=== block 1 ===
**Block 1: the metal 2 layer**

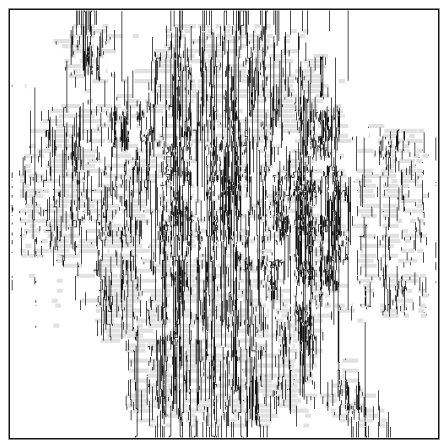

$ cat src/rtl/pkt_pkg.sv
// Shared packet definitions for the PU crossbar: field positions, packet/PU-id types, arbiter helper.
// Latency: n/a (types and pure functions only).
// Backpressure: n/a.
//
// Packet layout: [PKTW] valid, [PKTW-1:PKTW-2] destination PU, [PKTW-3:0] payload.
`ifndef PKTW
`define PKTW 16
`endif

package pkt_pkg;

  localparam int PKTW      = `PKTW;
  localparam int NPU       = 4;
  localparam int VALID_BIT = PKTW;
  localparam int DEST_MSB  = PKTW - 1;
  localparam int DEST_LSB  = PKTW - 2;

  typedef logic [`PKTW:0] pkt_t;
  typedef logic [1:0]     pu_id_t;

  // One arbiter decision: whether anything was granted, and to which source.
  typedef struct packed {
    logic   vld;
    pu_id_t src;
  } grant_t;

  function automatic pu_id_t pkt_dest(input pkt_t p);
    return p[DEST_MSB:DEST_LSB];
  endfunction

  // Round-robin pick: first requester at or after 'start', wrapping.
  // Walking from the far end lets the nearest requester overwrite earlier picks.
  function automatic grant_t rr_pick(input logic [NPU-1:0] req, input pu_id_t start);
    grant_t g;
    pu_id_t s;
    g = '0;
    for (int k = NPU - 1; k >= 0; k--) begin
      s = start + pu_id_t'(k);
      if (req[s]) begin
        g.vld = 1'b1;
        g.src = s;
      end
    end
    return g;
  endfunction

endpackage

$ cat src/rtl/pkt_fifo.sv
// Small synchronous packet FIFO, one per crossbar source.
// Latency: a pushed entry is visible on head_dat the cycle after the push edge.
// Backpressure: none upstream; push while full is ignored unless a pop happens in the same cycle.
//
// Ports: clk, rst (async active-low), push/push_dat (enqueue), pop (dequeue head),
//        head_dat (oldest entry, valid when !empty), full, empty.
module pkt_fifo
  import pkt_pkg::*;
#(
  parameter int DEPTH = 4
) (
  input  logic clk,
  input  logic rst,
  input  logic push,
  input  pkt_t push_dat,
  input  logic pop,
  output pkt_t head_dat,
  output logic full,
  output logic empty
);

  localparam int AW = $clog2(DEPTH);

  // Pointers carry one extra bit so full and empty are distinguishable.
  logic [AW:0] wr_ptr;
  logic [AW:0] rd_ptr;
  pkt_t        mem [DEPTH];
  logic        push_ok;
  logic        pop_ok;

  assign empty    = (wr_ptr == rd_ptr);
  assign full     = (wr_ptr[AW] != rd_ptr[AW]) && (wr_ptr[AW-1:0] == rd_ptr[AW-1:0]);
  assign head_dat = mem[rd_ptr[AW-1:0]];

  assign pop_ok  = pop && !empty;
  assign push_ok = push && (!full || pop_ok);

  always_ff @(posedge clk or negedge rst) begin
    if (!rst) begin
      wr_ptr <= '0;
      rd_ptr <= '0;
    end else begin
      if (push_ok) wr_ptr <= wr_ptr + (AW+1)'(1);
      if (pop_ok)  rd_ptr <= rd_ptr + (AW+1)'(1);
    end
  end

  // Storage needs no reset: contents are only observed through non-empty pointers.
  always_ff @(posedge clk) begin
    if (push_ok) mem[wr_ptr[AW-1:0]] <= push_dat;
  end

endmodule

$ cat src/rtl/pkt_xbar.sv
// 4x4 packet crossbar: per-source input FIFOs, per-destination round-robin arbiters, registered rx outputs.
// Latency: 2 cycles from tx_in to rx_out with an empty FIFO and no contention.
// Backpressure: none; a packet arriving at a full FIFO (with no pop that cycle) is dropped and counted.
//
// Ports: clk, rst (async active-low), tx_in[i] (packet from PU i), rx_out[j] (packet to PU j,
//        valid one cycle), drop_cnt[i] (saturating drops at source i), busy (any FIFO non-empty).
module pkt_xbar
  import pkt_pkg::*;
#(
  parameter int FDEPTH = 4,
  parameter int CNTW   = 8
) (
  input  logic                      clk,
  input  logic                      rst,
  input  pkt_t [NPU-1:0]            tx_in,
  output pkt_t [NPU-1:0]            rx_out,
  output logic [NPU-1:0][CNTW-1:0]  drop_cnt,
  output logic                      busy
);

  logic [NPU-1:0]          fifo_full;
  logic [NPU-1:0]          fifo_empty;
  logic [NPU-1:0]          fifo_push;
  logic [NPU-1:0]          fifo_pop;
  logic [NPU-1:0]          drop_vld;
  pkt_t [NPU-1:0]          head_dat;
  logic [NPU-1:0][NPU-1:0] req;       // req[dest][src]
  grant_t [NPU-1:0]        gnt;       // gnt[dest]
  pu_id_t [NPU-1:0]        rr;        // rr[dest]: first source considered next

  for (genvar s = 0; s < NPU; s++) begin : g_src
    pkt_fifo #(.DEPTH(FDEPTH)) u_fifo (
      .clk      (clk),
      .rst      (rst),
      .push     (fifo_push[s]),
      .push_dat (tx_in[s]),
      .pop      (fifo_pop[s]),
      .head_dat (head_dat[s]),
      .full     (fifo_full[s]),
      .empty    (fifo_empty[s])
    );
  end

  // Only the head of each queue requests, which gives strict per-source ordering.
  always_comb begin
    req = '0;
    for (int s = 0; s < NPU; s++) begin
      if (!fifo_empty[s]) req[pkt_dest(head_dat[s])][s] = 1'b1;
    end
  end

  always_comb begin
    gnt = '0;
    for (int j = 0; j < NPU; j++) gnt[j] = rr_pick(req[j], rr[j]);
  end

  // A source requests one destination at most, so at most one grant pops it.
  always_comb begin
    fifo_pop = '0;
    for (int j = 0; j < NPU; j++) begin
      if (gnt[j].vld) fifo_pop[gnt[j].src] = 1'b1;
    end
  end

  // A same-cycle pop frees a slot, so the push goes through instead of dropping.
  always_comb begin
    fifo_push = '0;
    drop_vld  = '0;
    for (int s = 0; s < NPU; s++) begin
      fifo_push[s] = tx_in[s][VALID_BIT] && (!fifo_full[s] || fifo_pop[s]);
      drop_vld[s]  = tx_in[s][VALID_BIT] && fifo_full[s] && !fifo_pop[s];
    end
  end

  always_ff @(posedge clk or negedge rst) begin
    if (!rst) begin
      rx_out   <= '0;
      rr       <= '0;
      drop_cnt <= '0;
    end else begin
      for (int j = 0; j < NPU; j++) begin
        rx_out[j] <= gnt[j].vld ? head_dat[gnt[j].src] : '0;
        if (gnt[j].vld) rr[j] <= gnt[j].src + pu_id_t'(1);
      end
      for (int s = 0; s < NPU; s++) begin
        if (drop_vld[s] && (drop_cnt[s] != '1)) drop_cnt[s] <= drop_cnt[s] + CNTW'(1);
      end
    end
  end

  assign busy = ~&fifo_empty;

endmodule
$ cat config.mk
export PLATFORM = sky130hd
export DESIGN_NAME = pkt_xbar
export DESIGN_NICKNAME = d
export VERILOG_FILES = /design/src/rtl/pkt_pkg.sv /design/src/rtl/pkt_fifo.sv /design/src/rtl/pkt_xbar.sv
export SDC_FILE = /design/constraint.sdc
export NUM_CORES = 1
export LEC_CHECK = 0
export CAP_MARGIN = 20
export CORE_MARGIN = 5
export CORE_UTILIZATION = 36
export DETAILED_ROUTE_END_ITERATION = 8
export RECOVER_POWER = 25
export SYNTH_ARGS = -nofsm -noshare
export SYNTH_HDL_FRONTEND = slang
export SYNTH_HIERARCHICAL = 1
export SYNTH_SLANG_ARGS = --single-unit
$ cat constraint.sdc
create_clock -name clk -period 8.3 [get_ports clk]
set_input_delay 1.66 -clock clk [delete_from_list [all_inputs] [get_ports clk]]
set_output_delay 1.66 -clock clk [all_outputs]
set_load 0.03 [all_outputs]
=== block 2 ===
File: src/rtl/inst_prefetch_buffer.sv
// Instruction prefetch queue: owns the fetch PC, reads the combinational ROM,
// buffers up to DEPTH {pc, inst} pairs and hands them to the core via valid/ready.
module inst_prefetch_buffer #(
  parameter int          DEPTH    = 4,
  parameter logic [31:0] RESET_PC = 32'h1c00_0000,
  localparam int         CW       = $clog2(DEPTH) + 1
) (
  input  logic          clk,
  input  logic          rst,
  output logic          rom_ce_o,
  output logic [31:0]   rom_addr_o,
  input  logic [31:0]   rom_inst_i,
  input  logic          redirect_i,
  input  logic [31:0]   redirect_pc_i,
  output logic          if_valid_o,
  input  logic          if_ready_i,
  output logic [31:0]   if_pc_o,
  output logic [31:0]   if_inst_o,
  output logic [CW-1:0] count_o
);

  localparam int PW = $clog2(DEPTH);

  logic [31:0]   fetch_pc_r;
  logic [31:0]   pc_mem_r   [DEPTH];
  logic [31:0]   inst_mem_r [DEPTH];
  logic [PW-1:0] head_r;
  logic [PW-1:0] tail_r;
  logic [CW-1:0] count_r;

  logic          full_s;
  logic          valid_s;
  logic          pop_s;
  logic          push_s;
  logic [31:0]   head_pc_s;
  logic [31:0]   head_inst_s;

  // Handshake decode and head-entry output mux (masked to zero when not valid)
  always_comb begin
    full_s      = (count_r == CW'(DEPTH));
    valid_s     = (count_r != '0) && !redirect_i && !rst;
    pop_s       = valid_s && if_ready_i;
    push_s      = !rst && !redirect_i && (!full_s || pop_s);
    head_pc_s   = 32'h0000_0000;
    head_inst_s = 32'h0000_0000;
    if (valid_s) begin
      head_pc_s   = pc_mem_r[head_r];
      head_inst_s = inst_mem_r[head_r];
    end else begin
      head_pc_s   = 32'h0000_0000;
      head_inst_s = 32'h0000_0000;
    end
  end

  // Fetch PC, queue pointers and occupancy; reset beats redirect beats normal flow
  always_ff @(posedge clk) begin
    if (rst) begin
      fetch_pc_r <= RESET_PC;
      head_r     <= '0;
      tail_r     <= '0;
      count_r    <= '0;
    end else if (redirect_i) begin
      fetch_pc_r <= redirect_pc_i & 32'hFFFF_FFFC;
      head_r     <= '0;
      tail_r     <= '0;
      count_r    <= '0;
    end else begin
      if (push_s) begin
        tail_r     <= tail_r + PW'(1);
        fetch_pc_r <= fetch_pc_r + 32'd4;
      end
      if (pop_s) begin
        head_r <= head_r + PW'(1);
      end
      case ({push_s, pop_s})
        2'b10:   count_r <= count_r + CW'(1);
        2'b01:   count_r <= count_r - CW'(1);
        default: count_r <= count_r;
      endcase
    end
  end

  // Entry storage is not reset; contents are only observable through valid_s
  always_ff @(posedge clk) begin
    if (push_s) begin
      pc_mem_r[tail_r]   <= fetch_pc_r;
      inst_mem_r[tail_r] <= rom_inst_i;
    end
  end

  assign rom_ce_o   = push_s;
  assign rom_addr_o = fetch_pc_r;
  assign if_valid_o = valid_s;
  assign if_pc_o    = head_pc_s;
  assign if_inst_o  = head_inst_s;
  assign count_o    = count_r;

endmodule

File: config.mk
export PLATFORM = sky130hd
export DESIGN_NAME = inst_prefetch_buffer
export DESIGN_NICKNAME = d
export VERILOG_FILES = /design/src/rtl/inst_prefetch_buffer.sv
export SDC_FILE = /design/constraint.sdc
export NUM_CORES = 1
export LEC_CHECK = 0
export ABC_AREA = 1
export ABC_CLOCK_PERIOD_IN_PS = 8210
export CORE_ASPECT_RATIO = 0.9
export CORE_MARGIN = 1.5
export CORE_UTILIZATION = 59
export CTS_BUF_LIST = sky130_fd_sc_hd__clkbuf_16
export DETAILED_ROUTE_END_ITERATION = 8
export GPL_ROUTABILITY_DRIVEN = 1
export PLACE_DENSITY = 0.82
export SLEW_MARGIN = 20
export SYNTH_ARGS = -nofsm -noshare
export SYNTH_HDL_FRONTEND = slang
export SYNTH_SLANG_ARGS = --single-unit
export TNS_END_PERCENT = 100
File: constraint.sdc
create_clock -name clk -period 8.21 [get_ports clk]
set_input_delay 1.642 -clock clk [delete_from_list [all_inputs] [get_ports clk]]
set_output_delay 1.642 -clock clk [all_outputs]
set_load 0.01 [all_outputs]
**Block 2: met3 routing**

Bar = 50 microns.
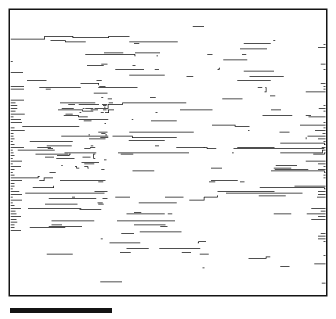
main direction: horizontal
nets with wire on the layer: 184
wire length on this layer: 2090 microns
total via count in the routed design: 9109
met3 track demand over resource in global routing: 3.58%

==> run summary, block 2 <==
Update from the flow run.

The worst-case reg-to-reg setup slack stands at between 5000 and 6000 ps. For this run, the register share of the synthesized area comes to about 67%. The run finished with clean final reports. Per the detail_route report, vias per standard cell equal 5.71. The number of antenna violations at the first check in global routing is 0. Summing all placed instances gives a cell area of 0.0140 sq mm. The library cell occupying the most area in the post-synthesis netlist is edfxtp_1. The time the worst path needs with I/O delays and setup is between 6000 and 7000 ps. The sequential cells in the finished layout cover a total of ~0.0082 sq mm.

The final net count is roughly 1400. Sorting the synthesized cells by area gives the leading types as edfxtp_1 61%, nor2_1 10%, dfxtp_1 6.4%. For this sky-water flow run, the detailed-routed wirelength per cell is reported as approximately 17 microns.

The chip footprint is ~0.022 sq mm. The post-layout utilization of the core is between 70% and 80%. Once the clock tree was built, the setup fixing pass inserted 0 buffers. The detailed router used layers up to and including met4. The clock network area share is ~6.2%.
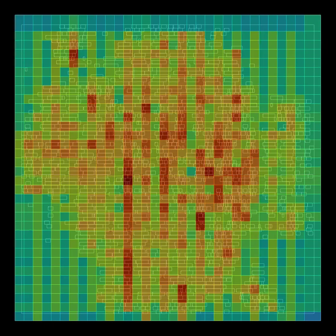
**Above:** block 1 (track usage over the die).
routing usage on met2: 27.4%
WL per Instance: 22.9 microns
met3 track demand over resource in global routing: 2.73%
met1 GRT Util: 23.5%

## Picture notes: 'the metal 2 layer' of block 1
main direction: vertical
longest straight run: 94.5 microns
share of all routed wire: 47%
nets with wire on the layer: 1232
total via count in the routed design: 10813
final routed wirelength across all metal layers: 46600 microns

==> run summary, block 1 <==
Update from the flow run.

The flow ran to the end, but the final reports show violations. The checks that failed: antenna rules, capacitance limit, slew limit. The non-clock buffer total of the final layout is around 190. There are 404 flip-flops and latches. The uppermost signal routing layer after detailed routing is met4. The wire length of the first global-routing pass is between 60000 and 70000 microns.

The number of cells traversed by the worst hold path is 1. The worst path required time is 8470 ps.

The length of routed met2 wiring is around 22000 microns. The max-cap violation count is 1. In the final report, the number of pins over their slew limit comes to roughly 86.

The simple-gate share of the synthesized area is between 7 and 8%. For this run, the final setup violation count is recorded as 0.

The CTS log lists the clock sinks for this run as slightly above 400. Per the post-route antenna check, the number of violating nets is 1. The worst path uses 77.5% of the clock period.

The I/O pin count is 171. The slew check shows that the tightest pin keeps a relative margin of -243%. The count of final hold-check violations is 0. The most common flop cell mapped by yosys is edfxtp_1. For the final database, setup skew stands at approximately 17 ps. In the setup report, the worst path falls into the class reg -> reg.

=== block 3 ===
**Block 3: where the registers sit**

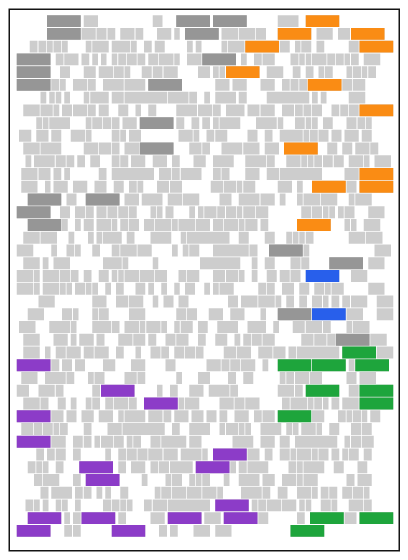

## config.mk

```make
export PLATFORM = sky130hd
export DESIGN_NAME = tile_viewport_scanner_flat
export DESIGN_NICKNAME = d
export VERILOG_FILES = /design/src/rtl/tile_viewport_scanner_pkg.sv /design/src/rtl/tile_viewport_scanner_if.sv /design/src/rtl/tile_viewport_scanner_wrap_counter.sv /design/src/rtl/tile_viewport_scanner.sv /design/src/flat_wrapper.sv
export SDC_FILE = /design/constraint.sdc
export NUM_CORES = 1
export LEC_CHECK = 0
export CAP_MARGIN = 20
export CORE_ASPECT_RATIO = 1.4
export CORE_UTILIZATION = 60
export DETAILED_ROUTE_END_ITERATION = 16
export GPL_TIMING_DRIVEN = 0
export MAX_ROUTING_LAYER = met4
export PLACE_DENSITY_LB_ADDON = 0.1
export SYNTH_ARGS = -nofsm -noshare
export SYNTH_HDL_FRONTEND = slang
export SYNTH_SLANG_ARGS = --single-unit
```

## constraint.sdc

```tcl
create_clock -name clk -period 10.99 [get_ports clk]
set_input_delay 2.7475 -clock clk [delete_from_list [all_inputs] [get_ports clk]]
set_output_delay 2.7475 -clock clk [all_outputs]
set_load 0.02 [all_outputs]
```

## src/rtl/tile_viewport_scanner_pkg.sv

```systemverilog
// Shared definitions for the tile viewport scanner: scan-order encoding,
// FSM state encoding and the default coordinate width.
package scanner_pkg;

    localparam int DEFAULT_CNT_W = 16;

    localparam logic SCAN_RASTER = 1'b0;
    localparam logic SCAN_TILED  = 1'b1;

    typedef enum logic [1:0] {
        ST_IDLE = 2'd0,
        ST_SCAN = 2'd1,
        ST_FIN  = 2'd2
    } scan_state_t;

endpackage

```

## src/rtl/tile_viewport_scanner_if.sv

```systemverilog
// Fragment coordinate stream: valid/ready handshake carrying (x,y) and
// the sof/eol/eof sideband flags.
interface tile_viewport_scanner_if
    import scanner_pkg::*;
#(
    parameter int CNT_W = DEFAULT_CNT_W
);
    logic             out_valid;
    logic             out_ready;
    logic [CNT_W-1:0] uv_x;
    logic [CNT_W-1:0] uv_y;
    logic             sof;
    logic             eol;
    logic             eof;

    modport master (
        output out_valid, uv_x, uv_y, sof, eol, eof,
        input  out_ready
    );

    modport slave (
        input  out_valid, uv_x, uv_y, sof, eol, eof,
        output out_ready
    );
endinterface

```

## src/rtl/tile_viewport_scanner_wrap_counter.sv

```systemverilog
// Step counter that wraps to zero on reaching a runtime limit; carry is
// asserted in the enabled cycle that produces the wrap.
module scan_wrap_counter
    import scanner_pkg::*;
#(
    parameter int W    = DEFAULT_CNT_W,
    parameter int STEP = 1
) (
    input  logic         clk,
    input  logic         rst,
    input  logic         clr,
    input  logic         en,
    input  logic [W-1:0] limit,
    output logic [W-1:0] q,
    output logic         carry
);
    // One extra bit so q + STEP cannot alias onto a small limit.
    logic [W:0] sum;

    assign sum   = {1'b0, q} + (W+1)'(STEP);
    assign carry = en && (sum == {1'b0, limit});

    always_ff @(posedge clk) begin
        if (rst || clr) begin
            q <= '0;
        end else if (en) begin
            q <= carry ? '0 : sum[W-1:0];
        end
    end
endmodule

```

## src/rtl/tile_viewport_scanner.sv

```systemverilog
// Frame scanner emitting fragment coordinates in raster or tile-major order.
// Define TILE_VIEWPORT_SCANNER_CONTINUOUS_EN to loop frames back-to-back.
module tile_viewport_scanner
    import scanner_pkg::*;
#(
    parameter int H_DISP = 1280,
    parameter int V_DISP = 720,
    parameter int TILE_W = 32,
    parameter int TILE_H = 8,
    parameter int CNT_W  = DEFAULT_CNT_W
) (
    input  logic clk,
    input  logic rst,
    input  logic start,
    input  logic mode,
    output logic busy,
    output logic done,
    tile_viewport_scanner_if.master strm
);
    localparam logic [CNT_W-1:0] H_LIM   = CNT_W'(H_DISP);
    localparam logic [CNT_W-1:0] V_LIM   = CNT_W'(V_DISP);
    localparam logic [CNT_W-1:0] TW_LIM  = CNT_W'(TILE_W);
    localparam logic [CNT_W-1:0] TH_LIM  = CNT_W'(TILE_H);
    localparam logic [CNT_W-1:0] H_LAST  = CNT_W'(H_DISP - 1);
    localparam logic [CNT_W-1:0] V_LAST  = CNT_W'(V_DISP - 1);
    localparam logic [CNT_W-1:0] TW_LAST = CNT_W'(TILE_W - 1);
    localparam logic [CNT_W-1:0] TH_LAST = CNT_W'(TILE_H - 1);

    scan_state_t      state;
    logic             mode_q;
    logic             tiled;
    logic             accept_start;
    logic             adv;
    logic             frame_end;
    logic [CNT_W-1:0] ox, oy, tbx, tby;
    logic             ox_carry, oy_carry, tbx_carry, tby_carry;
    logic [CNT_W-1:0] ox_lim, oy_lim;
    logic [CNT_W-1:0] px, py;

    assign tiled        = (mode_q == SCAN_TILED);
    assign accept_start = (state == ST_IDLE) && start;
    assign adv          = strm.out_valid && strm.out_ready;

    // In raster order ox/oy are the plain x/y counters over the whole frame.
    assign ox_lim = tiled ? TW_LIM : H_LIM;
    assign oy_lim = tiled ? TH_LIM : V_LIM;

    scan_wrap_counter #(.W(CNT_W), .STEP(1)) u_ox (
        .clk(clk), .rst(rst), .clr(accept_start), .en(adv),
        .limit(ox_lim), .q(ox), .carry(ox_carry)
    );

    scan_wrap_counter #(.W(CNT_W), .STEP(1)) u_oy (
        .clk(clk), .rst(rst), .clr(accept_start), .en(ox_carry),
        .limit(oy_lim), .q(oy), .carry(oy_carry)
    );

    scan_wrap_counter #(.W(CNT_W), .STEP(TILE_W)) u_tbx (
        .clk(clk), .rst(rst), .clr(accept_start), .en(tiled && oy_carry),
        .limit(H_LIM), .q(tbx), .carry(tbx_carry)
    );

    scan_wrap_counter #(.W(CNT_W), .STEP(TILE_H)) u_tby (
        .clk(clk), .rst(rst), .clr(accept_start), .en(tbx_carry),
        .limit(V_LIM), .q(tby), .carry(tby_carry)
    );

    // The outermost carry of the active chain marks the accepted last pixel.
    assign frame_end = tiled ? tby_carry : oy_carry;

    always_comb begin
        px = tiled ? (tbx + ox) : ox;
        py = tiled ? (tby + oy) : oy;
    end

    // Outputs depend only on registered state, never on out_ready.
    assign strm.uv_x = px;
    assign strm.uv_y = py;
    assign strm.sof  = strm.out_valid && (px == '0) && (py == '0);
    assign strm.eof  = strm.out_valid && (px == H_LAST) && (py == V_LAST);
    assign strm.eol  = strm.out_valid &&
                       (tiled ? ((ox == TW_LAST) && (oy == TH_LAST)) : (ox == H_LAST));

    always_ff @(posedge clk) begin
        if (rst) begin
            state          <= ST_IDLE;
            mode_q         <= SCAN_RASTER;
            strm.out_valid <= 1'b0;
            busy           <= 1'b0;
            done           <= 1'b0;
        end else begin
            done <= 1'b0;
            case (state)
                ST_IDLE: begin
                    if (start) begin
                        state          <= ST_SCAN;
                        mode_q         <= mode;
                        strm.out_valid <= 1'b1;
                        busy           <= 1'b1;
                    end
                end
                ST_SCAN: begin
                    if (frame_end) begin
                        done <= 1'b1;
`ifdef TILE_VIEWPORT_SCANNER_CONTINUOUS_EN
                        // Counters have all wrapped to zero; next frame starts without a bubble.
                        mode_q <= mode;
`else
                        state          <= ST_FIN;
                        strm.out_valid <= 1'b0;
`endif
                    end
                end
                ST_FIN: begin
                    state <= ST_IDLE;
                    busy  <= 1'b0;
                end
                default: begin
                    state          <= ST_IDLE;
                    strm.out_valid <= 1'b0;
                    busy           <= 1'b0;
                end
            endcase
        end
    end
endmodule

```

## src/flat_wrapper.sv

```systemverilog
// flat-port wrapper written by rule: the top's interface ports become plain ports
module tile_viewport_scanner_flat import scanner_pkg::*;
#(
    parameter int H_DISP = 1280,
    parameter int V_DISP = 720,
    parameter int TILE_W = 32,
    parameter int TILE_H = 8,
    parameter int CNT_W  = DEFAULT_CNT_W
)
  (clk, rst, start, mode, busy, done, strm_out_valid, strm_uv_x, strm_uv_y, strm_sof, strm_eol, strm_eof, strm_out_ready);
  tile_viewport_scanner_if #(.CNT_W(CNT_W)) strm_i ();
  input  logic clk;
  input  logic rst;
  input  logic start;
  input  logic mode;
  output logic busy;
  output logic done;
  output wire logic [$bits(strm_i.out_valid)-1:0] strm_out_valid;
  output wire logic [$bits(strm_i.uv_x)-1:0] strm_uv_x;
  output wire logic [$bits(strm_i.uv_y)-1:0] strm_uv_y;
  output wire logic [$bits(strm_i.sof)-1:0] strm_sof;
  output wire logic [$bits(strm_i.eol)-1:0] strm_eol;
  output wire logic [$bits(strm_i.eof)-1:0] strm_eof;
  input wire logic [$bits(strm_i.out_ready)-1:0] strm_out_ready;
  assign strm_out_valid = strm_i.out_valid;
  assign strm_uv_x = strm_i.uv_x;
  assign strm_uv_y = strm_i.uv_y;
  assign strm_sof = strm_i.sof;
  assign strm_eol = strm_i.eol;
  assign strm_eof = strm_i.eof;
  assign strm_i.out_ready = strm_out_ready;
  tile_viewport_scanner #(.H_DISP(H_DISP), .V_DISP(V_DISP), .TILE_W(TILE_W), .TILE_H(TILE_H), .CNT_W(CNT_W)) u_core (.clk(clk), .rst(rst), .start(start), .mode(mode), .busy(busy), .done(done), .strm(strm_i));
endmodule
```

=== block 4 ===
--- src/rtl/comp_pkg.sv ---
// Shared types and constants for the bit-serial magnitude comparator.
package comp_pkg;

  typedef enum logic [1:0] {
    StIdle,
    StShift,
    StDone
  } state_e;

  // One-hot result encoding, ordered {gt, lt, eq}
  localparam logic [2:0] RES_GT = 3'b100;
  localparam logic [2:0] RES_LT = 3'b010;
  localparam logic [2:0] RES_EQ = 3'b001;

  localparam int unsigned DefaultWidth = 8;

endpackage

--- src/rtl/one_bitcomp.sv ---
// Single-bit magnitude comparator cell.
module one_bitcomp (
  input  logic a_i,
  input  logic b_i,
  output logic gt_o,
  output logic lt_o,
  output logic eq_o
);

  assign gt_o = a_i & ~b_i;
  assign lt_o = ~a_i & b_i;
  assign eq_o = ~(a_i ^ b_i);

endmodule

--- src/rtl/serial_mag_comp.sv ---
// Bit-serial N-bit magnitude comparator: shifts operands MSB-first through the
// 1-bit cell and folds the per-bit outcome into a one-hot result.
module serial_mag_comp
  import comp_pkg::*;
#(
  parameter int unsigned WIDTH      = DefaultWidth,
  parameter bit          EARLY_EXIT = 1'b1
) (
  input  logic             clk,
  input  logic             rst_n,
  input  logic             in_valid,
  output logic             in_ready,
  input  logic [WIDTH-1:0] a,
  input  logic [WIDTH-1:0] b,
  output logic             out_valid,
  input  logic             out_ready,
  output logic             a_gt_b,
  output logic             a_lt_b,
  output logic             a_eq_b,
  output logic             busy
);

  localparam int unsigned    CntW    = (WIDTH > 1) ? $clog2(WIDTH) : 1;
  localparam logic [CntW-1:0] CntInit = CntW'(WIDTH - 1);

  state_e           state_q, state_d;
  logic [WIDTH-1:0] sh_a_q, sh_a_d;
  logic [WIDTH-1:0] sh_b_q, sh_b_d;
  logic [CntW-1:0]  cnt_q, cnt_d;
  logic             decided_q, decided_d;
  logic [2:0]       res_q, res_d;

  logic       bit_gt, bit_lt, bit_eq;
  logic [2:0] bit_res;
  logic       last_bit;

  one_bitcomp u_cell (
    .a_i  (sh_a_q[WIDTH-1]),
    .b_i  (sh_b_q[WIDTH-1]),
    .gt_o (bit_gt),
    .lt_o (bit_lt),
    .eq_o (bit_eq)
  );

  assign bit_res  = bit_gt ? RES_GT : (bit_lt ? RES_LT : RES_EQ);
  assign last_bit = (cnt_q == '0);

  always_ff @(posedge clk or negedge rst_n) begin
    if (!rst_n) begin
      state_q   <= StIdle;
      sh_a_q    <= '0;
      sh_b_q    <= '0;
      cnt_q     <= '0;
      decided_q <= 1'b0;
      res_q     <= '0;
    end else begin
      state_q   <= state_d;
      sh_a_q    <= sh_a_d;
      sh_b_q    <= sh_b_d;
      cnt_q     <= cnt_d;
      decided_q <= decided_d;
      res_q     <= res_d;
    end
  end

  always_comb begin
    state_d = state_q;
    unique case (state_q)
      StIdle:  if (in_valid) state_d = StShift;
      StShift: if ((EARLY_EXIT && !bit_eq) || last_bit) state_d = StDone;
      StDone:  if (out_ready) state_d = StIdle;
      default: state_d = StIdle;
    endcase
  end

  always_comb begin
    sh_a_d    = sh_a_q;
    sh_b_d    = sh_b_q;
    cnt_d     = cnt_q;
    decided_d = decided_q;
    res_d     = res_q;
    unique case (state_q)
      StIdle: begin
        if (in_valid) begin
          sh_a_d    = a;
          sh_b_d    = b;
          cnt_d     = CntInit;
          decided_d = 1'b0;
        end
      end
      StShift: begin
        sh_a_d = sh_a_q << 1;
        sh_b_d = sh_b_q << 1;
        if (!last_bit) cnt_d = cnt_q - 1'b1;
        if (EARLY_EXIT) begin
          if (!bit_eq || last_bit) res_d = bit_res;
        end else if (!decided_q && !bit_eq) begin
          // First differing bit wins; lower bits no longer matter
          res_d     = bit_res;
          decided_d = 1'b1;
        end else if (!decided_q && last_bit) begin
          res_d = RES_EQ;
        end
      end
      default: ;
    endcase
  end

  always_comb begin
    in_ready  = (state_q == StIdle);
    out_valid = (state_q == StDone);
    busy      = (state_q != StIdle);
    {a_gt_b, a_lt_b, a_eq_b} = res_q;
  end

endmodule

--- config.mk ---
export PLATFORM = sky130hd
export DESIGN_NAME = serial_mag_comp
export DESIGN_NICKNAME = d
export VERILOG_FILES = /design/src/rtl/comp_pkg.sv /design/src/rtl/one_bitcomp.sv /design/src/rtl/serial_mag_comp.sv
export SDC_FILE = /design/constraint.sdc
export NUM_CORES = 1
export LEC_CHECK = 0
export CAP_MARGIN = 20
export CORE_UTILIZATION = 53
export CTS_CLUSTER_SIZE = 25
export DETAILED_ROUTE_END_ITERATION = 16
export PLACE_DENSITY = 0.83
export SLEW_MARGIN = 20
export SYNTH_ARGS = -nofsm -noshare
export SYNTH_HDL_FRONTEND = slang
export SYNTH_SLANG_ARGS = --single-unit
--- constraint.sdc ---
create_clock -name clk -period 2.9 [get_ports clk]
set_input_delay 0.435 -clock clk [delete_from_list [all_inputs] [get_ports clk]]
set_output_delay 0.435 -clock clk [all_outputs]
set_load 0.01 [all_outputs]
**Block 4: gate families picked out**

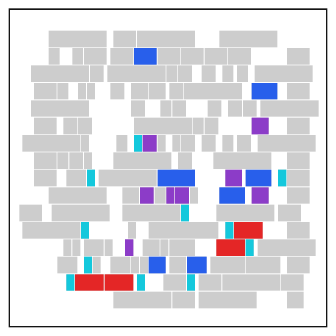
legend:
  NAND gates:
    color: purple
    cells: 8
    where: center
  adder and majority cells:
    color: red
    cells: 4
    most_used: ha_1
  inverters:
    color: cyan
    cells: 11
    most_used: inv_1
  AND-OR and OR-AND gates:
    color: blue
    cells: 7
    most_used: o221a_2
number of standard cells in the layout, taps in and fillers out: 165
most frequent logic cell in the layout: clkdlybuf4s50_1
combinational share of cell area: 33.4%

==> run summary, block 4 <==
Update from the flow run.

TritonRoute output was used to compute an average wire per cell of 14.4 microns. The number of well taps is 27. For this block, wires on met1 add up to 1160 microns. In the placement report, post-DP HPWL is listed as approximately 1600 microns.

Clock tree synthesis selected as its root buffer the cell clkbuf_4. The destination of the critical timing path is in_ready. After floorplanning, the die was sized to cover 0.00244 sq mm. TritonRoute reported its final design rule violation total as 0. The sum of internal, switching and leakage power is about 1400 uW. The post-layout utilization of the core is 72.5%. The summed negative setup slack over all endpoints is 0 ps. The count of input and output buffers is 25. The pre-CTS setup check shows a worst slack of 977 ps. The capture point of the worst reg-to-reg path is res_q[1]. Global routing consumed, over all layers together, a little over a fifth of the routing resources. The run finished with clean final reports. The share of the synthesized area in the top cell type is around 50%.
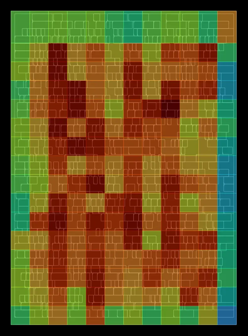
**Above:** block 3 (track usage over the die).
total global routing track utilization: 39.2%
met1 GRT Util: 46.5%
routing usage on met2: 61.9%

Notes on 'where the registers sit' of block 3 above:
legend:
  u_core.u_tby.q:
    color: orange
    placed_flops: 13
    where: north-east
  u_core.u_ox.q:
    color: purple
    placed_flops: 16
  u_core.u_tbx.q:
    color: green
    placed_flops: 11
  u_core.state:
    color: blue
    placed_flops: 2
not colored: 20
end-of-flow core utilization: 70.3%
power drawn by the sequential cells: 228 uW
area used by sequential logic in the layout: 0.00124 sq mm
flop share of the area: 19.7%

==> run summary, block 3 <==
Update from the flow run.

The layout has 11 clock buffers. In this run the tool buffered the top-level ports with 42 buffer cells. The final antenna diode tally reported by the flow is 0. The tightest hold margin is roughly 520 ps. Per the CTS log, the maximum H-tree level is 3. The critical path data arrival time is between 4000 and 5000 ps. The synthesized netlist handed to floorplanning was reported with a cell count of ~740. The sequential element share of the synthesized area is between 20% and 30%.

Per the final report, the share of cell area in clock cells is ~4.2%. Of the total standard cell area in the layout, the multi-input combinational portion is between 60 and 70%. The average instance area after synthesis is between 7 and 8 sq um. The post-route antenna net violation count is 0. The power report lists the combinational group at just over 40 uW. The netlist area before placement is approximately 0.0055 sq mm. The routed metal-1 wirelength is about 7200 microns. In this run the most used layer during global routing was met2. The slew at the pin with the worst max-slew slack is between 1000 and 1500 ps. The most common flop cell mapped by yosys is dfxtp_1. The design has ~62 sequential cells.

The areal power density over the cells is ~84 mW/mm^2. The run finished with clean final reports. The layout-stage area growth over the synthesis result is 14.9%. The number of buffers and inverters on the critical path is 1. The worst setup slack after layout is just under 4000 ps. The start point of the critical path is u_core.u_oy.q[4].

Setup repair after global routing left no endpoint under its margin. The wire length per cell is slightly above 20 microns.

==> gallery <==
The metal 2 layer.
Plate I
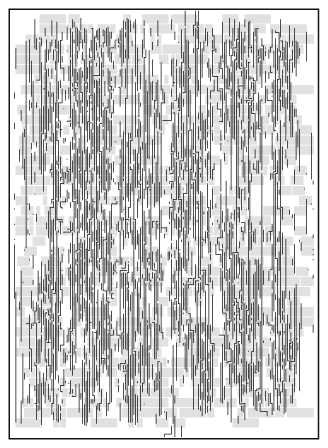
Plate II
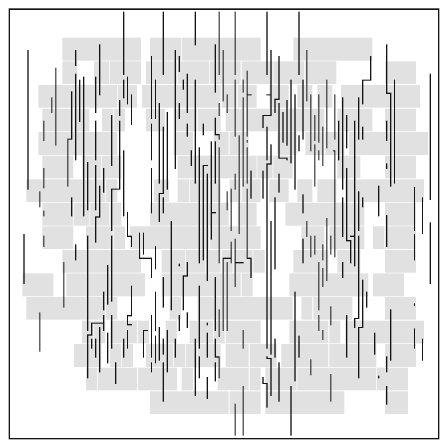
| from | picture |
|---|---|
| block 3 | Plate I |
| block 4 | Plate II |


=== block 5 ===
**Block 5: met3 routing**

Bar = 20 microns.
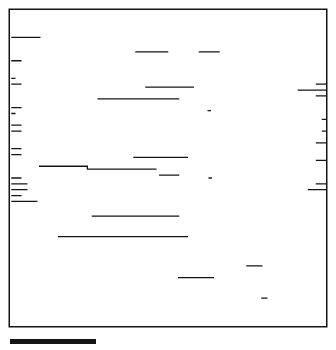

===== src/rtl/seg7_scan_ctrl.sv =====
// Multiplexed 7-segment scan controller: one shared hex decoder, per-digit
// anode drive, dead-time gaps, frame-aligned double-buffered value updates.
module seg7_scan_ctrl #(
  parameter int NUM_DIGITS   = 4,
  parameter int CLK_DIV      = 50000,
  parameter int BLANK_CYCLES = 2
) (
  input  logic                    clk,
  input  logic                    rst,
  input  logic                    load,
  input  logic [4*NUM_DIGITS-1:0] value_in,
  input  logic                    lz_en,
  output logic                    ready,
  output logic [3:0]              dec_num,
  output logic                    blank,
  output logic [NUM_DIGITS-1:0]   an,
  output logic                    frame_done
);

  localparam int CNT_MAX = (CLK_DIV > BLANK_CYCLES) ? CLK_DIV : BLANK_CYCLES;
  localparam int CW      = $clog2(CNT_MAX + 1);
  localparam int IW      = $clog2(NUM_DIGITS);
  // Out of reset the GAP state is held for at least one cycle so the
  // anodes stay dark while rst is asserted.
  localparam int GAP_LEN = (BLANK_CYCLES > 0) ? BLANK_CYCLES : 1;

  localparam logic [CW-1:0] SHOW_LAST = CW'(CLK_DIV - 1);
  localparam logic [CW-1:0] GAP_LAST  = CW'(GAP_LEN - 1);
  localparam logic [IW-1:0] IDX_LAST  = IW'(NUM_DIGITS - 1);

  typedef enum logic {
    S_GAP,
    S_SHOW
  } state_t;

  state_t                  state_q, state_d;
  logic [CW-1:0]           cnt_q, cnt_d;
  logic [IW-1:0]           idx_q, idx_d;
  logic [4*NUM_DIGITS-1:0] disp_q, disp_d;
  logic [4*NUM_DIGITS-1:0] shadow_q, shadow_d;
  logic                    pend_q, pend_d;
  logic                    fd_q, fd_d;
  logic                    wrap;
  logic [NUM_DIGITS-1:0]   supp;
  logic                    all_zero;

  always_ff @(posedge clk) begin
    if (rst) begin
      state_q  <= S_GAP;
      cnt_q    <= '0;
      idx_q    <= '0;
      disp_q   <= '0;
      shadow_q <= '0;
      pend_q   <= 1'b0;
      fd_q     <= 1'b0;
    end else begin
      state_q  <= state_d;
      cnt_q    <= cnt_d;
      idx_q    <= idx_d;
      disp_q   <= disp_d;
      shadow_q <= shadow_d;
      pend_q   <= pend_d;
      fd_q     <= fd_d;
    end
  end

  always_comb begin
    state_d  = state_q;
    cnt_d    = cnt_q + 1'b1;
    idx_d    = idx_q;
    disp_d   = disp_q;
    shadow_d = shadow_q;
    pend_d   = pend_q;
    wrap     = 1'b0;
    unique case (state_q)
      S_GAP: begin
        if (cnt_q == GAP_LAST) begin
          state_d = S_SHOW;
          cnt_d   = '0;
        end
      end
      S_SHOW: begin
        if (cnt_q == SHOW_LAST) begin
          cnt_d   = '0;
          state_d = (BLANK_CYCLES == 0) ? S_SHOW : S_GAP;
          if (idx_q == IDX_LAST) begin
            idx_d = '0;
            wrap  = 1'b1;
          end else begin
            idx_d = idx_q + 1'b1;
          end
        end
      end
    endcase
    fd_d = wrap;
    if (wrap && pend_q) begin
      disp_d = shadow_q;
      pend_d = 1'b0;
    end
    // ready is !pend_q, so a commit and an accept can never coincide
    if (load && !pend_q) begin
      shadow_d = value_in;
      pend_d   = 1'b1;
    end
  end

  always_comb begin
    supp     = '0;
    all_zero = 1'b1;
    for (int i = NUM_DIGITS - 1; i > 0; i--) begin
      all_zero = all_zero & (disp_q[4*i +: 4] == 4'h0);
      supp[i]  = all_zero;
    end
  end

  always_comb begin
    an      = '1;
    dec_num = 4'h0;
    blank   = 1'b1;
    if (state_q == S_SHOW) begin
      an[idx_q] = 1'b0;
      dec_num   = disp_q[4*idx_q +: 4];
      blank     = lz_en & supp[idx_q];
    end
  end

  assign ready      = !pend_q;
  assign frame_done = fd_q;

endmodule

===== config.mk =====
export PLATFORM = sky130hd
export DESIGN_NAME = seg7_scan_ctrl
export DESIGN_NICKNAME = d
export VERILOG_FILES = /design/src/rtl/seg7_scan_ctrl.sv
export SDC_FILE = /design/constraint.sdc
export NUM_CORES = 1
export LEC_CHECK = 0
export CORE_UTILIZATION = 50
export DETAILED_ROUTE_END_ITERATION = 8
export PLACE_DENSITY_LB_ADDON = 0.15
export SYNTH_ARGS = -nofsm -noshare
export SYNTH_HDL_FRONTEND = slang
export SYNTH_SLANG_ARGS = --single-unit

===== constraint.sdc =====
create_clock -name clk -period 1.7 [get_ports clk]
set_input_delay 0.17 -clock clk [delete_from_list [all_inputs] [get_ports clk]]
set_output_delay 0.17 -clock clk [all_outputs]
set_load 0.1 [all_outputs]

=== block 6 ===
`config.mk`:
```
export PLATFORM = sky130hd
export DESIGN_NAME = ps2_key_tracker
export DESIGN_NICKNAME = d
export VERILOG_FILES = /design/src/rtl/ps2_key_tracker.sv
export SDC_FILE = /design/constraint.sdc
export NUM_CORES = 1
export LEC_CHECK = 0
export CAP_MARGIN = 5
export CORE_UTILIZATION = 50
export DETAILED_ROUTE_END_ITERATION = 16
export PLACE_DENSITY = 0.65
export REMOVE_ABC_BUFFERS = 1
export SYNTH_ARGS = -nofsm -noshare
export SYNTH_HDL_FRONTEND = slang
export SYNTH_SLANG_ARGS = --single-unit
```
`constraint.sdc`:
```
create_clock -name clk -period 3.1 [get_ports clk]
set_input_delay 0.62 -clock clk [delete_from_list [all_inputs] [get_ports clk]]
set_output_delay 0.62 -clock clk [all_outputs]
set_load 0.05 [all_outputs]
```
`src/rtl/ps2_key_tracker.sv`:
```
// PS/2 keyboard front end: frame receiver, E0/F0 decoder, held-key tracker and event FIFO.
// Optional macro PS2_TYPEMATIC_EN forwards auto-repeat makes into the event FIFO.
module ps2_key_tracker #(
  parameter int FIFO_DEPTH  = 8,
  parameter int CNT_W       = 8,
  parameter int TIMEOUT_CYC = 50000
) (
  input  logic             clk,
  input  logic             resetn,
  input  logic             ps2_clk,
  input  logic             ps2_data,
  output logic [7:0]       key_code,
  output logic             key_ext,
  output logic             key_down,
  output logic [CNT_W-1:0] press_cnt,
  output logic             evt_valid,
  input  logic             evt_ready,
  output logic [7:0]       evt_code,
  output logic             evt_ext,
  output logic             evt_break,
  output logic             fifo_ovf,
  output logic             frame_err
);

  localparam int AW = $clog2(FIFO_DEPTH);
  localparam int TW = $clog2(TIMEOUT_CYC + 1);

  typedef enum logic [1:0] {ST_IDLE, ST_EXT, ST_BRK, ST_EXTBRK} dec_state_e;

  // shift_q holds {parity, d[7:0], start}; stop is the bit sampled on the last edge
  function automatic logic frame_ok(input logic [9:0] sh, input logic stop_bit);
    return (sh[0] == 1'b0) && (stop_bit == 1'b1) && ((^sh[9:1]) == 1'b1);
  endfunction

  logic [2:0]       clk_sync_q, dat_sync_q;
  logic             fall_s, bit_s;
  logic [3:0]       bit_cnt_q, bit_cnt_d;
  logic [9:0]       shift_q, shift_d;
  logic [TW-1:0]    to_cnt_q, to_cnt_d;
  logic             byte_valid_q, byte_valid_d;
  logic [7:0]       byte_q, byte_d;
  logic             frame_err_q, frame_err_d;
  dec_state_e       state_q, state_d;
  logic             evt_s, evt_ext_s, evt_brk_s, code_match_s;
  logic [7:0]       key_code_q, key_code_d;
  logic             key_ext_q, key_ext_d, key_down_q, key_down_d;
  logic [CNT_W-1:0] press_cnt_q, press_cnt_d;
  logic             push_q, push_d;
  logic [9:0]       push_data_q, push_data_d;
  logic [9:0]       mem_q [FIFO_DEPTH];
  logic [AW-1:0]    wr_ptr_q, rd_ptr_q;
  logic [AW:0]      count_q, count_d;
  logic             pop_s, full_s, wr_s;
  logic             fifo_ovf_q, fifo_ovf_d;

  // Three-flop synchronisers for the asynchronous PS/2 lines
  always_ff @(posedge clk or negedge resetn) begin
    if (!resetn) begin
      clk_sync_q <= 3'b000;
      dat_sync_q <= 3'b000;
    end else begin
      clk_sync_q <= {clk_sync_q[1:0], ps2_clk};
      dat_sync_q <= {dat_sync_q[1:0], ps2_data};
    end
  end

  assign fall_s = clk_sync_q[2] & ~clk_sync_q[1];
  assign bit_s  = dat_sync_q[2];

  always_comb begin
    bit_cnt_d    = bit_cnt_q;
    shift_d      = shift_q;
    to_cnt_d     = to_cnt_q;
    byte_valid_d = 1'b0;
    byte_d       = byte_q;
    frame_err_d  = frame_err_q;
    if (fall_s) begin
      to_cnt_d = '0;
      if (bit_cnt_q == 4'd10) begin
        bit_cnt_d = 4'd0;
        if (frame_ok(shift_q, bit_s)) begin
          byte_valid_d = 1'b1;
          byte_d       = shift_q[8:1];
        end else begin
          frame_err_d = 1'b1;
        end
      end else begin
        bit_cnt_d = bit_cnt_q + 4'd1;
        shift_d   = {bit_s, shift_q[9:1]};
      end
    end else if (bit_cnt_q != 4'd0) begin
      // A stalled frame is abandoned so the next start bit realigns the receiver
      if (to_cnt_q == TW'(TIMEOUT_CYC - 1)) begin
        bit_cnt_d   = 4'd0;
        to_cnt_d    = '0;
        frame_err_d = 1'b1;
      end else begin
        to_cnt_d = to_cnt_q + TW'(1);
      end
    end else begin
      to_cnt_d = '0;
    end
  end

  // Decoder: prefix bytes steer the state, payload bytes emit make/break
  always_comb begin
    state_d   = state_q;
    evt_s     = 1'b0;
    evt_ext_s = 1'b0;
    evt_brk_s = 1'b0;
    if (byte_valid_q) begin
      if (byte_q == 8'hE0) begin
        state_d = ST_EXT;
      end else begin
        case (state_q)
          ST_IDLE: begin
            if (byte_q == 8'hF0) begin
              state_d = ST_BRK;
            end else begin
              evt_s = 1'b1;
            end
          end
          ST_EXT: begin
            if (byte_q == 8'hF0) begin
              state_d = ST_EXTBRK;
            end else begin
              evt_s     = 1'b1;
              evt_ext_s = 1'b1;
              state_d   = ST_IDLE;
            end
          end
          ST_BRK: begin
            evt_s     = 1'b1;
            evt_brk_s = 1'b1;
            state_d   = ST_IDLE;
          end
          ST_EXTBRK: begin
            evt_s     = 1'b1;
            evt_ext_s = 1'b1;
            evt_brk_s = 1'b1;
            state_d   = ST_IDLE;
          end
          default: state_d = ST_IDLE;
        endcase
      end
    end else begin
      state_d = state_q;
    end
  end

  assign code_match_s = ({evt_ext_s, byte_q} == {key_ext_q, key_code_q});

  always_comb begin
    key_code_d  = key_code_q;
    key_ext_d   = key_ext_q;
    key_down_d  = key_down_q;
    press_cnt_d = press_cnt_q;
    push_d      = 1'b0;
    push_data_d = push_data_q;
    if (evt_s) begin
      if (evt_brk_s) begin
        push_d      = 1'b1;
        push_data_d = {evt_ext_s, 1'b1, byte_q};
        if (code_match_s) begin
          key_down_d = 1'b0;
        end else begin
          key_down_d = key_down_q;
        end
      end else if (key_down_q && code_match_s) begin
`ifdef PS2_TYPEMATIC_EN
        push_d      = 1'b1;
        push_data_d = {evt_ext_s, 1'b0, byte_q};
`else
        push_d      = 1'b0;
`endif
      end else begin
        key_code_d  = byte_q;
        key_ext_d   = evt_ext_s;
        key_down_d  = 1'b1;
        press_cnt_d = press_cnt_q + CNT_W'(1);
        push_d      = 1'b1;
        push_data_d = {evt_ext_s, 1'b0, byte_q};
      end
    end else begin
      push_d = 1'b0;
    end
  end

  assign pop_s  = (count_q != '0) && evt_ready;
  assign full_s = (count_q == (AW + 1)'(FIFO_DEPTH));
  assign wr_s   = push_q && (!full_s || pop_s);

  always_comb begin
    fifo_ovf_d = fifo_ovf_q;
    count_d    = count_q;
    if (push_q && full_s && !pop_s) begin
      fifo_ovf_d = 1'b1;
    end else begin
      fifo_ovf_d = fifo_ovf_q;
    end
    case ({wr_s, pop_s})
      2'b10:   count_d = count_q + (AW + 1)'(1);
      2'b01:   count_d = count_q - (AW + 1)'(1);
      default: count_d = count_q;
    endcase
  end

  // Receiver, decoder, key tracker and FIFO control state
  always_ff @(posedge clk or negedge resetn) begin
    if (!resetn) begin
      bit_cnt_q    <= 4'd0;
      shift_q      <= 10'd0;
      to_cnt_q     <= '0;
      byte_valid_q <= 1'b0;
      byte_q       <= 8'd0;
      frame_err_q  <= 1'b0;
      state_q      <= ST_IDLE;
      key_code_q   <= 8'd0;
      key_ext_q    <= 1'b0;
      key_down_q   <= 1'b0;
      press_cnt_q  <= '0;
      push_q       <= 1'b0;
      push_data_q  <= 10'd0;
      wr_ptr_q     <= '0;
      rd_ptr_q     <= '0;
      count_q      <= '0;
      fifo_ovf_q   <= 1'b0;
    end else begin
      bit_cnt_q    <= bit_cnt_d;
      shift_q      <= shift_d;
      to_cnt_q     <= to_cnt_d;
      byte_valid_q <= byte_valid_d;
      byte_q       <= byte_d;
      frame_err_q  <= frame_err_d;
      state_q      <= state_d;
      key_code_q   <= key_code_d;
      key_ext_q    <= key_ext_d;
      key_down_q   <= key_down_d;
      press_cnt_q  <= press_cnt_d;
      push_q       <= push_d;
      push_data_q  <= push_data_d;
      wr_ptr_q     <= wr_s  ? wr_ptr_q + AW'(1) : wr_ptr_q;
      rd_ptr_q     <= pop_s ? rd_ptr_q + AW'(1) : rd_ptr_q;
      count_q      <= count_d;
      fifo_ovf_q   <= fifo_ovf_d;
    end
  end

  // Storage is cleared on reset so the show-ahead head reads 0 while empty after reset
  always_ff @(posedge clk or negedge resetn) begin
    if (!resetn) begin
      for (int i = 0; i < FIFO_DEPTH; i++) begin
        mem_q[i] <= 10'd0;
      end
    end else if (wr_s) begin
      mem_q[wr_ptr_q] <= push_data_q;
    end
  end

  assign key_code  = key_code_q;
  assign key_ext   = key_ext_q;
  assign key_down  = key_down_q;
  assign press_cnt = press_cnt_q;
  assign evt_valid = (count_q != '0);
  assign evt_ext   = mem_q[rd_ptr_q][9];
  assign evt_break = mem_q[rd_ptr_q][8];
  assign evt_code  = mem_q[rd_ptr_q][7:0];
  assign fifo_ovf  = fifo_ovf_q;
  assign frame_err = frame_err_q;

endmodule

```
=== block 7 ===
$ cat src/rtl/adc_spi_intf_if.sv
// Conversion handshake between the slider interface (initiator) and the ADC SPI responder.
`timescale 1ns/1ps
interface adc_spi_intf_if;
  logic        strt_cnv;
  logic [2:0]  chnnl;
  logic [11:0] res;
  logic        cnv_cmplt;

  modport master (output strt_cnv, output chnnl, input res, input cnv_cmplt);
  modport slave  (input strt_cnv, input chnnl, output res, output cnv_cmplt);
endinterface

$ cat src/rtl/adc_spi_intf.sv
// Runs two 16-bit SPI frames to an 8-channel 12-bit ADC per request and returns the
// second frame's 12-bit result with a one-cycle cnv_cmplt pulse.
`timescale 1ns/1ps
module adc_spi_intf #(
  parameter int SCLK_DIV = 32,
  parameter int CS_GAP   = 8
) (
  input  logic          clk,
  input  logic          rst_n,
  adc_spi_intf_if.slave hs,
  output logic          SS_n,
  output logic          SCLK,
  output logic          MOSI,
  input  logic          MISO
);
  localparam int HALF  = SCLK_DIV / 2;
  localparam int PH_W  = (HALF > 1) ? $clog2(HALF) : 1;
  localparam int GAP_W = (CS_GAP > 1) ? $clog2(CS_GAP) : 1;
  localparam logic [PH_W-1:0]  PH_LAST  = PH_W'(HALF - 1);
  localparam logic [GAP_W-1:0] GAP_LAST = GAP_W'(CS_GAP - 1);
  // Half-period slots: 0 front porch, 1..32 SCLK low/high halves, 33 back porch.
  localparam logic [5:0]       HP_LAST  = 6'd33;

  typedef enum logic [2:0] {IDLE, FRM1, GAP1, FRM2, GAP2, DONE} state_t;

  state_t            state_reg;
  logic [2:0]        ch_reg;
  logic [15:0]       cmd_reg;
  logic [11:0]       shift_reg;
  logic [PH_W-1:0]   ph_reg;
  logic [5:0]        hp_reg;
  logic [GAP_W-1:0]  gap_reg;
  logic [5:0]        hp_next;

  assign hp_next = hp_reg + 6'd1;
  // The command shifts out of the top bit; it is zero whenever no frame is active.
  assign MOSI    = cmd_reg[15];

  always_ff @(posedge clk or negedge rst_n) begin
    if (!rst_n) begin
      state_reg    <= IDLE;
      ch_reg       <= '0;
      cmd_reg      <= '0;
      shift_reg    <= '0;
      ph_reg       <= '0;
      hp_reg       <= '0;
      gap_reg      <= '0;
      SS_n         <= 1'b1;
      SCLK         <= 1'b1;
      hs.res       <= '0;
      hs.cnv_cmplt <= 1'b0;
    end else begin
      hs.cnv_cmplt <= 1'b0;
      case (state_reg)
        IDLE: begin
          if (hs.strt_cnv) begin
            ch_reg    <= hs.chnnl;
            cmd_reg   <= {2'b00, hs.chnnl, 11'h000};
            shift_reg <= '0;
            ph_reg    <= '0;
            hp_reg    <= '0;
            SS_n      <= 1'b0;
            SCLK      <= 1'b1;
            state_reg <= FRM1;
          end
        end
        FRM1, FRM2: begin
          if (ph_reg != PH_LAST) begin
            ph_reg <= ph_reg + 1'b1;
          end else begin
            ph_reg <= '0;
            if (hp_reg == HP_LAST) begin
              SS_n      <= 1'b1;
              SCLK      <= 1'b1;
              cmd_reg   <= '0;
              gap_reg   <= '0;
              state_reg <= (state_reg == FRM1) ? GAP1 : GAP2;
            end else begin
              hp_reg <= hp_next;
              SCLK   <= !(hp_next[0] && (hp_next != HP_LAST));
              // Falls after the first advance MOSI; every rise samples MISO.
              if (hp_next[0] && (hp_next >= 6'd3) && (hp_next != HP_LAST))
                cmd_reg <= {cmd_reg[14:0], 1'b0};
              if (!hp_next[0])
                shift_reg <= {shift_reg[10:0], MISO};
            end
          end
        end
        GAP1, GAP2: begin
          if (gap_reg != GAP_LAST) begin
            gap_reg <= gap_reg + 1'b1;
          end else if (state_reg == GAP1) begin
            cmd_reg   <= {2'b00, ch_reg, 11'h000};
            shift_reg <= '0;
            ph_reg    <= '0;
            hp_reg    <= '0;
            SS_n      <= 1'b0;
            SCLK      <= 1'b1;
            state_reg <= FRM2;
          end else begin
            hs.res       <= shift_reg;
            hs.cnv_cmplt <= 1'b1;
            state_reg    <= DONE;
          end
        end
        DONE:    state_reg <= IDLE;
        default: state_reg <= IDLE;
      endcase
    end
  end
endmodule

$ cat src/flat_wrapper.sv
// flat-port wrapper written by rule: the top's interface ports become plain ports
module adc_spi_intf_flat 
#(
  parameter int SCLK_DIV = 32,
  parameter int CS_GAP   = 8
)
  (clk, rst_n, SS_n, SCLK, MOSI, MISO, hs_strt_cnv, hs_chnnl, hs_res, hs_cnv_cmplt);
  adc_spi_intf_if hs_i ();
  input  logic clk;
  input  logic rst_n;
  output logic SS_n;
  output logic SCLK;
  output logic MOSI;
  input  logic MISO;
  input wire logic [$bits(hs_i.strt_cnv)-1:0] hs_strt_cnv;
  input wire logic [$bits(hs_i.chnnl)-1:0] hs_chnnl;
  output wire logic [$bits(hs_i.res)-1:0] hs_res;
  output wire logic [$bits(hs_i.cnv_cmplt)-1:0] hs_cnv_cmplt;
  assign hs_i.strt_cnv = hs_strt_cnv;
  assign hs_i.chnnl = hs_chnnl;
  assign hs_res = hs_i.res;
  assign hs_cnv_cmplt = hs_i.cnv_cmplt;
  adc_spi_intf #(.SCLK_DIV(SCLK_DIV), .CS_GAP(CS_GAP)) u_core (.clk(clk), .rst_n(rst_n), .hs(hs_i), .SS_n(SS_n), .SCLK(SCLK), .MOSI(MOSI), .MISO(MISO));
endmodule
$ cat config.mk
export PLATFORM = sky130hd
export DESIGN_NAME = adc_spi_intf_flat
export DESIGN_NICKNAME = d
export VERILOG_FILES = /design/src/rtl/adc_spi_intf_if.sv /design/src/rtl/adc_spi_intf.sv /design/src/flat_wrapper.sv
export SDC_FILE = /design/constraint.sdc
export NUM_CORES = 1
export LEC_CHECK = 0
export ABC_CLOCK_PERIOD_IN_PS = 1900
export CORE_MARGIN = 2
export CORE_UTILIZATION = 35
export CTS_BUF_LIST = sky130_fd_sc_hd__clkbuf_8
export DETAILED_ROUTE_END_ITERATION = 16
export GPL_ROUTABILITY_DRIVEN = 0
export PLACE_DENSITY = 0.58
export REMOVE_ABC_BUFFERS = 1
export SLEW_MARGIN = 25
export SYNTH_ARGS = -nofsm -noshare
export SYNTH_HDL_FRONTEND = slang
export SYNTH_SLANG_ARGS = --single-unit
$ cat constraint.sdc
create_clock -name clk -period 1.9 [get_ports clk]
set_input_delay 0.57 -clock clk [delete_from_list [all_inputs] [get_ports clk]]
set_output_delay 0.57 -clock clk [all_outputs]
set_load 0.1 [all_outputs]

## Gallery

Where the registers sit.
picture 1
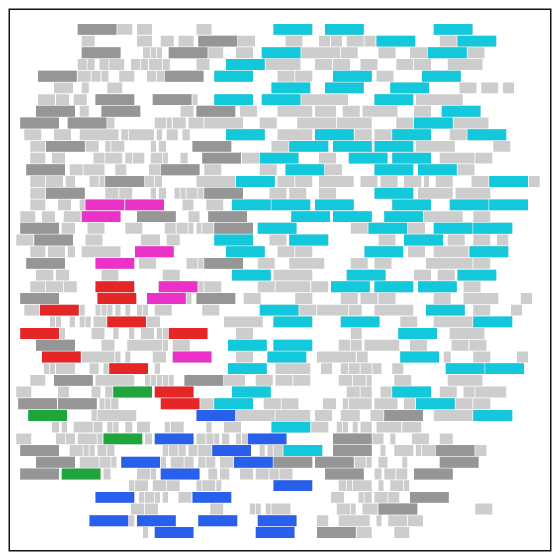
picture 2
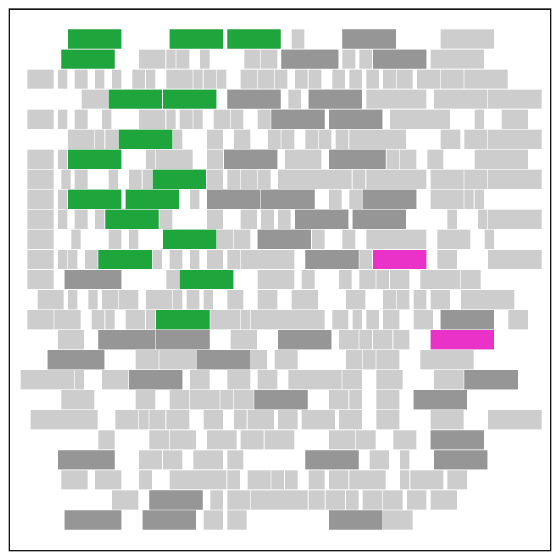
picture 3
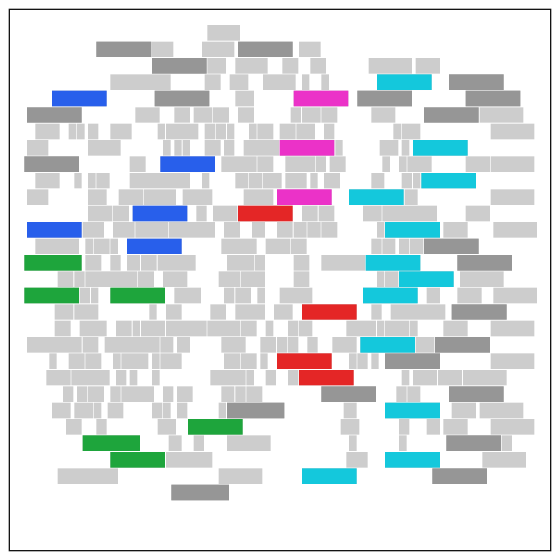
Of these, most sequential cells: picture 1
Of these, most cells: picture 1
Picture 3 comes from block 7.
Picture 2 comes from block 5.
Picture 1 comes from block 6.

Key to picture 1:
legend:
  bit_cnt_q:
    color: green
    placed_flops: 4
    where: south-west
  to_cnt_q:
    color: blue
    placed_flops: 16
  mem_q:
    color: cyan
    placed_flops: 80
  shift_q:
    color: red
    placed_flops: 10
    where: west
  byte_q:
    color: magenta
    placed_flops: 8
    where: west

**Block 7: the metal 2 layer**

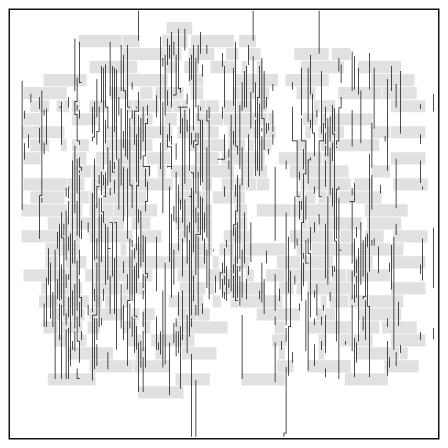
wire length on this layer: 3560 microns
main direction: vertical
final routed wirelength across all metal layers: 6400 microns
total via count in the routed design: 2103
routing usage on met2: 27.5%

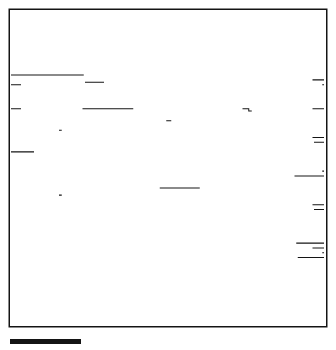
**Above:** block 7 (met3 routing).
Bar = 20 microns.
nets with wire on the layer: 21
main direction: horizontal
wire length on this layer: 110 microns
longest straight run: 20.2 microns
met3 track demand over resource in global routing: 2.77%

==> run summary, block 7 <==
Update from the flow run.

The run finished, with violations left. The largest single stage delay on the critical path is 600 ps. The critical path contains buffers and inverters numbering 0 combined. Across all setup checks in the final design, the least slack found is -63.7 ps. The max-slew violation count is 0. The count of flip-flops with a built-in enable after synthesis is 0. The uppermost signal routing layer after detailed routing is met4. The aggregate global-route resource usage is roughly 15%.

The critical path crosses 5 cells after its start point. In the final run the clock tree shows a worst skew of 9.64 ps. The final standard cell area without fillers is 0.00382 sq mm. The chip footprint is 0.00801 sq mm. The post-layout utilization of the core is between 50% and 60%.

The overall die height is 89.5 microns. The average instance area after synthesis is just over 10 sq um. The max-cap violation count is 0. The sequential power is 1570 uW. The tightest hold margin is roughly 240 ps. The internal portion of total power is 2390 uW. The number of well taps is a little under 100. The analysis attributes to net switching a power of about 1500 uW. Summing all placed instances gives a cell area of approximately 0.0033 sq mm. The flow reports that sequential cells draw around two fifths of the design power. In the final timing run, aggregate negative setup slack is -563 ps. Headroom to the max-slew limit came out at between 60 and 70%. The sum of internal, switching and leakage power is between 3000 and 4000 uW.

The final reports fail on setup timing. The pin count of the biggest net entering global routing is around 52. The I/O pin count is 23.

The final count of negative-setup-slack endpoints is 16.
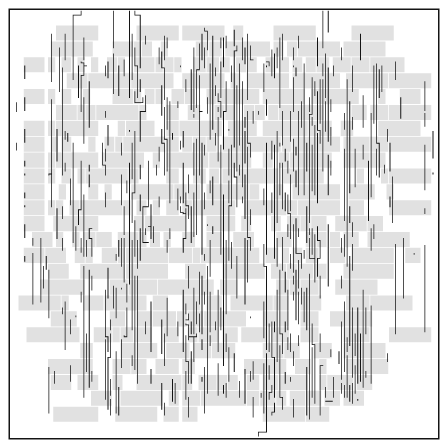
**Above:** block 5 (the metal 2 layer).
share of all routed wire: 45%
main direction: vertical
wire length on this layer: 2580 microns
longest straight run: 32.0 microns
nets with wire on the layer: 265
final routed wirelength across all metal layers: 5760 microns
total via count in the routed design: 2159

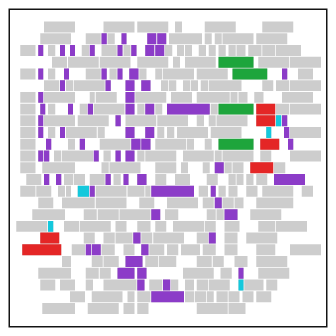
**Above:** block 5 (gate families picked out).
legend:
  inverters:
    color: cyan
    cells: 5
    most_used: inv_1
  NAND gates:
    color: purple
    cells: 73
    most_used: nand2_1
  multiplexers:
    color: green
    cells: 4
    most_used: mux4_2
  adder and majority cells:
    color: red
    cells: 6
    most_used: ha_1
most frequent logic cell in the layout: dfxtp_1
number of standard cells in the layout, taps in and fillers out: 392

About 'met3 routing' of block 5:
wire length on this layer: 210 microns
share of all routed wire: 3.7%
longest straight run: 29.9 microns
nets with wire on the layer: 32
main direction: horizontal
met3 track demand over resource in global routing: 4.66%

==> run summary, block 5 <==
Update from the flow run.

The run finished, with violations left. After detailed routing, no signal wire sits above met4. Per the OpenROAD timing report, the critical path contains 4 cells.

Global routing consumed, on the met2 layer, around a third of the routing resources. Of all nets on the critical path, the largest fanout is 6. The final reports fail on setup timing. The overall die height is 73.3 microns. The final count of negative-setup-slack endpoints is 5. The areal power density over the cells is ~720 mW/mm^2.

The chip footprint is about 0.0054 sq mm. The final timing report gives a worst setup slack of -93.5 ps. The routed metal-1 wirelength is 2870 microns. Cells fill a little over two thirds of the core in the end. The met1 usage in global routing is between 30% and 40%. In the CTS report, the clock slew at the register clock pins of the worst setup and hold paths is listed as around 90 ps.

Summing the areas of all xor and xnor instances in the mapped netlist gives 3.44% of the synthesized area.
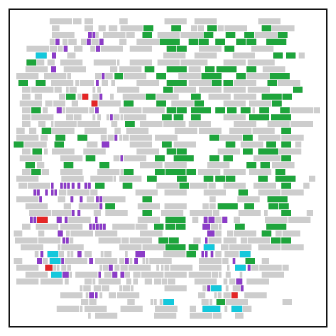
**Above:** block 6 (gate families picked out).
legend:
  NAND gates:
    color: purple
    cells: 81
    most_used: nand2_1
  multiplexers:
    color: green
    cells: 135
    most_used: mux2_2
  AND-OR and OR-AND gates:
    color: red
    cells: 5
    most_used: o21a_1
  adder and majority cells:
    color: cyan
    cells: 11
    most_used: ha_1
number of standard cells in the layout, taps in and fillers out: 816
most frequent logic cell in the layout: dfrtp_1

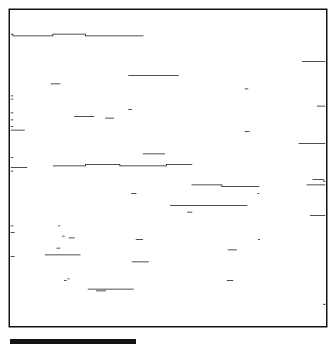
**Above:** block 6 (met3 routing).
Bar = 50 microns.
nets with wire on the layer: 31
share of all routed wire: 2.3%
longest straight run: 30.4 microns
main direction: horizontal
wire length on this layer: 336 microns
total via count in the routed design: 4548
met3 track demand over resource in global routing: 3.08%
final routed wirelength across all metal layers: 14700 microns

==> run summary, block 6 <==
Update from the flow run.

The layout report gives the multi-input gate share of total cell area as 37.1%. The setup slack at placement is between 200 and 250 ps. The antenna diode count is 0.

The report lists the power per cell area as ~610 mW/mm^2. The final-layout non-clock buffer area share is 5.41%. The internal portion of total power is ~4000 uW. For the sequential group, total power comes out at ~2500 uW. In the finished layout, the clock tree contains a buffer count of 26.

TritonCTS built the clock tree. The tightest hold path in the finished design has a slack of around 230 ps. The slew at the pin with the worst max-slew slack is roughly 760 ps.

In this run the critical path is formed by buf_4 -> mux4_2 -> mux2_2 -> buf_4. Counting flops with a built-in enable in the synthesized netlist gives 0. The chip area estimate from yosys synthesis is ~0.0076 sq mm. The global placer's final weighted congestion is approximately 0.77. The final reports fail on DRC.

The leakage dissipation is between 0.004 and 0.005 uW. The power spent charging and discharging nets is about 1400 uW. The netlist area before placement is approximately 0.0076 sq mm. The run finished, with violations left. For this run, design rule violations remaining after detail routing come to 2. The met2 usage in global routing is between 30 and 40%.

The wire length of the first global-routing pass is ~25000 microns. The cell family contributing the most delay on the critical path is multiplexers. The timing report gives the clock slew at the launch and capture registers of the worst setup and hold paths as 60 ps. The worst setup path is launched from a flip-flop.

=== block 8 ===
File: src/rtl/imem_pkg.sv
// Shared definitions for the loadable instruction memory: idle/fault
// instruction word, loader state encoding and fault cause codes.
package imem_pkg;

  // add x0,x0,x0 -- returned on fault, flush, idle and while loading
  localparam logic [31:0] NOP_INST = 32'h00000033;

  // Fault cause codes, reserved for a future mcause path
  localparam logic [3:0] CAUSE_MISALIGNED = 4'd0;
  localparam logic [3:0] CAUSE_ACCESS     = 4'd1;

  typedef enum logic [1:0] {
    L_IDLE = 2'd0,
    L_ACC  = 2'd1,
    L_WR   = 2'd2
  } ld_state_t;

endpackage

File: src/rtl/imem_byte_loader.sv
// Byte-serial program loader: assembles little-endian bytes into 32-bit
// words and emits one array write per word, starting at word 0.
//
// Handshake: a byte is transferred on a rising edge where ld_valid=1 and
// ld_ready=1; ld_ready depends only on the FSM state, never on ld_valid.
// ld_start and ld_end are single-cycle pulses; ld_start wins over
// everything (restart), ld_end wins over a byte offered in the same cycle.
module imem_byte_loader
  import imem_pkg::*;
#(
  parameter int DEPTH = 64,
  localparam int AW = $clog2(DEPTH)
) (
  input  logic          clk,
  input  logic          rst_n,
  input  logic          ld_start,
  input  logic          ld_end,
  input  logic          ld_valid,
  input  logic [7:0]    ld_byte,
  output logic          wr_en,
  output logic [AW-1:0] wr_addr,
  output logic [31:0]   wr_data,
  output logic          ld_ready,
  output logic          ld_busy,
  output logic [AW:0]   ld_words,
  output ld_state_t     state
);

  localparam logic [AW:0] LAST_PTR = (AW+1)'(DEPTH - 1);

  ld_state_t   state_q, state_d;
  logic [1:0]  lane_q;
  logic [31:0] asm_q;
  logic [AW:0] ptr_q;
  logic        accept;

  assign accept   = (state_q == L_ACC) && ld_valid && !ld_end && !ld_start;
  // a restart in L_WR drops the pending word
  assign wr_en    = (state_q == L_WR) && !ld_start;
  assign wr_addr  = ptr_q[AW-1:0];
  assign wr_data  = asm_q;
  assign ld_ready = (state_q == L_ACC);
  assign ld_busy  = (state_q != L_IDLE);
  assign ld_words = ptr_q;
  assign state    = state_q;

  // State register
  always_ff @(posedge clk or negedge rst_n) begin
    if (!rst_n) state_q <= L_IDLE;
    else        state_q <= state_d;
  end

  // Next-state logic
  always_comb begin
    state_d = state_q;
    case (state_q)
      L_IDLE: if (ld_start) state_d = L_ACC;
      L_ACC: begin
        if (ld_start)                     state_d = L_ACC;
        else if (ld_end)                  state_d = L_IDLE;
        else if (accept && lane_q == 2'd3) state_d = L_WR;
      end
      L_WR: begin
        if (ld_start)                          state_d = L_ACC;
        else if (ld_end || ptr_q == LAST_PTR)  state_d = L_IDLE;
        else                                   state_d = L_ACC;
      end
      default: state_d = L_IDLE;
    endcase
  end

  // Lane counter, word assembly register and write pointer
  always_ff @(posedge clk or negedge rst_n) begin
    if (!rst_n) begin
      lane_q <= 2'd0;
      asm_q  <= 32'd0;
      ptr_q  <= '0;
    end else if (ld_start) begin
      lane_q <= 2'd0;
      ptr_q  <= '0;
    end else begin
      // ld_end drops a partial word by rewinding the lane
      if (state_q == L_ACC && ld_end) begin
        lane_q <= 2'd0;
      end else if (accept) begin
        asm_q[{lane_q, 3'b000} +: 8] <= ld_byte;
        lane_q <= lane_q + 2'd1;
      end
      if (wr_en) ptr_q <= ptr_q + 1'b1;
    end
  end

endmodule

File: src/rtl/imem_loadable.sv
// Synchronous-read instruction memory with a registered fetch port
// (stall/flush/fault) and a run-time byte loader.
module imem_loadable
  import imem_pkg::*;
#(
  parameter int          DEPTH    = 64,
  parameter int          PC_W     = 32,
  parameter logic [31:0] NOP_INST = imem_pkg::NOP_INST,
  localparam int         AW       = $clog2(DEPTH)
) (
  input  logic            clk,
  input  logic            rst_n,
  input  logic            fetch_req,
  input  logic [PC_W-1:0] fetch_pc,
  input  logic            stall,
  input  logic            flush,
  output logic [31:0]     inst_out,
  output logic            inst_valid,
  output logic            fault,
  input  logic            ld_start,
  input  logic            ld_end,
  input  logic            ld_valid,
  input  logic [7:0]      ld_byte,
  output logic            ld_ready,
  output logic            ld_busy,
  output logic [AW:0]     ld_words,
  output ld_state_t       ld_state
);

  // Power-up content; reset never touches the array
  logic [31:0] mem [DEPTH] = '{default: NOP_INST};

  logic          wr_en;
  logic [AW-1:0] wr_addr;
  logic [31:0]   wr_data;
  logic [AW-1:0] idx;
  logic          bad_pc;
  logic          blocked;

  imem_byte_loader #(.DEPTH(DEPTH)) u_loader (
    .clk      (clk),
    .rst_n    (rst_n),
    .ld_start (ld_start),
    .ld_end   (ld_end),
    .ld_valid (ld_valid),
    .ld_byte  (ld_byte),
    .wr_en    (wr_en),
    .wr_addr  (wr_addr),
    .wr_data  (wr_data),
    .ld_ready (ld_ready),
    .ld_busy  (ld_busy),
    .ld_words (ld_words),
    .state    (ld_state)
  );

  assign idx     = fetch_pc[2 +: AW];
  assign bad_pc  = (|fetch_pc[1:0]) || (|fetch_pc[PC_W-1:AW+2]);
  // a fetch in the same cycle as ld_start is lost
  assign blocked = ld_busy || ld_start;

  // Array write port, driven only by the loader
  always_ff @(posedge clk) begin
    if (wr_en) mem[wr_addr] <= wr_data;
  end

  // Fetch register: flush > load block > stall > request > idle
  always_ff @(posedge clk or negedge rst_n) begin
    if (!rst_n) begin
      inst_out   <= NOP_INST;
      inst_valid <= 1'b0;
      fault      <= 1'b0;
    end else if (flush || blocked) begin
      inst_out   <= NOP_INST;
      inst_valid <= 1'b0;
      fault      <= 1'b0;
    end else if (stall) begin
      inst_out   <= inst_out;
      inst_valid <= inst_valid;
      fault      <= fault;
    end else if (fetch_req) begin
      inst_out   <= bad_pc ? NOP_INST : mem[idx];
      inst_valid <= 1'b1;
      fault      <= bad_pc;
    end else begin
      inst_out   <= NOP_INST;
      inst_valid <= 1'b0;
      fault      <= 1'b0;
    end
  end

endmodule

File: config.mk
export PLATFORM = sky130hd
export DESIGN_NAME = imem_loadable
export DESIGN_NICKNAME = d
export VERILOG_FILES = /design/src/rtl/imem_pkg.sv /design/src/rtl/imem_byte_loader.sv /design/src/rtl/imem_loadable.sv
export SDC_FILE = /design/constraint.sdc
export NUM_CORES = 2
export LEC_CHECK = 0
export CAP_MARGIN = 20
export CORE_MARGIN = 1
export CORE_UTILIZATION = 50
export DETAILED_ROUTE_END_ITERATION = 7
export PLACE_DENSITY = 0.68
export SLEW_MARGIN = 20
export SYNTH_ARGS = -nofsm -noshare
export SYNTH_HDL_FRONTEND = slang
export SYNTH_HIERARCHICAL = 1
export SYNTH_SLANG_ARGS = --single-unit
File: constraint.sdc
create_clock -name clk -period 3.7 [get_ports clk]
set_clock_uncertainty 0.2 [all_clocks]
set_input_delay 0.37 -clock clk [delete_from_list [all_inputs] [get_ports clk]]
set_output_delay 0.37 -clock clk [all_outputs]
set_load 0.02 [all_outputs]
=== block 9 ===
--- config.mk ---
export PLATFORM = sky130hd
export DESIGN_NAME = dom_conv_sched
export DESIGN_NICKNAME = d
export VERILOG_FILES = /design/src/rtl/dom_conv_sched.sv
export SDC_FILE = /design/constraint.sdc
export NUM_CORES = 1
export LEC_CHECK = 0
export ABC_AREA = 1
export CORE_ASPECT_RATIO = 2
export CORE_MARGIN = 4
export CORE_UTILIZATION = 39
export CTS_CLUSTER_DIAMETER = 80
export CTS_CLUSTER_SIZE = 25
export DETAILED_ROUTE_END_ITERATION = 8
export HOLD_SLACK_MARGIN = 0.12
export PLACE_DENSITY = 0.93
export SYNTH_ARGS = -nofsm -noshare
export SYNTH_HDL_FRONTEND = slang
export SYNTH_SLANG_ARGS = --single-unit
export TNS_END_PERCENT = 20
--- constraint.sdc ---
create_clock -name clk -period 2.6 [get_ports clk]
set_input_delay 0.52 -clock clk [delete_from_list [all_inputs] [get_ports clk]]
set_output_delay 0.52 -clock clk [all_outputs]
set_load 0.005 [all_outputs]
--- src/rtl/dom_conv_sched.sv ---
// Round-robin burst scheduler: grants one output-block FIFO at a time and
// streams BURST_LEN beats from it toward the domain converter, tagging each beat.
module dom_conv_sched #(
  parameter int FIFO_NUM_O_BLK = 4,
  parameter int I_DATA_WIDTH   = 32,
  parameter int I_FDSSI_WIDTH  = 2,
  parameter int I_SSI_WIDTH    = 8,
  parameter int I_SAM_OFFSET   = 4,
  parameter int BURST_LEN      = 8
) (
  input  logic                                   clk,
  input  logic                                   rst,
  input  logic                                   enable,
  input  logic [FIFO_NUM_O_BLK-1:0]              blk_avail,
  input  logic [FIFO_NUM_O_BLK-1:0]              blk_nempty,
  input  logic [FIFO_NUM_O_BLK*I_DATA_WIDTH-1:0] blk_data,
  output logic [FIFO_NUM_O_BLK-1:0]              blk_pop,
  output logic                                   valid_o,
  input  logic                                   dn_ready,
  output logic [I_DATA_WIDTH-1:0]                data_o,
  output logic [I_FDSSI_WIDTH-1:0]               FDSSI_o,
  output logic [I_SSI_WIDTH-1:0]                 SSI_o,
  output logic [I_SAM_OFFSET-1:0]                s_o,
  output logic                                   wt_o,
  output logic                                   underrun_o
);

  localparam int NB = FIFO_NUM_O_BLK;
  localparam int DW = I_DATA_WIDTH;
  localparam int FW = I_FDSSI_WIDTH;
  localparam int SW = I_SSI_WIDTH;
  localparam int OW = I_SAM_OFFSET;
  localparam logic [OW-1:0] S_LAST = OW'(BURST_LEN - 1);

  typedef enum logic {
    IDLE  = 1'b0,
    BURST = 1'b1
  } state_t;

  state_t          state_q, state_d;
  logic [FW-1:0]   grant_q, grant_d;
  logic [FW-1:0]   last_grant_q, last_grant_d;
  logic [OW-1:0]   s_q, s_d;
  logic            underrun_q, underrun_d;
  logic [SW-1:0]   ssi_q [NB];
  logic [SW-1:0]   ssi_d [NB];

  logic [FW-1:0]   winner;
  logic            any_avail;
  logic            sel_nempty;
  logic [DW-1:0]   sel_data;
  logic [SW-1:0]   sel_ssi;
  logic            accept;

  // Round-robin search: distance k=1 is the block right after the last grant.
  always_comb begin
    winner    = '0;
    any_avail = 1'b0;
    for (int k = 1; k <= NB; k++) begin
      for (int i = 0; i < NB; i++) begin
        if (!any_avail && blk_avail[i] && (i == (int'(last_grant_q) + k) % NB)) begin
          any_avail = 1'b1;
          winner    = FW'(i);
        end
      end
    end
  end

  always_comb begin
    sel_nempty = 1'b0;
    sel_data   = '0;
    sel_ssi    = '0;
    for (int i = 0; i < NB; i++) begin
      if (grant_q == FW'(i)) begin
        sel_nempty = blk_nempty[i];
        sel_data   = blk_data[i*DW +: DW];
        sel_ssi    = ssi_q[i];
      end
    end
  end

  // NOTE: every signal written here gets a default first, so no path can infer a latch.
  always_comb begin
    state_d      = state_q;
    grant_d      = grant_q;
    last_grant_d = last_grant_q;
    s_d          = s_q;
    underrun_d   = underrun_q;
    ssi_d        = ssi_q;
    accept       = 1'b0;
    blk_pop      = '0;
    valid_o      = 1'b0;
    data_o       = '0;
    FDSSI_o      = '0;
    SSI_o        = '0;
    s_o          = '0;
    wt_o         = 1'b0;

    case (state_q)
      IDLE: begin
        if (enable && any_avail) begin
          state_d      = BURST;
          grant_d      = winner;
          last_grant_d = winner;
        end
      end
      BURST: begin
        valid_o = sel_nempty;
        data_o  = sel_data;
        FDSSI_o = grant_q;
        SSI_o   = sel_ssi;
        s_o     = s_q;
        wt_o    = (s_q == S_LAST);
        accept  = sel_nempty & dn_ready;
        if (!sel_nempty) underrun_d = 1'b1;
        for (int i = 0; i < NB; i++) begin
          blk_pop[i] = accept && (grant_q == FW'(i));
        end
        if (accept) begin
          if (s_q == S_LAST) begin
            state_d = IDLE;
            s_d     = '0;
            for (int i = 0; i < NB; i++) begin
              if (grant_q == FW'(i)) ssi_d[i] = ssi_q[i] + 1'b1;
            end
          end else begin
            s_d = s_q + 1'b1;
          end
        end
      end
      default: state_d = IDLE;
    endcase

    // A reset cycle must not consume a word from the FIFO being aborted.
    if (rst) begin
      valid_o = 1'b0;
      blk_pop = '0;
    end
  end

  assign underrun_o = underrun_q;

  // NOTE: sequential state uses <= so every flop samples its pre-edge input.
  always_ff @(posedge clk) begin
    if (rst) begin
      state_q      <= IDLE;
      grant_q      <= '0;
      last_grant_q <= FW'(NB - 1);
      s_q          <= '0;
      underrun_q   <= 1'b0;
      // NOTE: the SSI counters are ordinary flops, so each entry takes the reset.
      for (int i = 0; i < NB; i++) ssi_q[i] <= '0;
    end else begin
      state_q      <= state_d;
      grant_q      <= grant_d;
      last_grant_q <= last_grant_d;
      s_q          <= s_d;
      underrun_q   <= underrun_d;
      for (int i = 0; i < NB; i++) ssi_q[i] <= ssi_d[i];
    end
  end

endmodule

**Block 9: where the registers sit**

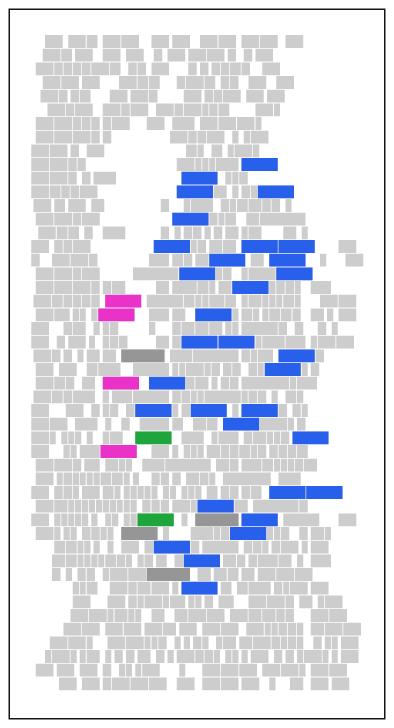
legend:
  ssi_q:
    color: blue
    placed_flops: 32
  s_q:
    color: magenta
    placed_flops: 4
  last_grant_q:
    color: green
    placed_flops: 2
end-of-flow core utilization: 69.1%
area used by sequential logic in the layout: 852 sq um
flop share of the area: 14.3%

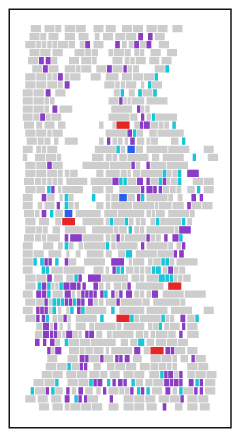
**Above:** block 9 (gate families picked out).
legend:
  AND-OR and OR-AND gates:
    color: blue
    cells: 3
    most_used: o21a_1
  inverters:
    color: cyan
    cells: 83
    most_used: inv_1
  NAND gates:
    color: purple
    cells: 154
    most_used: nand2_1
    where: widely spread
  adder and majority cells:
    color: red
    cells: 5
    most_used: ha_1
most frequent logic cell in the layout: clkdlybuf4s50_1
combinational share of cell area: 37.8%
number of standard cells in the layout, taps in and fillers out: 866

==> run summary, block 9 <==
Update from the flow run.

The quantity of gates resized following cts is 23. The worst path required time is 2080 ps. The master cell of the clock root buffer is clkbuf_16. Setup repair after global routing could not meet its margin everywhere.

The final count of negative-setup-slack endpoints is 1. The detailed-routing iteration count for the pre-antenna-repair pass is 5. The via count of the first global-routing pass is 4974.

In the post-route analysis, the smallest setup slack over all paths is -56.5 ps. The checks that failed: setup timing. The critical path data arrival time is about 2100 ps. Counting flops per register, the top entry is ssi_q. The area fraction of the largest cell type after synthesis is approximately 24%. The capture point of the worst reg-to-reg path is ssi_q[20]. The combinational family with the most area after synthesis is simple AND/OR/NAND/NOR gates. Per the OpenROAD floorplan log, the height of the die is 141 microns. The setup slack at placement is -304 ps.

The total wire length is 14800 microns. The floorplan step set the die width to between 70 and 80 microns. In this run the critical path is formed by buf_6 -> nor2_4 -> inv_4 -> o211ai_1 -> o211ai_1 -> inv_1 -> clkdlybuf4s50_1. The TritonCTS clock tree is yes. In the routed layout, each cell is associated on average with a via count of approximately 5.7. The register with the most flip-flops in the layout has 32 of them. 0 antenna diodes ended up in the layout.

The clock sink count is about 42. The combinational gate area is 0.00226 sq mm. The sum of internal, switching and leakage power is approximately 2100 uW. Entering global routing, the biggest net connects 39 pins.

The most common flop cell mapped by yosys is dfxtp_1. Leaving out the clock tree, the finished layout contains an inverter count of roughly 83. The flow ran to the end, but the final reports show violations.
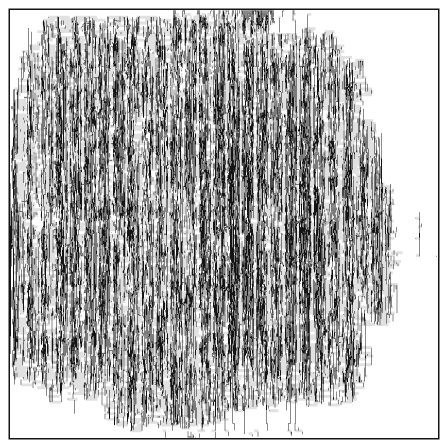
**Above:** block 8 (the metal 2 layer).
wire length on this layer: 103 mm
longest straight run: 162 microns
nets with wire on the layer: 3742
routing usage on met2: 41.8%
total via count in the routed design: 41055
final routed wirelength across all metal layers: 211000 microns

==> run summary, block 8 <==
Update from the flow run.

The horizontal die dimension is just over 400 microns. The chip area estimate from yosys synthesis is 0.0813 sq mm. The total tool warning count is 31. The most frequent cell after synthesis is edfxtp_1. The iteration count recorded for the first detailed-route pass is 6.

The biggest area contributor in the post-synthesis netlist is edfxtp_1. The worst path meets setup with roughly 630 ps of slack. Per the final report, the share of cell area in non-clock buffers is under 10%. Counting I/O delays and the setup requirement, the final critical path takes just over 3000 ps. The hold buffer count at cts is 9. The final layout reports a setup TNS of 0 ps. The placed wire-length estimate after detailed placement is around 130000 microns.

The register bank with the most flops is mem. In the post-synthesis netlist, the biggest area contributors are edfxtp_1 76%, mux4_2 12%, mux2i_1 2.6%. The global placer's final weighted congestion is roughly 0.85. For the worst reg-to-reg path, the endpoint reported by OpenROAD is mem[48][13]. The max-cap violation count is 0.

The flow ran to the end, and the final reports show no timing, DRC or antenna violations. The leakage power in the latest report is between 0.02 and 0.03 uW. At the pin with the least slew margin, the transition time is between 1000 and 1500 ps.

=== block 10 ===
**Block 10: gate families picked out**

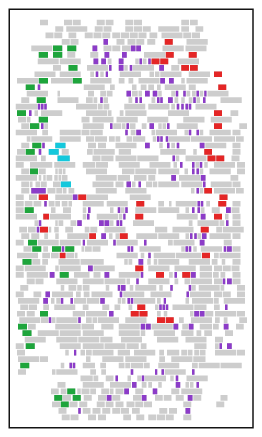

### src/rtl/e203_exu_csr_rmw_seq.sv
// -----------------------------------------------------------------------------
// e203_exu_csr_rmw_seq
//
// Sequences one Zicsr instruction (CSRRW/CSRRS/CSRRC and their immediate
// forms) into the CSR file access port. It sits between ALU issue and the CSR
// file and holds at most one instruction at a time:
//   IDLE -> RD -> [WR] -> WB -> IDLE
// The old CSR value is read in RD, the modified value is written in WR (unless
// the write is suppressed or the access is illegal), and the old value is
// returned for rd writeback in WB.
//
// Ports
//   clk, rst          core clock, asynchronous active-high reset
//   i_valid/i_ready   issue handshake; i_ready is high only in IDLE
//   i_op              01=RW 10=RS 11=RC 00=illegal
//   i_imm, i_zimm     immediate select and 5-bit immediate / rs1 index field
//   i_rs1_dat         rs1 operand
//   i_rd_idx          destination register index (0 = x0)
//   i_csr_idx         CSR address
//   i_flush           pipeline flush, honoured only while in RD
//   csr_ena           CSR access strobe (RD or WR)
//   csr_rd_en         CSR read enable (RD, unless the read is suppressed)
//   csr_wr_en         CSR write enable (WR)
//   csr_idx           registered CSR address
//   wbck_csr_dat      CSR write data, zero outside WR
//   read_csr_dat      CSR read data, combinational from csr_idx
//   csr_access_ilgl   illegal-access flag from the CSR file, sampled in RD
//   o_wbck_*          rd writeback channel (valid/ready, data, index, illegal)
// -----------------------------------------------------------------------------
module e203_exu_csr_rmw_seq #(
  parameter int XLEN    = 32,
  parameter int RDIDX_W = 5
) (
  input  logic               clk,
  input  logic               rst,
  // issue side
  input  logic               i_valid,
  output logic               i_ready,
  input  logic [1:0]         i_op,
  input  logic               i_imm,
  input  logic [4:0]         i_zimm,
  input  logic [XLEN-1:0]    i_rs1_dat,
  input  logic [RDIDX_W-1:0] i_rd_idx,
  input  logic [11:0]        i_csr_idx,
  input  logic               i_flush,
  // CSR file access port
  output logic               csr_ena,
  output logic               csr_rd_en,
  output logic               csr_wr_en,
  output logic [11:0]        csr_idx,
  output logic [XLEN-1:0]    wbck_csr_dat,
  input  logic [XLEN-1:0]    read_csr_dat,
  input  logic               csr_access_ilgl,
  // rd writeback
  output logic               o_wbck_valid,
  input  logic               o_wbck_ready,
  output logic [XLEN-1:0]    o_wbck_dat,
  output logic [RDIDX_W-1:0] o_wbck_rd_idx,
  output logic               o_wbck_ilgl
);

  localparam logic [1:0] OP_ILGL = 2'b00;
  localparam logic [1:0] OP_RW   = 2'b01;
  localparam logic [1:0] OP_RS   = 2'b10;
  localparam logic [1:0] OP_RC   = 2'b11;

  typedef enum logic [1:0] {
    ST_IDLE = 2'd0,
    ST_RD   = 2'd1,
    ST_WR   = 2'd2,
    ST_WB   = 2'd3
  } state_t;

  state_t               state_q;
  logic [1:0]           op_q;
  logic [XLEN-1:0]      src_q;
  logic [RDIDX_W-1:0]   rd_idx_q;
  logic                 rd_sup_q;
  logic                 wr_sup_q;
  logic [XLEN-1:0]      old_q;

  logic [XLEN-1:0]      src_sel;
  logic                 rd_sup_in;
  logic                 wr_sup_in;
  logic [XLEN-1:0]      old_rd;
  logic [XLEN-1:0]      wr_dat;

  // Operand source: zero-extended immediate or the rs1 register value.
  assign src_sel = i_imm ? {{(XLEN-5){1'b0}}, i_zimm} : i_rs1_dat;

  // CSRRW with rd=x0 must not produce read side effects; CSRRS/CSRRC with
  // rs1=x0 (or zimm=0) must not produce write side effects.
  assign rd_sup_in = (i_op == OP_RW) & (i_rd_idx == '0);
  assign wr_sup_in = (i_op != OP_RW) & (i_zimm == 5'd0);

  // Old value as seen by both the modify step and rd writeback.
  assign old_rd = rd_sup_q ? '0 : read_csr_dat;

  // Modify step, evaluated during RD against the live read data.
  always_comb begin
    wr_dat = '0;
    case (op_q)
      OP_RW:   wr_dat = src_q;
      OP_RS:   wr_dat = old_rd | src_q;
      OP_RC:   wr_dat = old_rd & ~src_q;
      default: wr_dat = '0;
    endcase
  end

  // Single FSM with registered outputs. Because every output is a flop on the
  // asynchronous reset, raising rst mid-operation drops csr_wr_en at once.
  always_ff @(posedge clk or posedge rst) begin
    if (rst) begin
      state_q       <= ST_IDLE;
      op_q          <= '0;
      src_q         <= '0;
      rd_idx_q      <= '0;
      rd_sup_q      <= 1'b0;
      wr_sup_q      <= 1'b0;
      old_q         <= '0;
      i_ready       <= 1'b1;
      csr_ena       <= 1'b0;
      csr_rd_en     <= 1'b0;
      csr_wr_en     <= 1'b0;
      csr_idx       <= '0;
      wbck_csr_dat  <= '0;
      o_wbck_valid  <= 1'b0;
      o_wbck_dat    <= '0;
      o_wbck_rd_idx <= '0;
      o_wbck_ilgl   <= 1'b0;
    end else begin
      case (state_q)
        ST_IDLE: begin
          if (i_valid & i_ready) begin
            op_q     <= i_op;
            src_q    <= src_sel;
            rd_idx_q <= i_rd_idx;
            rd_sup_q <= rd_sup_in;
            wr_sup_q <= wr_sup_in;
            csr_idx  <= i_csr_idx;
            i_ready  <= 1'b0;
            if (i_op == OP_ILGL) begin
              // Undefined encoding: no CSR access, report illegal directly.
              state_q       <= ST_WB;
              o_wbck_valid  <= 1'b1;
              o_wbck_dat    <= '0;
              o_wbck_rd_idx <= i_rd_idx;
              o_wbck_ilgl   <= 1'b1;
            end else begin
              state_q   <= ST_RD;
              csr_ena   <= 1'b1;
              csr_rd_en <= ~rd_sup_in;
            end
          end
        end

        ST_RD: begin
          csr_ena   <= 1'b0;
          csr_rd_en <= 1'b0;
          if (i_flush) begin
            // Nothing has been written yet, so the op can simply vanish.
            state_q <= ST_IDLE;
            i_ready <= 1'b1;
          end else if (csr_access_ilgl) begin
            state_q       <= ST_WB;
            o_wbck_valid  <= 1'b1;
            o_wbck_dat    <= '0;
            o_wbck_rd_idx <= rd_idx_q;
            o_wbck_ilgl   <= 1'b1;
          end else if (wr_sup_q) begin
            state_q       <= ST_WB;
            o_wbck_valid  <= 1'b1;
            o_wbck_dat    <= old_rd;
            o_wbck_rd_idx <= rd_idx_q;
            o_wbck_ilgl   <= 1'b0;
          end else begin
            state_q      <= ST_WR;
            csr_ena      <= 1'b1;
            csr_wr_en    <= 1'b1;
            wbck_csr_dat <= wr_dat;
            old_q        <= old_rd;
          end
        end

        ST_WR: begin
          // The write commits this cycle; a flush can no longer cancel it.
          csr_ena       <= 1'b0;
          csr_wr_en     <= 1'b0;
          wbck_csr_dat  <= '0;
          state_q       <= ST_WB;
          o_wbck_valid  <= 1'b1;
          o_wbck_dat    <= old_q;
          o_wbck_rd_idx <= rd_idx_q;
          o_wbck_ilgl   <= 1'b0;
        end

        ST_WB: begin
          // Writeback outputs hold until the consumer accepts them.
          if (o_wbck_ready) begin
            state_q       <= ST_IDLE;
            i_ready       <= 1'b1;
            o_wbck_valid  <= 1'b0;
            o_wbck_dat    <= '0;
            o_wbck_rd_idx <= '0;
            o_wbck_ilgl   <= 1'b0;
          end
        end

        default: begin
          state_q <= ST_IDLE;
          i_ready <= 1'b1;
        end
      endcase
    end
  end

endmodule
### config.mk
export PLATFORM = sky130hd
export DESIGN_NAME = e203_exu_csr_rmw_seq
export DESIGN_NICKNAME = d
export VERILOG_FILES = /design/src/rtl/e203_exu_csr_rmw_seq.sv
export SDC_FILE = /design/constraint.sdc
export NUM_CORES = 1
export LEC_CHECK = 0
export CAP_MARGIN = 10
export CORE_ASPECT_RATIO = 1.75
export CORE_MARGIN = 2
export CORE_UTILIZATION = 45
export CTS_BUF_LIST = sky130_fd_sc_hd__clkbuf_16
export DETAILED_ROUTE_END_ITERATION = 12
export PLACE_DENSITY = 0.7
export SYNTH_ARGS = -nofsm -noshare
export SYNTH_HDL_FRONTEND = slang
export SYNTH_SLANG_ARGS = --single-unit
### constraint.sdc
create_clock -name clk -period 17.42 [get_ports clk]
set_input_delay 3.484 -clock clk [delete_from_list [all_inputs] [get_ports clk]]
set_output_delay 3.484 -clock clk [all_outputs]
set_load 0.01 [all_outputs]
=== block 11 ===
[src/rtl/lp805x_sfr_pkg.sv]
// Shared types and sizing for the lp805x SFR read endpoint.
package lp805x_sfr_pkg;

  localparam int FIFO_DEPTH = 2;
  localparam int CNT_W      = 2;

  typedef enum logic [1:0] {
    EMPTY    = 2'd0,
    ANNOUNCE = 2'd1,
    WAIT     = 2'd2,
    POP      = 2'd3
  } sfr_state_e;

endpackage

[src/rtl/lp805x_sfrport_fifo.sv]
// Two-entry sample FIFO. Pointers are single bits, so they wrap modulo 2.
module lp805x_sfrport_fifo
  import lp805x_sfr_pkg::*;
#(
  parameter int DW = 8
) (
  input  logic             clk,
  input  logic             rst,
  input  logic             i_push,
  input  logic             i_pop,
  input  logic [DW-1:0]    i_din,
  output logic [DW-1:0]    o_head,
  output logic [CNT_W-1:0] o_count
);

  logic [FIFO_DEPTH-1:0][DW-1:0] r_mem;
  logic                          r_wptr;
  logic                          r_rptr;
  logic [CNT_W-1:0]              r_cnt;

  always_ff @(posedge clk or negedge rst) begin
    if (!rst) begin
      r_mem  <= '0;
      r_wptr <= 1'b0;
      r_rptr <= 1'b0;
      r_cnt  <= '0;
    end else begin
      if (i_push) begin
        r_mem[r_wptr] <= i_din;
        r_wptr        <= ~r_wptr;
      end
      if (i_pop)
        r_rptr <= ~r_rptr;
      // Simultaneous push and pop leaves the occupancy unchanged.
      case ({i_push, i_pop})
        2'b10:   r_cnt <= r_cnt + 1'b1;
        2'b01:   r_cnt <= r_cnt - 1'b1;
        default: r_cnt <= r_cnt;
      endcase
    end
  end

  assign o_head  = r_mem[r_rptr];
  assign o_count = r_cnt;

endmodule

[src/rtl/lp805x_sfrport.sv]
// lp805x SFR read endpoint: FIFO-backed prrdy/pput handshake plus a registered
// write path. Define LP805X_SFRPORT_OVF_EN to add the sticky sfr_ovf flag.
module lp805x_sfrport
  import lp805x_sfr_pkg::*;
#(
  parameter int         DW   = 8,
  parameter logic [7:0] ADDR = 8'h80
) (
  input  logic          clk,
  input  logic          rst,
  input  logic [7:0]    sfr_addr,
  output logic          sfr_this,
  input  logic [DW-1:0] per_dat,
  input  logic          per_vld,
  output logic          sfr_prrdy,
  input  logic          sfr_pget,
  output logic          sfr_pwrdy,
  input  logic          sfr_pput,
  output logic [DW-1:0] sfr_dat,
  input  logic          sfr_wr,
  input  logic [DW-1:0] sfr_wdat,
  output logic          per_we,
  output logic [DW-1:0] per_wdat
`ifdef LP805X_SFRPORT_OVF_EN
  ,output logic         sfr_ovf
`endif
);

  sfr_state_e       r_state, w_nxt;
  logic [DW-1:0]    w_head;
  logic [CNT_W-1:0] w_cnt;
  logic             w_full, w_pop, w_push, w_wr_hit;
  logic [DW-1:0]    r_dat;
  logic             r_per_we;
  logic [DW-1:0]    r_per_wdat;
  logic             w_unused_pget;

  // The read token is informational only; the handshake runs on prrdy/pput.
  assign w_unused_pget = sfr_pget;

  assign sfr_this = (sfr_addr == ADDR);
  assign w_wr_hit = sfr_wr & sfr_this;
  assign w_full   = (w_cnt == CNT_W'(FIFO_DEPTH));
  assign w_pop    = sfr_pput & (r_state == WAIT);
  assign w_push   = per_vld & (~w_full | w_pop);

  lp805x_sfrport_fifo #(.DW(DW)) u_fifo (
    .clk     (clk),
    .rst     (rst),
    .i_push  (w_push),
    .i_pop   (w_pop),
    .i_din   (per_dat),
    .o_head  (w_head),
    .o_count (w_cnt)
  );

  // In POP the count register already reflects the committed pop.
  always_comb begin
    w_nxt = r_state;
    case (r_state)
      EMPTY:    if (w_cnt != '0) w_nxt = ANNOUNCE;
      ANNOUNCE: w_nxt = WAIT;
      WAIT:     if (sfr_pput) w_nxt = POP;
      POP:      w_nxt = (w_cnt != '0) ? ANNOUNCE : EMPTY;
      default:  w_nxt = EMPTY;
    endcase
  end

  always_ff @(posedge clk or negedge rst) begin
    if (!rst) begin
      r_state    <= EMPTY;
      r_dat      <= '0;
      r_per_we   <= 1'b0;
      r_per_wdat <= '0;
    end else begin
      r_state  <= w_nxt;
      if (w_nxt == ANNOUNCE && r_state != ANNOUNCE)
        r_dat <= w_head;
      r_per_we <= w_wr_hit;
      if (w_wr_hit)
        r_per_wdat <= sfr_wdat;
    end
  end

  assign sfr_prrdy = (r_state == ANNOUNCE);
  assign sfr_pwrdy = (r_state == WAIT) & ~r_per_we;
  assign sfr_dat   = r_dat;
  assign per_we    = r_per_we;
  assign per_wdat  = r_per_wdat;

`ifdef LP805X_SFRPORT_OVF_EN
  logic w_drop;
  logic r_ovf;

  assign w_drop = per_vld & w_full & ~w_pop;

  // A drop in the same cycle as a clearing write keeps the flag set.
  always_ff @(posedge clk or negedge rst) begin
    if (!rst)          r_ovf <= 1'b0;
    else if (w_drop)   r_ovf <= 1'b1;
    else if (w_wr_hit) r_ovf <= 1'b0;
  end

  assign sfr_ovf = r_ovf;
`endif

endmodule

[config.mk]
export PLATFORM = sky130hd
export DESIGN_NAME = lp805x_sfrport
export DESIGN_NICKNAME = d
export VERILOG_FILES = /design/src/rtl/lp805x_sfr_pkg.sv /design/src/rtl/lp805x_sfrport_fifo.sv /design/src/rtl/lp805x_sfrport.sv
export SDC_FILE = /design/constraint.sdc
export NUM_CORES = 1
export LEC_CHECK = 0
export ABC_AREA = 1
export ABC_CLOCK_PERIOD_IN_PS = 2400
export CORE_MARGIN = 8
export CORE_UTILIZATION = 49
export CTS_BUF_LIST = sky130_fd_sc_hd__clkbuf_8
export DETAILED_ROUTE_END_ITERATION = 10
export PLACE_DENSITY = 0.81
export SLEW_MARGIN = 0
export SYNTH_ARGS = -nofsm -noshare
export SYNTH_HDL_FRONTEND = slang
export SYNTH_SLANG_ARGS = --single-unit
[constraint.sdc]
create_clock -name clk -period 2.4 [get_ports clk]
set_input_delay 0.48 -clock clk [delete_from_list [all_inputs] [get_ports clk]]
set_output_delay 0.48 -clock clk [all_outputs]
set_load 0.005 [all_outputs]
=== block 12 ===
===== src/rtl/mem_stage_access_pkg.sv =====
// mem_stage_access_pkg
//   Shared definitions for the MEM-stage data-memory access block:
//   load/store opcodes, access size encoding, FSM state encoding and
//   small decode helpers used by the top level.
package mem_stage_access_pkg;

   localparam logic [5:0] OP_LB  = 6'h20;
   localparam logic [5:0] OP_LH  = 6'h21;
   localparam logic [5:0] OP_LW  = 6'h23;
   localparam logic [5:0] OP_LBU = 6'h24;
   localparam logic [5:0] OP_LHU = 6'h25;
   localparam logic [5:0] OP_SB  = 6'h28;
   localparam logic [5:0] OP_SH  = 6'h29;
   localparam logic [5:0] OP_SW  = 6'h2B;

   typedef enum logic [1:0] {
      SZ_BYTE,
      SZ_HALF,
      SZ_WORD
   } size_t;

   typedef enum logic [1:0] {
      ST_IDLE,
      ST_ACCESS,
      ST_DONE
   } state_t;

   // Unknown opcodes arriving with a strobe are handled as full words.
   function automatic size_t decode_size(input logic [5:0] op);
      case (op)
         OP_LB, OP_LBU, OP_SB: return SZ_BYTE;
         OP_LH, OP_LHU, OP_SH: return SZ_HALF;
         OP_LW, OP_SW:         return SZ_WORD;
         default:              return SZ_WORD;
      endcase
   endfunction

   function automatic logic is_signed_load(input logic [5:0] op);
      return (op == OP_LB) || (op == OP_LH);
   endfunction

endpackage


===== src/rtl/mem_stage_access_if.sv =====
// mem_stage_access_if
//   Single-outstanding request/acknowledge data-memory bus.
//   master: drives bus_req, bus_we, bus_addr, bus_wdata, bus_be;
//           receives bus_ack (one-cycle completion) and bus_rdata.
//   slave : the memory side of the same signals.
interface mem_stage_access_if;
   logic        bus_req;
   logic        bus_we;
   logic [31:0] bus_addr;
   logic [31:0] bus_wdata;
   logic [3:0]  bus_be;
   logic        bus_ack;
   logic [31:0] bus_rdata;

   modport master (
      output bus_req, bus_we, bus_addr, bus_wdata, bus_be,
      input  bus_ack, bus_rdata
   );

   modport slave (
      input  bus_req, bus_we, bus_addr, bus_wdata, bus_be,
      output bus_ack, bus_rdata
   );
endinterface


===== src/rtl/mem_lane_align.sv =====
// mem_lane_align
//   Combinational little-endian byte-lane handling shared by the store and
//   load paths.
//   size      : access size (byte/half/word)
//   lane      : byte address bits [1:0]
//   sign      : sign-extend sub-word load data when set
//   wdata     : raw store data (rt)
//   rdata     : raw word read from memory
//   be        : store byte enables for this size/lane
//   wdata_rep : store data replicated into every lane it could occupy
//   load_ext  : selected lane(s) of rdata, sign- or zero-extended
module mem_lane_align
   import mem_stage_access_pkg::*;
(
   input  size_t       size,
   input  logic [1:0]  lane,
   input  logic        sign,
   input  logic [31:0] wdata,
   input  logic [31:0] rdata,
   output logic [3:0]  be,
   output logic [31:0] wdata_rep,
   output logic [31:0] load_ext
);

   logic [7:0]  rbyte [4];
   logic [7:0]  sel_byte;
   logic [15:0] sel_half;

   generate
      for (genvar gi = 0; gi < 4; gi++) begin : g_lane
         assign rbyte[gi] = rdata[gi*8 +: 8];
      end
   endgenerate

   assign sel_byte = rbyte[lane];
   // Halfwords are aligned, so only addr[1] picks the half.
   assign sel_half = lane[1] ? rdata[31:16] : rdata[15:0];

   always_comb begin
      be        = 4'b1111;
      wdata_rep = wdata;
      load_ext  = rdata;
      case (size)
         SZ_BYTE: begin
            be        = 4'b0001 << lane;
            wdata_rep = {4{wdata[7:0]}};
            load_ext  = {{24{sign & sel_byte[7]}}, sel_byte};
         end
         SZ_HALF: begin
            be        = lane[1] ? 4'b1100 : 4'b0011;
            wdata_rep = {2{wdata[15:0]}};
            load_ext  = {{16{sign & sel_half[15]}}, sel_half};
         end
         default: begin
            be        = 4'b1111;
            wdata_rep = wdata;
            load_ext  = rdata;
         end
      endcase
   end

endmodule


===== src/rtl/mem_stage_access.sv =====
// mem_stage_access
//   MEM-stage load/store engine. Converts an EX/MEM load or store into one
//   request/acknowledge transaction on the data bus, stalls the pipeline
//   while it is in flight and returns aligned, extended load data.
//   clk, rst    : clock and synchronous active-high reset
//   memr_in/memw_in, addr_in, wdata_in, instr_in : EX/MEM register outputs
//   bus         : data-memory bus (master side)
//   load_data/load_valid : extended load result, valid for one cycle
//   mem_stall   : holds the upstream pipeline registers
//   addr_err    : misaligned/illegal access seen in IDLE (combinational)
//   bus_timeout : one-cycle pulse when an access is aborted without ack
module mem_stage_access
   import mem_stage_access_pkg::*;
#(
   parameter int TIMEOUT_CYCLES = 255,
   parameter int TO_W           = 8
)
(
   input  logic                      clk,
   input  logic                      rst,
   input  logic                      memr_in,
   input  logic                      memw_in,
   input  logic [31:0]               addr_in,
   input  logic [31:0]               wdata_in,
   input  logic [31:0]               instr_in,
   mem_stage_access_if.master        bus,
   output logic [31:0]               load_data,
   output logic                      load_valid,
   output logic                      mem_stall,
   output logic                      addr_err,
   output logic                      bus_timeout
);

   localparam logic [TO_W-1:0] CNT_LAST = TO_W'(TIMEOUT_CYCLES - 1);

   state_t            state_reg, state_next;
   logic              req_reg, req_next;
   logic              we_reg, we_next;
   logic [31:0]       addr_reg, addr_next;
   logic [31:0]       wdata_reg, wdata_next;
   logic [3:0]        be_reg, be_next;
   logic [TO_W-1:0]   cnt_reg, cnt_next;
   logic [31:0]       load_data_reg, load_data_next;
   logic              load_valid_reg, load_valid_next;
   logic              timeout_reg, timeout_next;
   size_t             size_reg, size_next;
   logic              sign_reg, sign_next;
   logic [1:0]        lane_reg, lane_next;
   logic              is_load_reg, is_load_next;

   logic [5:0]        opcode;
   size_t             size_live;
   logic              strobe;
   logic              misaligned;
   logic              start;
   logic              in_idle;

   size_t             size_sel;
   logic [1:0]        lane_sel;
   logic              sign_sel;
   logic [3:0]        be_st;
   logic [31:0]       wdata_rep;
   logic [31:0]       load_ext;

   logic              unused_instr;
   assign unused_instr = &{1'b0, instr_in[25:0]};

   assign opcode    = instr_in[31:26];
   assign size_live = decode_size(opcode);
   assign strobe    = memr_in | memw_in;
   assign in_idle   = (state_reg == ST_IDLE);

   assign misaligned = (memr_in & memw_in)
                     | ((size_live == SZ_WORD) & (addr_in[1:0] != 2'b00))
                     | ((size_live == SZ_HALF) & addr_in[0]);

   assign start     = in_idle & strobe & ~misaligned;
   assign addr_err  = in_idle & strobe & misaligned;
   assign mem_stall = start | (state_reg == ST_ACCESS);

   // One aligner serves both paths: in IDLE it shapes the outgoing store
   // from live inputs; afterwards it extends read data using the size and
   // lane captured when the access was launched.
   assign size_sel = in_idle ? size_live               : size_reg;
   assign lane_sel = in_idle ? addr_in[1:0]            : lane_reg;
   assign sign_sel = in_idle ? is_signed_load(opcode)  : sign_reg;

   mem_lane_align u_align (
      .size      (size_sel),
      .lane      (lane_sel),
      .sign      (sign_sel),
      .wdata     (wdata_in),
      .rdata     (bus.bus_rdata),
      .be        (be_st),
      .wdata_rep (wdata_rep),
      .load_ext  (load_ext)
   );

   always_comb begin
      state_next      = state_reg;
      req_next        = req_reg;
      we_next         = we_reg;
      addr_next       = addr_reg;
      wdata_next      = wdata_reg;
      be_next         = be_reg;
      cnt_next        = cnt_reg;
      load_data_next  = load_data_reg;
      load_valid_next = 1'b0;
      timeout_next    = 1'b0;
      size_next       = size_reg;
      sign_next       = sign_reg;
      lane_next       = lane_reg;
      is_load_next    = is_load_reg;

      case (state_reg)
         ST_IDLE: begin
            if (start) begin
               addr_next    = {addr_in[31:2], 2'b00};
               we_next      = memw_in;
               be_next      = memw_in ? be_st : 4'b1111;
               wdata_next   = wdata_rep;
               req_next     = 1'b1;
               cnt_next     = '0;
               size_next    = size_live;
               sign_next    = is_signed_load(opcode);
               lane_next    = addr_in[1:0];
               is_load_next = memr_in;
               state_next   = ST_ACCESS;
            end
         end
         ST_ACCESS: begin
            // Ack is tested first so it wins over a simultaneous timeout.
            if (bus.bus_ack) begin
               req_next        = 1'b0;
               if (is_load_reg) begin
                  load_data_next = load_ext;
               end
               load_valid_next = is_load_reg;
               state_next      = ST_DONE;
            end else if (cnt_reg == CNT_LAST) begin
               req_next        = 1'b0;
               timeout_next    = 1'b1;
               load_data_next  = '0;
               load_valid_next = is_load_reg;
               state_next      = ST_DONE;
            end else begin
               cnt_next = cnt_reg + 1'b1;
            end
         end
         ST_DONE: begin
            state_next = ST_IDLE;
         end
         default: begin
            state_next = ST_IDLE;
         end
      endcase
   end

   always_ff @(posedge clk) begin
      if (rst) begin
         state_reg      <= ST_IDLE;
         req_reg        <= 1'b0;
         we_reg         <= 1'b0;
         addr_reg       <= '0;
         wdata_reg      <= '0;
         be_reg         <= 4'b0000;
         cnt_reg        <= '0;
         load_data_reg  <= '0;
         load_valid_reg <= 1'b0;
         timeout_reg    <= 1'b0;
         size_reg       <= SZ_WORD;
         sign_reg       <= 1'b0;
         lane_reg       <= 2'b00;
         is_load_reg    <= 1'b0;
      end else begin
         state_reg      <= state_next;
         req_reg        <= req_next;
         we_reg         <= we_next;
         addr_reg       <= addr_next;
         wdata_reg      <= wdata_next;
         be_reg         <= be_next;
         cnt_reg        <= cnt_next;
         load_data_reg  <= load_data_next;
         load_valid_reg <= load_valid_next;
         timeout_reg    <= timeout_next;
         size_reg       <= size_next;
         sign_reg       <= sign_next;
         lane_reg       <= lane_next;
         is_load_reg    <= is_load_next;
      end
   end

   assign bus.bus_req   = req_reg;
   assign bus.bus_we    = we_reg;
   assign bus.bus_addr  = addr_reg;
   assign bus.bus_wdata = wdata_reg;
   assign bus.bus_be    = be_reg;
   assign load_data     = load_data_reg;
   assign load_valid    = load_valid_reg;
   assign bus_timeout   = timeout_reg;

endmodule


===== src/flat_wrapper.sv =====
// flat-port wrapper written by rule: the top's interface ports become plain ports
module mem_stage_access_flat import mem_stage_access_pkg::*;
#(
   parameter int TIMEOUT_CYCLES = 255,
   parameter int TO_W           = 8
)
  (clk, rst, memr_in, memw_in, addr_in, wdata_in, instr_in, load_data, load_valid, mem_stall, addr_err, bus_timeout, bus_bus_req, bus_bus_we, bus_bus_addr, bus_bus_wdata, bus_bus_be, bus_bus_ack, bus_bus_rdata);
  mem_stage_access_if bus_i ();
  input  logic clk;
  input  logic rst;
  input  logic memr_in;
  input  logic memw_in;
  input  logic [31:0] addr_in;
  input  logic [31:0] wdata_in;
  input  logic [31:0] instr_in;
  output logic [31:0] load_data;
  output logic load_valid;
  output logic mem_stall;
  output logic addr_err;
  output logic bus_timeout;
  output wire logic [$bits(bus_i.bus_req)-1:0] bus_bus_req;
  output wire logic [$bits(bus_i.bus_we)-1:0] bus_bus_we;
  output wire logic [$bits(bus_i.bus_addr)-1:0] bus_bus_addr;
  output wire logic [$bits(bus_i.bus_wdata)-1:0] bus_bus_wdata;
  output wire logic [$bits(bus_i.bus_be)-1:0] bus_bus_be;
  input wire logic [$bits(bus_i.bus_ack)-1:0] bus_bus_ack;
  input wire logic [$bits(bus_i.bus_rdata)-1:0] bus_bus_rdata;
  assign bus_bus_req = bus_i.bus_req;
  assign bus_bus_we = bus_i.bus_we;
  assign bus_bus_addr = bus_i.bus_addr;
  assign bus_bus_wdata = bus_i.bus_wdata;
  assign bus_bus_be = bus_i.bus_be;
  assign bus_i.bus_ack = bus_bus_ack;
  assign bus_i.bus_rdata = bus_bus_rdata;
  mem_stage_access #(.TIMEOUT_CYCLES(TIMEOUT_CYCLES), .TO_W(TO_W)) u_core (.clk(clk), .rst(rst), .memr_in(memr_in), .memw_in(memw_in), .addr_in(addr_in), .wdata_in(wdata_in), .instr_in(instr_in), .bus(bus_i), .load_data(load_data), .load_valid(load_valid), .mem_stall(mem_stall), .addr_err(addr_err), .bus_timeout(bus_timeout));
endmodule

===== config.mk =====
export PLATFORM = sky130hd
export DESIGN_NAME = mem_stage_access_flat
export DESIGN_NICKNAME = d
export VERILOG_FILES = /design/src/rtl/mem_stage_access_pkg.sv /design/src/rtl/mem_stage_access_if.sv /design/src/rtl/mem_lane_align.sv /design/src/rtl/mem_stage_access.sv /design/src/flat_wrapper.sv
export SDC_FILE = /design/constraint.sdc
export NUM_CORES = 1
export LEC_CHECK = 0
export ABC_AREA = 1
export CORE_ASPECT_RATIO = 0.9
export CORE_MARGIN = 5
export CORE_UTILIZATION = 41
export CTS_BUF_LIST = sky130_fd_sc_hd__clkbuf_8
export DETAILED_ROUTE_END_ITERATION = 6
export PLACE_DENSITY = 0.8
export SLEW_MARGIN = 20
export SYNTH_ARGS = -nofsm -noshare
export SYNTH_HDL_FRONTEND = slang
export SYNTH_HIERARCHICAL = 1
export SYNTH_SLANG_ARGS = --single-unit

===== constraint.sdc =====
create_clock -name clk -period 1.9 [get_ports clk]
set_input_delay 0.38 -clock clk [delete_from_list [all_inputs] [get_ports clk]]
set_output_delay 0.38 -clock clk [all_outputs]
set_load 0.05 [all_outputs]


==> notes/layouts.md <==
Pictures saved along the way, in no particular order.

The metal 2 layer.
image #1
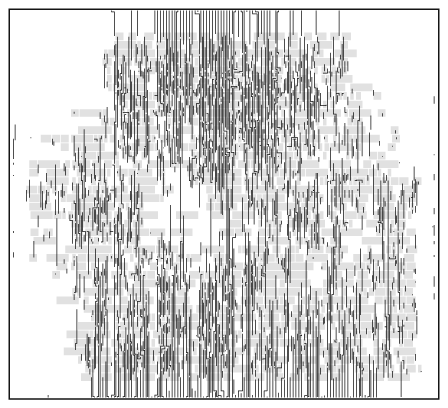
image #2
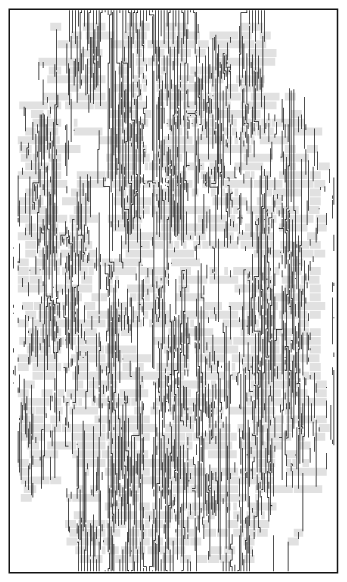
image #3
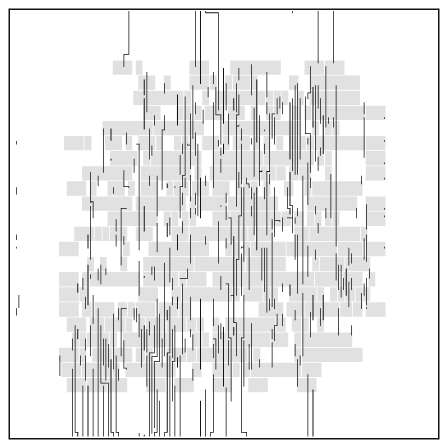
Block 10 is image #2.
Block 12 is image #1.
Block 11 is image #3.

Key to image #1:
longest straight run: 52.4 microns
wire length on this layer: 9640 microns
nets with wire on the layer: 946

**Block 11: met3 routing**

Bar = 20 microns.
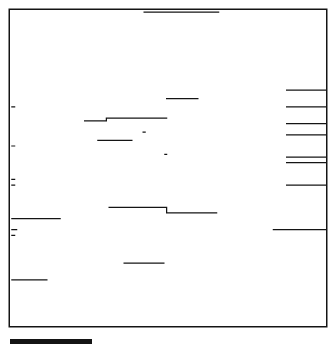
nets with wire on the layer: 20
share of all routed wire: 5.6%
total via count in the routed design: 1417
met3 track demand over resource in global routing: 5.01%
final routed wirelength across all metal layers: 3500 microns

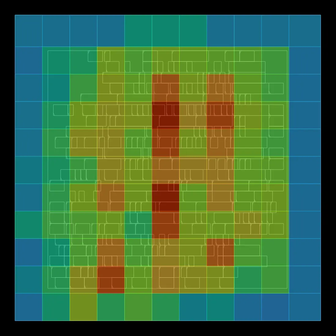
**Above:** block 11 (track usage over the die).
GR peak layer: met2
total global routing track utilization: 12.5%
WL per Instance: 11.6 microns

==> run summary, block 11 <==
Update from the flow run.

The flow ran to the end, and the final reports show no timing, DRC or antenna violations. The total instance count after detailed placement is between 200 and 300. Per the slew report, the remaining headroom to the max-slew limit stands at between 40% and 50%. The finished layout reports a core utilization of 68.6%. The share of the synthesized area in the top cell type is between 50% and 60%. The chip footprint is 0.00593 sq mm. The reg2reg setup slack is approximately 540 ps. For this design the ratio of total power to cell area is 1140 mW/mm^2.

The report lists the cells along the critical path as clkdlybuf4s50_1 -> nor2_1 -> nand3_1 -> nor2_4 -> clkdlybuf4s50_1. ~50 I/O pins were placed. For the combinational group, total power comes out at approximately 1100 uW. The post-place instance area is 0.00234 sq mm.

The net count after synthesis is between 200 and 250. Counting flops per register, the top entry is u_fifo.r_mem. The global route stage reports its total congestion overflow as 0. The part of the cycle the worst path needs is ~90%. Between clock sinks in the finished design, the worst skew comes to around 5.9 ps.

The slew at the pin with the worst max-slew slack is 825 ps. The final count of negative-setup-slack endpoints is 0. The final net count is around 290. Clock cells make up between 5 and 6% of the layout cell area. The cell-mix breakdown from Yosys lists the adder-cell area share as 3.43%. The maximum operating frequency is between 400 and 500 MHz. The start point of the critical path is sfr_addr[5].
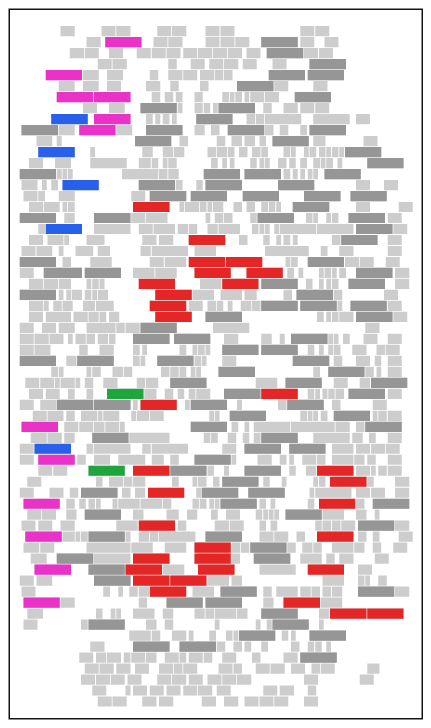
**Above:** block 10 (where the registers sit).
legend:
  wbck_csr_dat:
    color: red
    placed_flops: 32
  csr_idx:
    color: magenta
    placed_flops: 12
  op_q:
    color: green
    placed_flops: 2
  rd_idx_q:
    color: blue
    placed_flops: 5
not colored: 111
area used by sequential logic in the layout: 0.00406 sq mm
power drawn by the sequential cells: 660 uW
end-of-flow core utilization: 61.4%

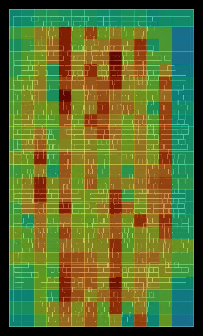
**Above:** block 10 (track usage over the die).
met3 track demand over resource in global routing: 5.13%
routing usage on met2: 43.4%
met1 GRT Util: 27.8%
GR peak layer: met2

Notes on 'gate families picked out' of block 10 above:
legend:
  multiplexers:
    color: green
    cells: 31
    most_used: mux2_2
    where: a column on the left
  NAND gates:
    color: purple
    cells: 171
    most_used: nand2_1
  adder and majority cells:
    color: cyan
    cells: 4
    most_used: ha_1
  AND-OR and OR-AND gates:
    color: red
    cells: 37
    most_used: a32o_1
most frequent logic cell in the layout: clkdlybuf4s50_1
combinational share of cell area: 32.3%
number of standard cells in the layout, taps in and fillers out: 1091

==> run summary, block 10 <==
Update from the flow run.

The run finished with clean final reports. The critical path goes through clkdlybuf4s50_1 -> or4b_2 -> buf_4 -> or2_2 -> o2bb2ai_2. TritonCTS built the clock tree. Synthesis inferred approximately 160 register bits. The number of warnings reported in the yosys synthesis log is 0.

The max-cap violation count is 0. The final-layout non-clock buffer area share is 18.5%. The floorplan step set the die height to 175 microns. The number of buffers and inverters on the critical path is 2. After routing the design area is 0.0101 sq mm. According to the floorplan report, the placeable core area is around 0.016 sq mm.

The area fraction in full adders, half adders and majority gates is less than 1%. The row count is a little over 60. The via count of the first global-routing pass was ~6200.

STA classifies the critical path startpoint as an input port. The I/O pin count is around 180. The final setup skew is between 10 and 15 ps. Prior to clock tree synthesis, the placed netlist has a worst setup slack of 11350 ps. For this run, the post-layout net count is about 950. The final timing report lists a max-slew violation count of 0. After synthesis, flip-flops and latches occupy a little over half of the total area. The clock-pin slew on the worst setup and hold paths is about 60 ps.

The total wire length is ~21000 microns. The library cell occupying the most area in the post-synthesis netlist is dfrtp_1. The number of buffers inserted to repair setup after CTS is 0.

The post-place instance area is ~0.0095 sq mm. The cell family contributing the most delay on the critical path is simple AND/OR/NAND/NOR gates. The power spent charging and discharging nets is between 600 and 700 uW.
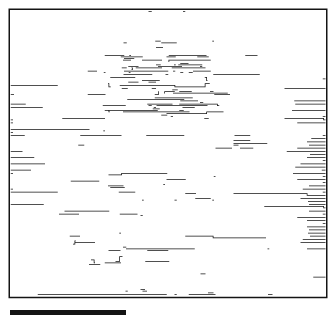
**Above:** block 12 (met3 routing).
Bar = 50 microns.
longest straight run: 55.4 microns
main direction: horizontal
met3 track demand over resource in global routing: 5.45%
total via count in the routed design: 6655
final routed wirelength across all metal layers: 20500 microns

==> run summary, block 12 <==
Update from the flow run.

Cells with a size suffix above 1 make up a little under a fifth of the layout. The flow ran to the end, but the final reports show violations. The checks that failed: setup timing. Looking at the critical path, the highest net fanout was 4. For this run, the number of standard cells in the final layout without fillers is approximately 1300.

The hold buffer count at cts is 0. The cell family contributing the most delay on the critical path is buffers and inverters. For reference, the critical path cell chain is dlygate4sd2_1 -> inv_2 -> nor3_2 -> buf_4 -> nand3_4 -> buf_6 -> nand2_1 -> nand2_1 -> inv_2 -> buf_12. The final timing report counts setup violations totalling 1. After layout, the worst setup slack is -5.64 ps. The wire length per cell is ~16 microns. The register share of total power is roughly two fifths.

The capture point of the worst reg-to-reg path is u_core/load_data[10]. The layout report gives the register share of total cell area as about a quarter. The most critical hold endpoint after final layout shows a slack of between 200 and 250 ps. Yosys reports that the most numerous cell types are 248 x nand2_1, 180 x nor2_1, 118 x dfxtp_1. Measured in cells, the most critical reg-to-reg path has a length of 17.


==> notes/layouts.md <==
Pictures saved along the way, in no particular order.

The metal 2 layer.
(a)
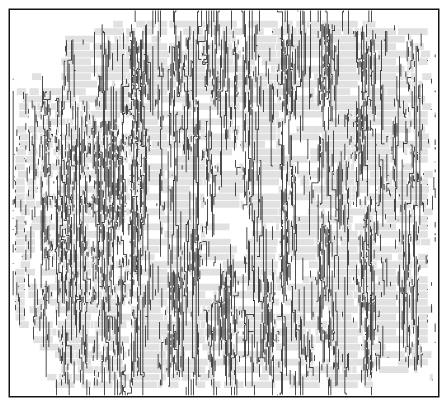
(b)
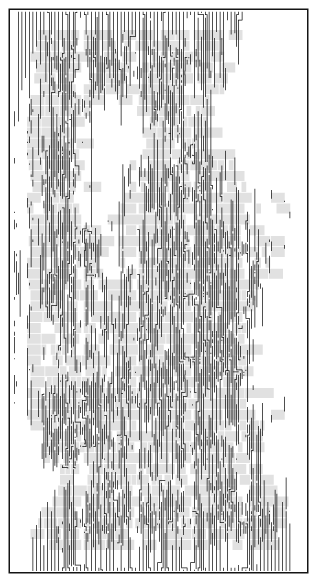
(c)
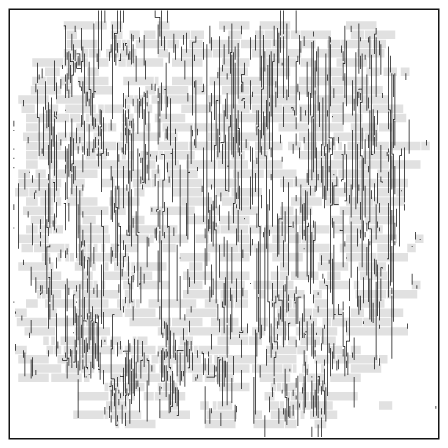
(c): block 6
(a): block 2
(b): block 9

Key to (b):
main direction: vertical
nets with wire on the layer: 789
wire length on this layer: 8100 microns
share of all routed wire: 55%
longest straight run: 47.9 microns


==> gallery <==
Gate families picked out.
panel A
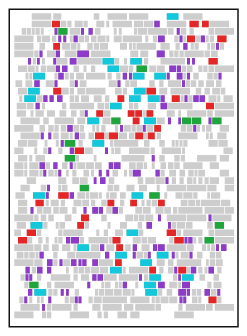
panel B
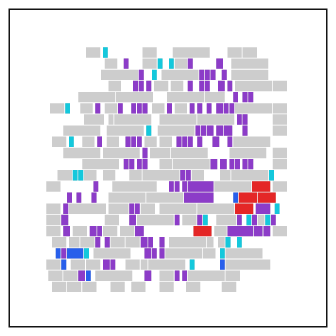
panel C
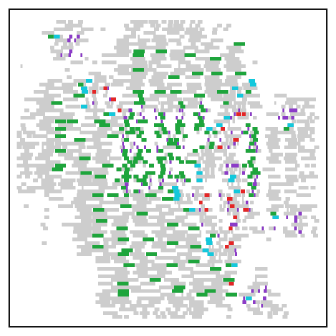
panel D
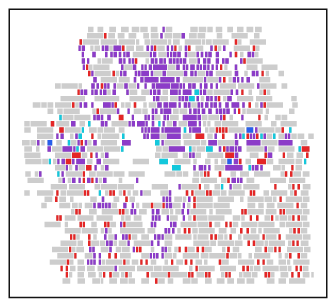
panel E
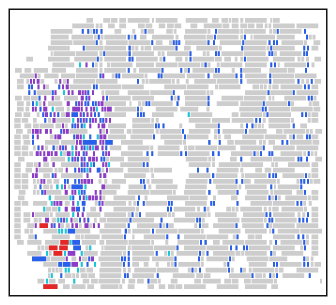
panel F
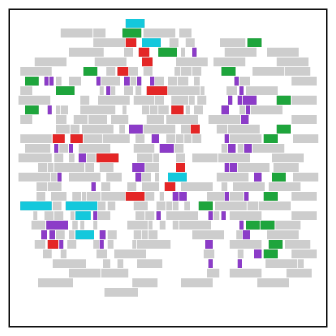
| from | picture |
|---|---|
| block 12 | panel D |
| block 11 | panel B |
| block 3 | panel A |
| block 1 | panel C |
| block 7 | panel F |
| block 2 | panel E |
The one with the fewest cells is panel B.

Key to panel A:
legend:
  multiplexers:
    color: green
    cells: 13
    most_used: mux2i_1
  AND-OR and OR-AND gates:
    color: red
    cells: 40
    most_used: o21a_1
    where: widely spread
  adder and majority cells:
    color: cyan
    cells: 30
    most_used: ha_1
  NAND gates:
    color: purple
    cells: 142
    most_used: nand2_1
    where: widely spread

Power is estimated from default activity; no workload was simulated.
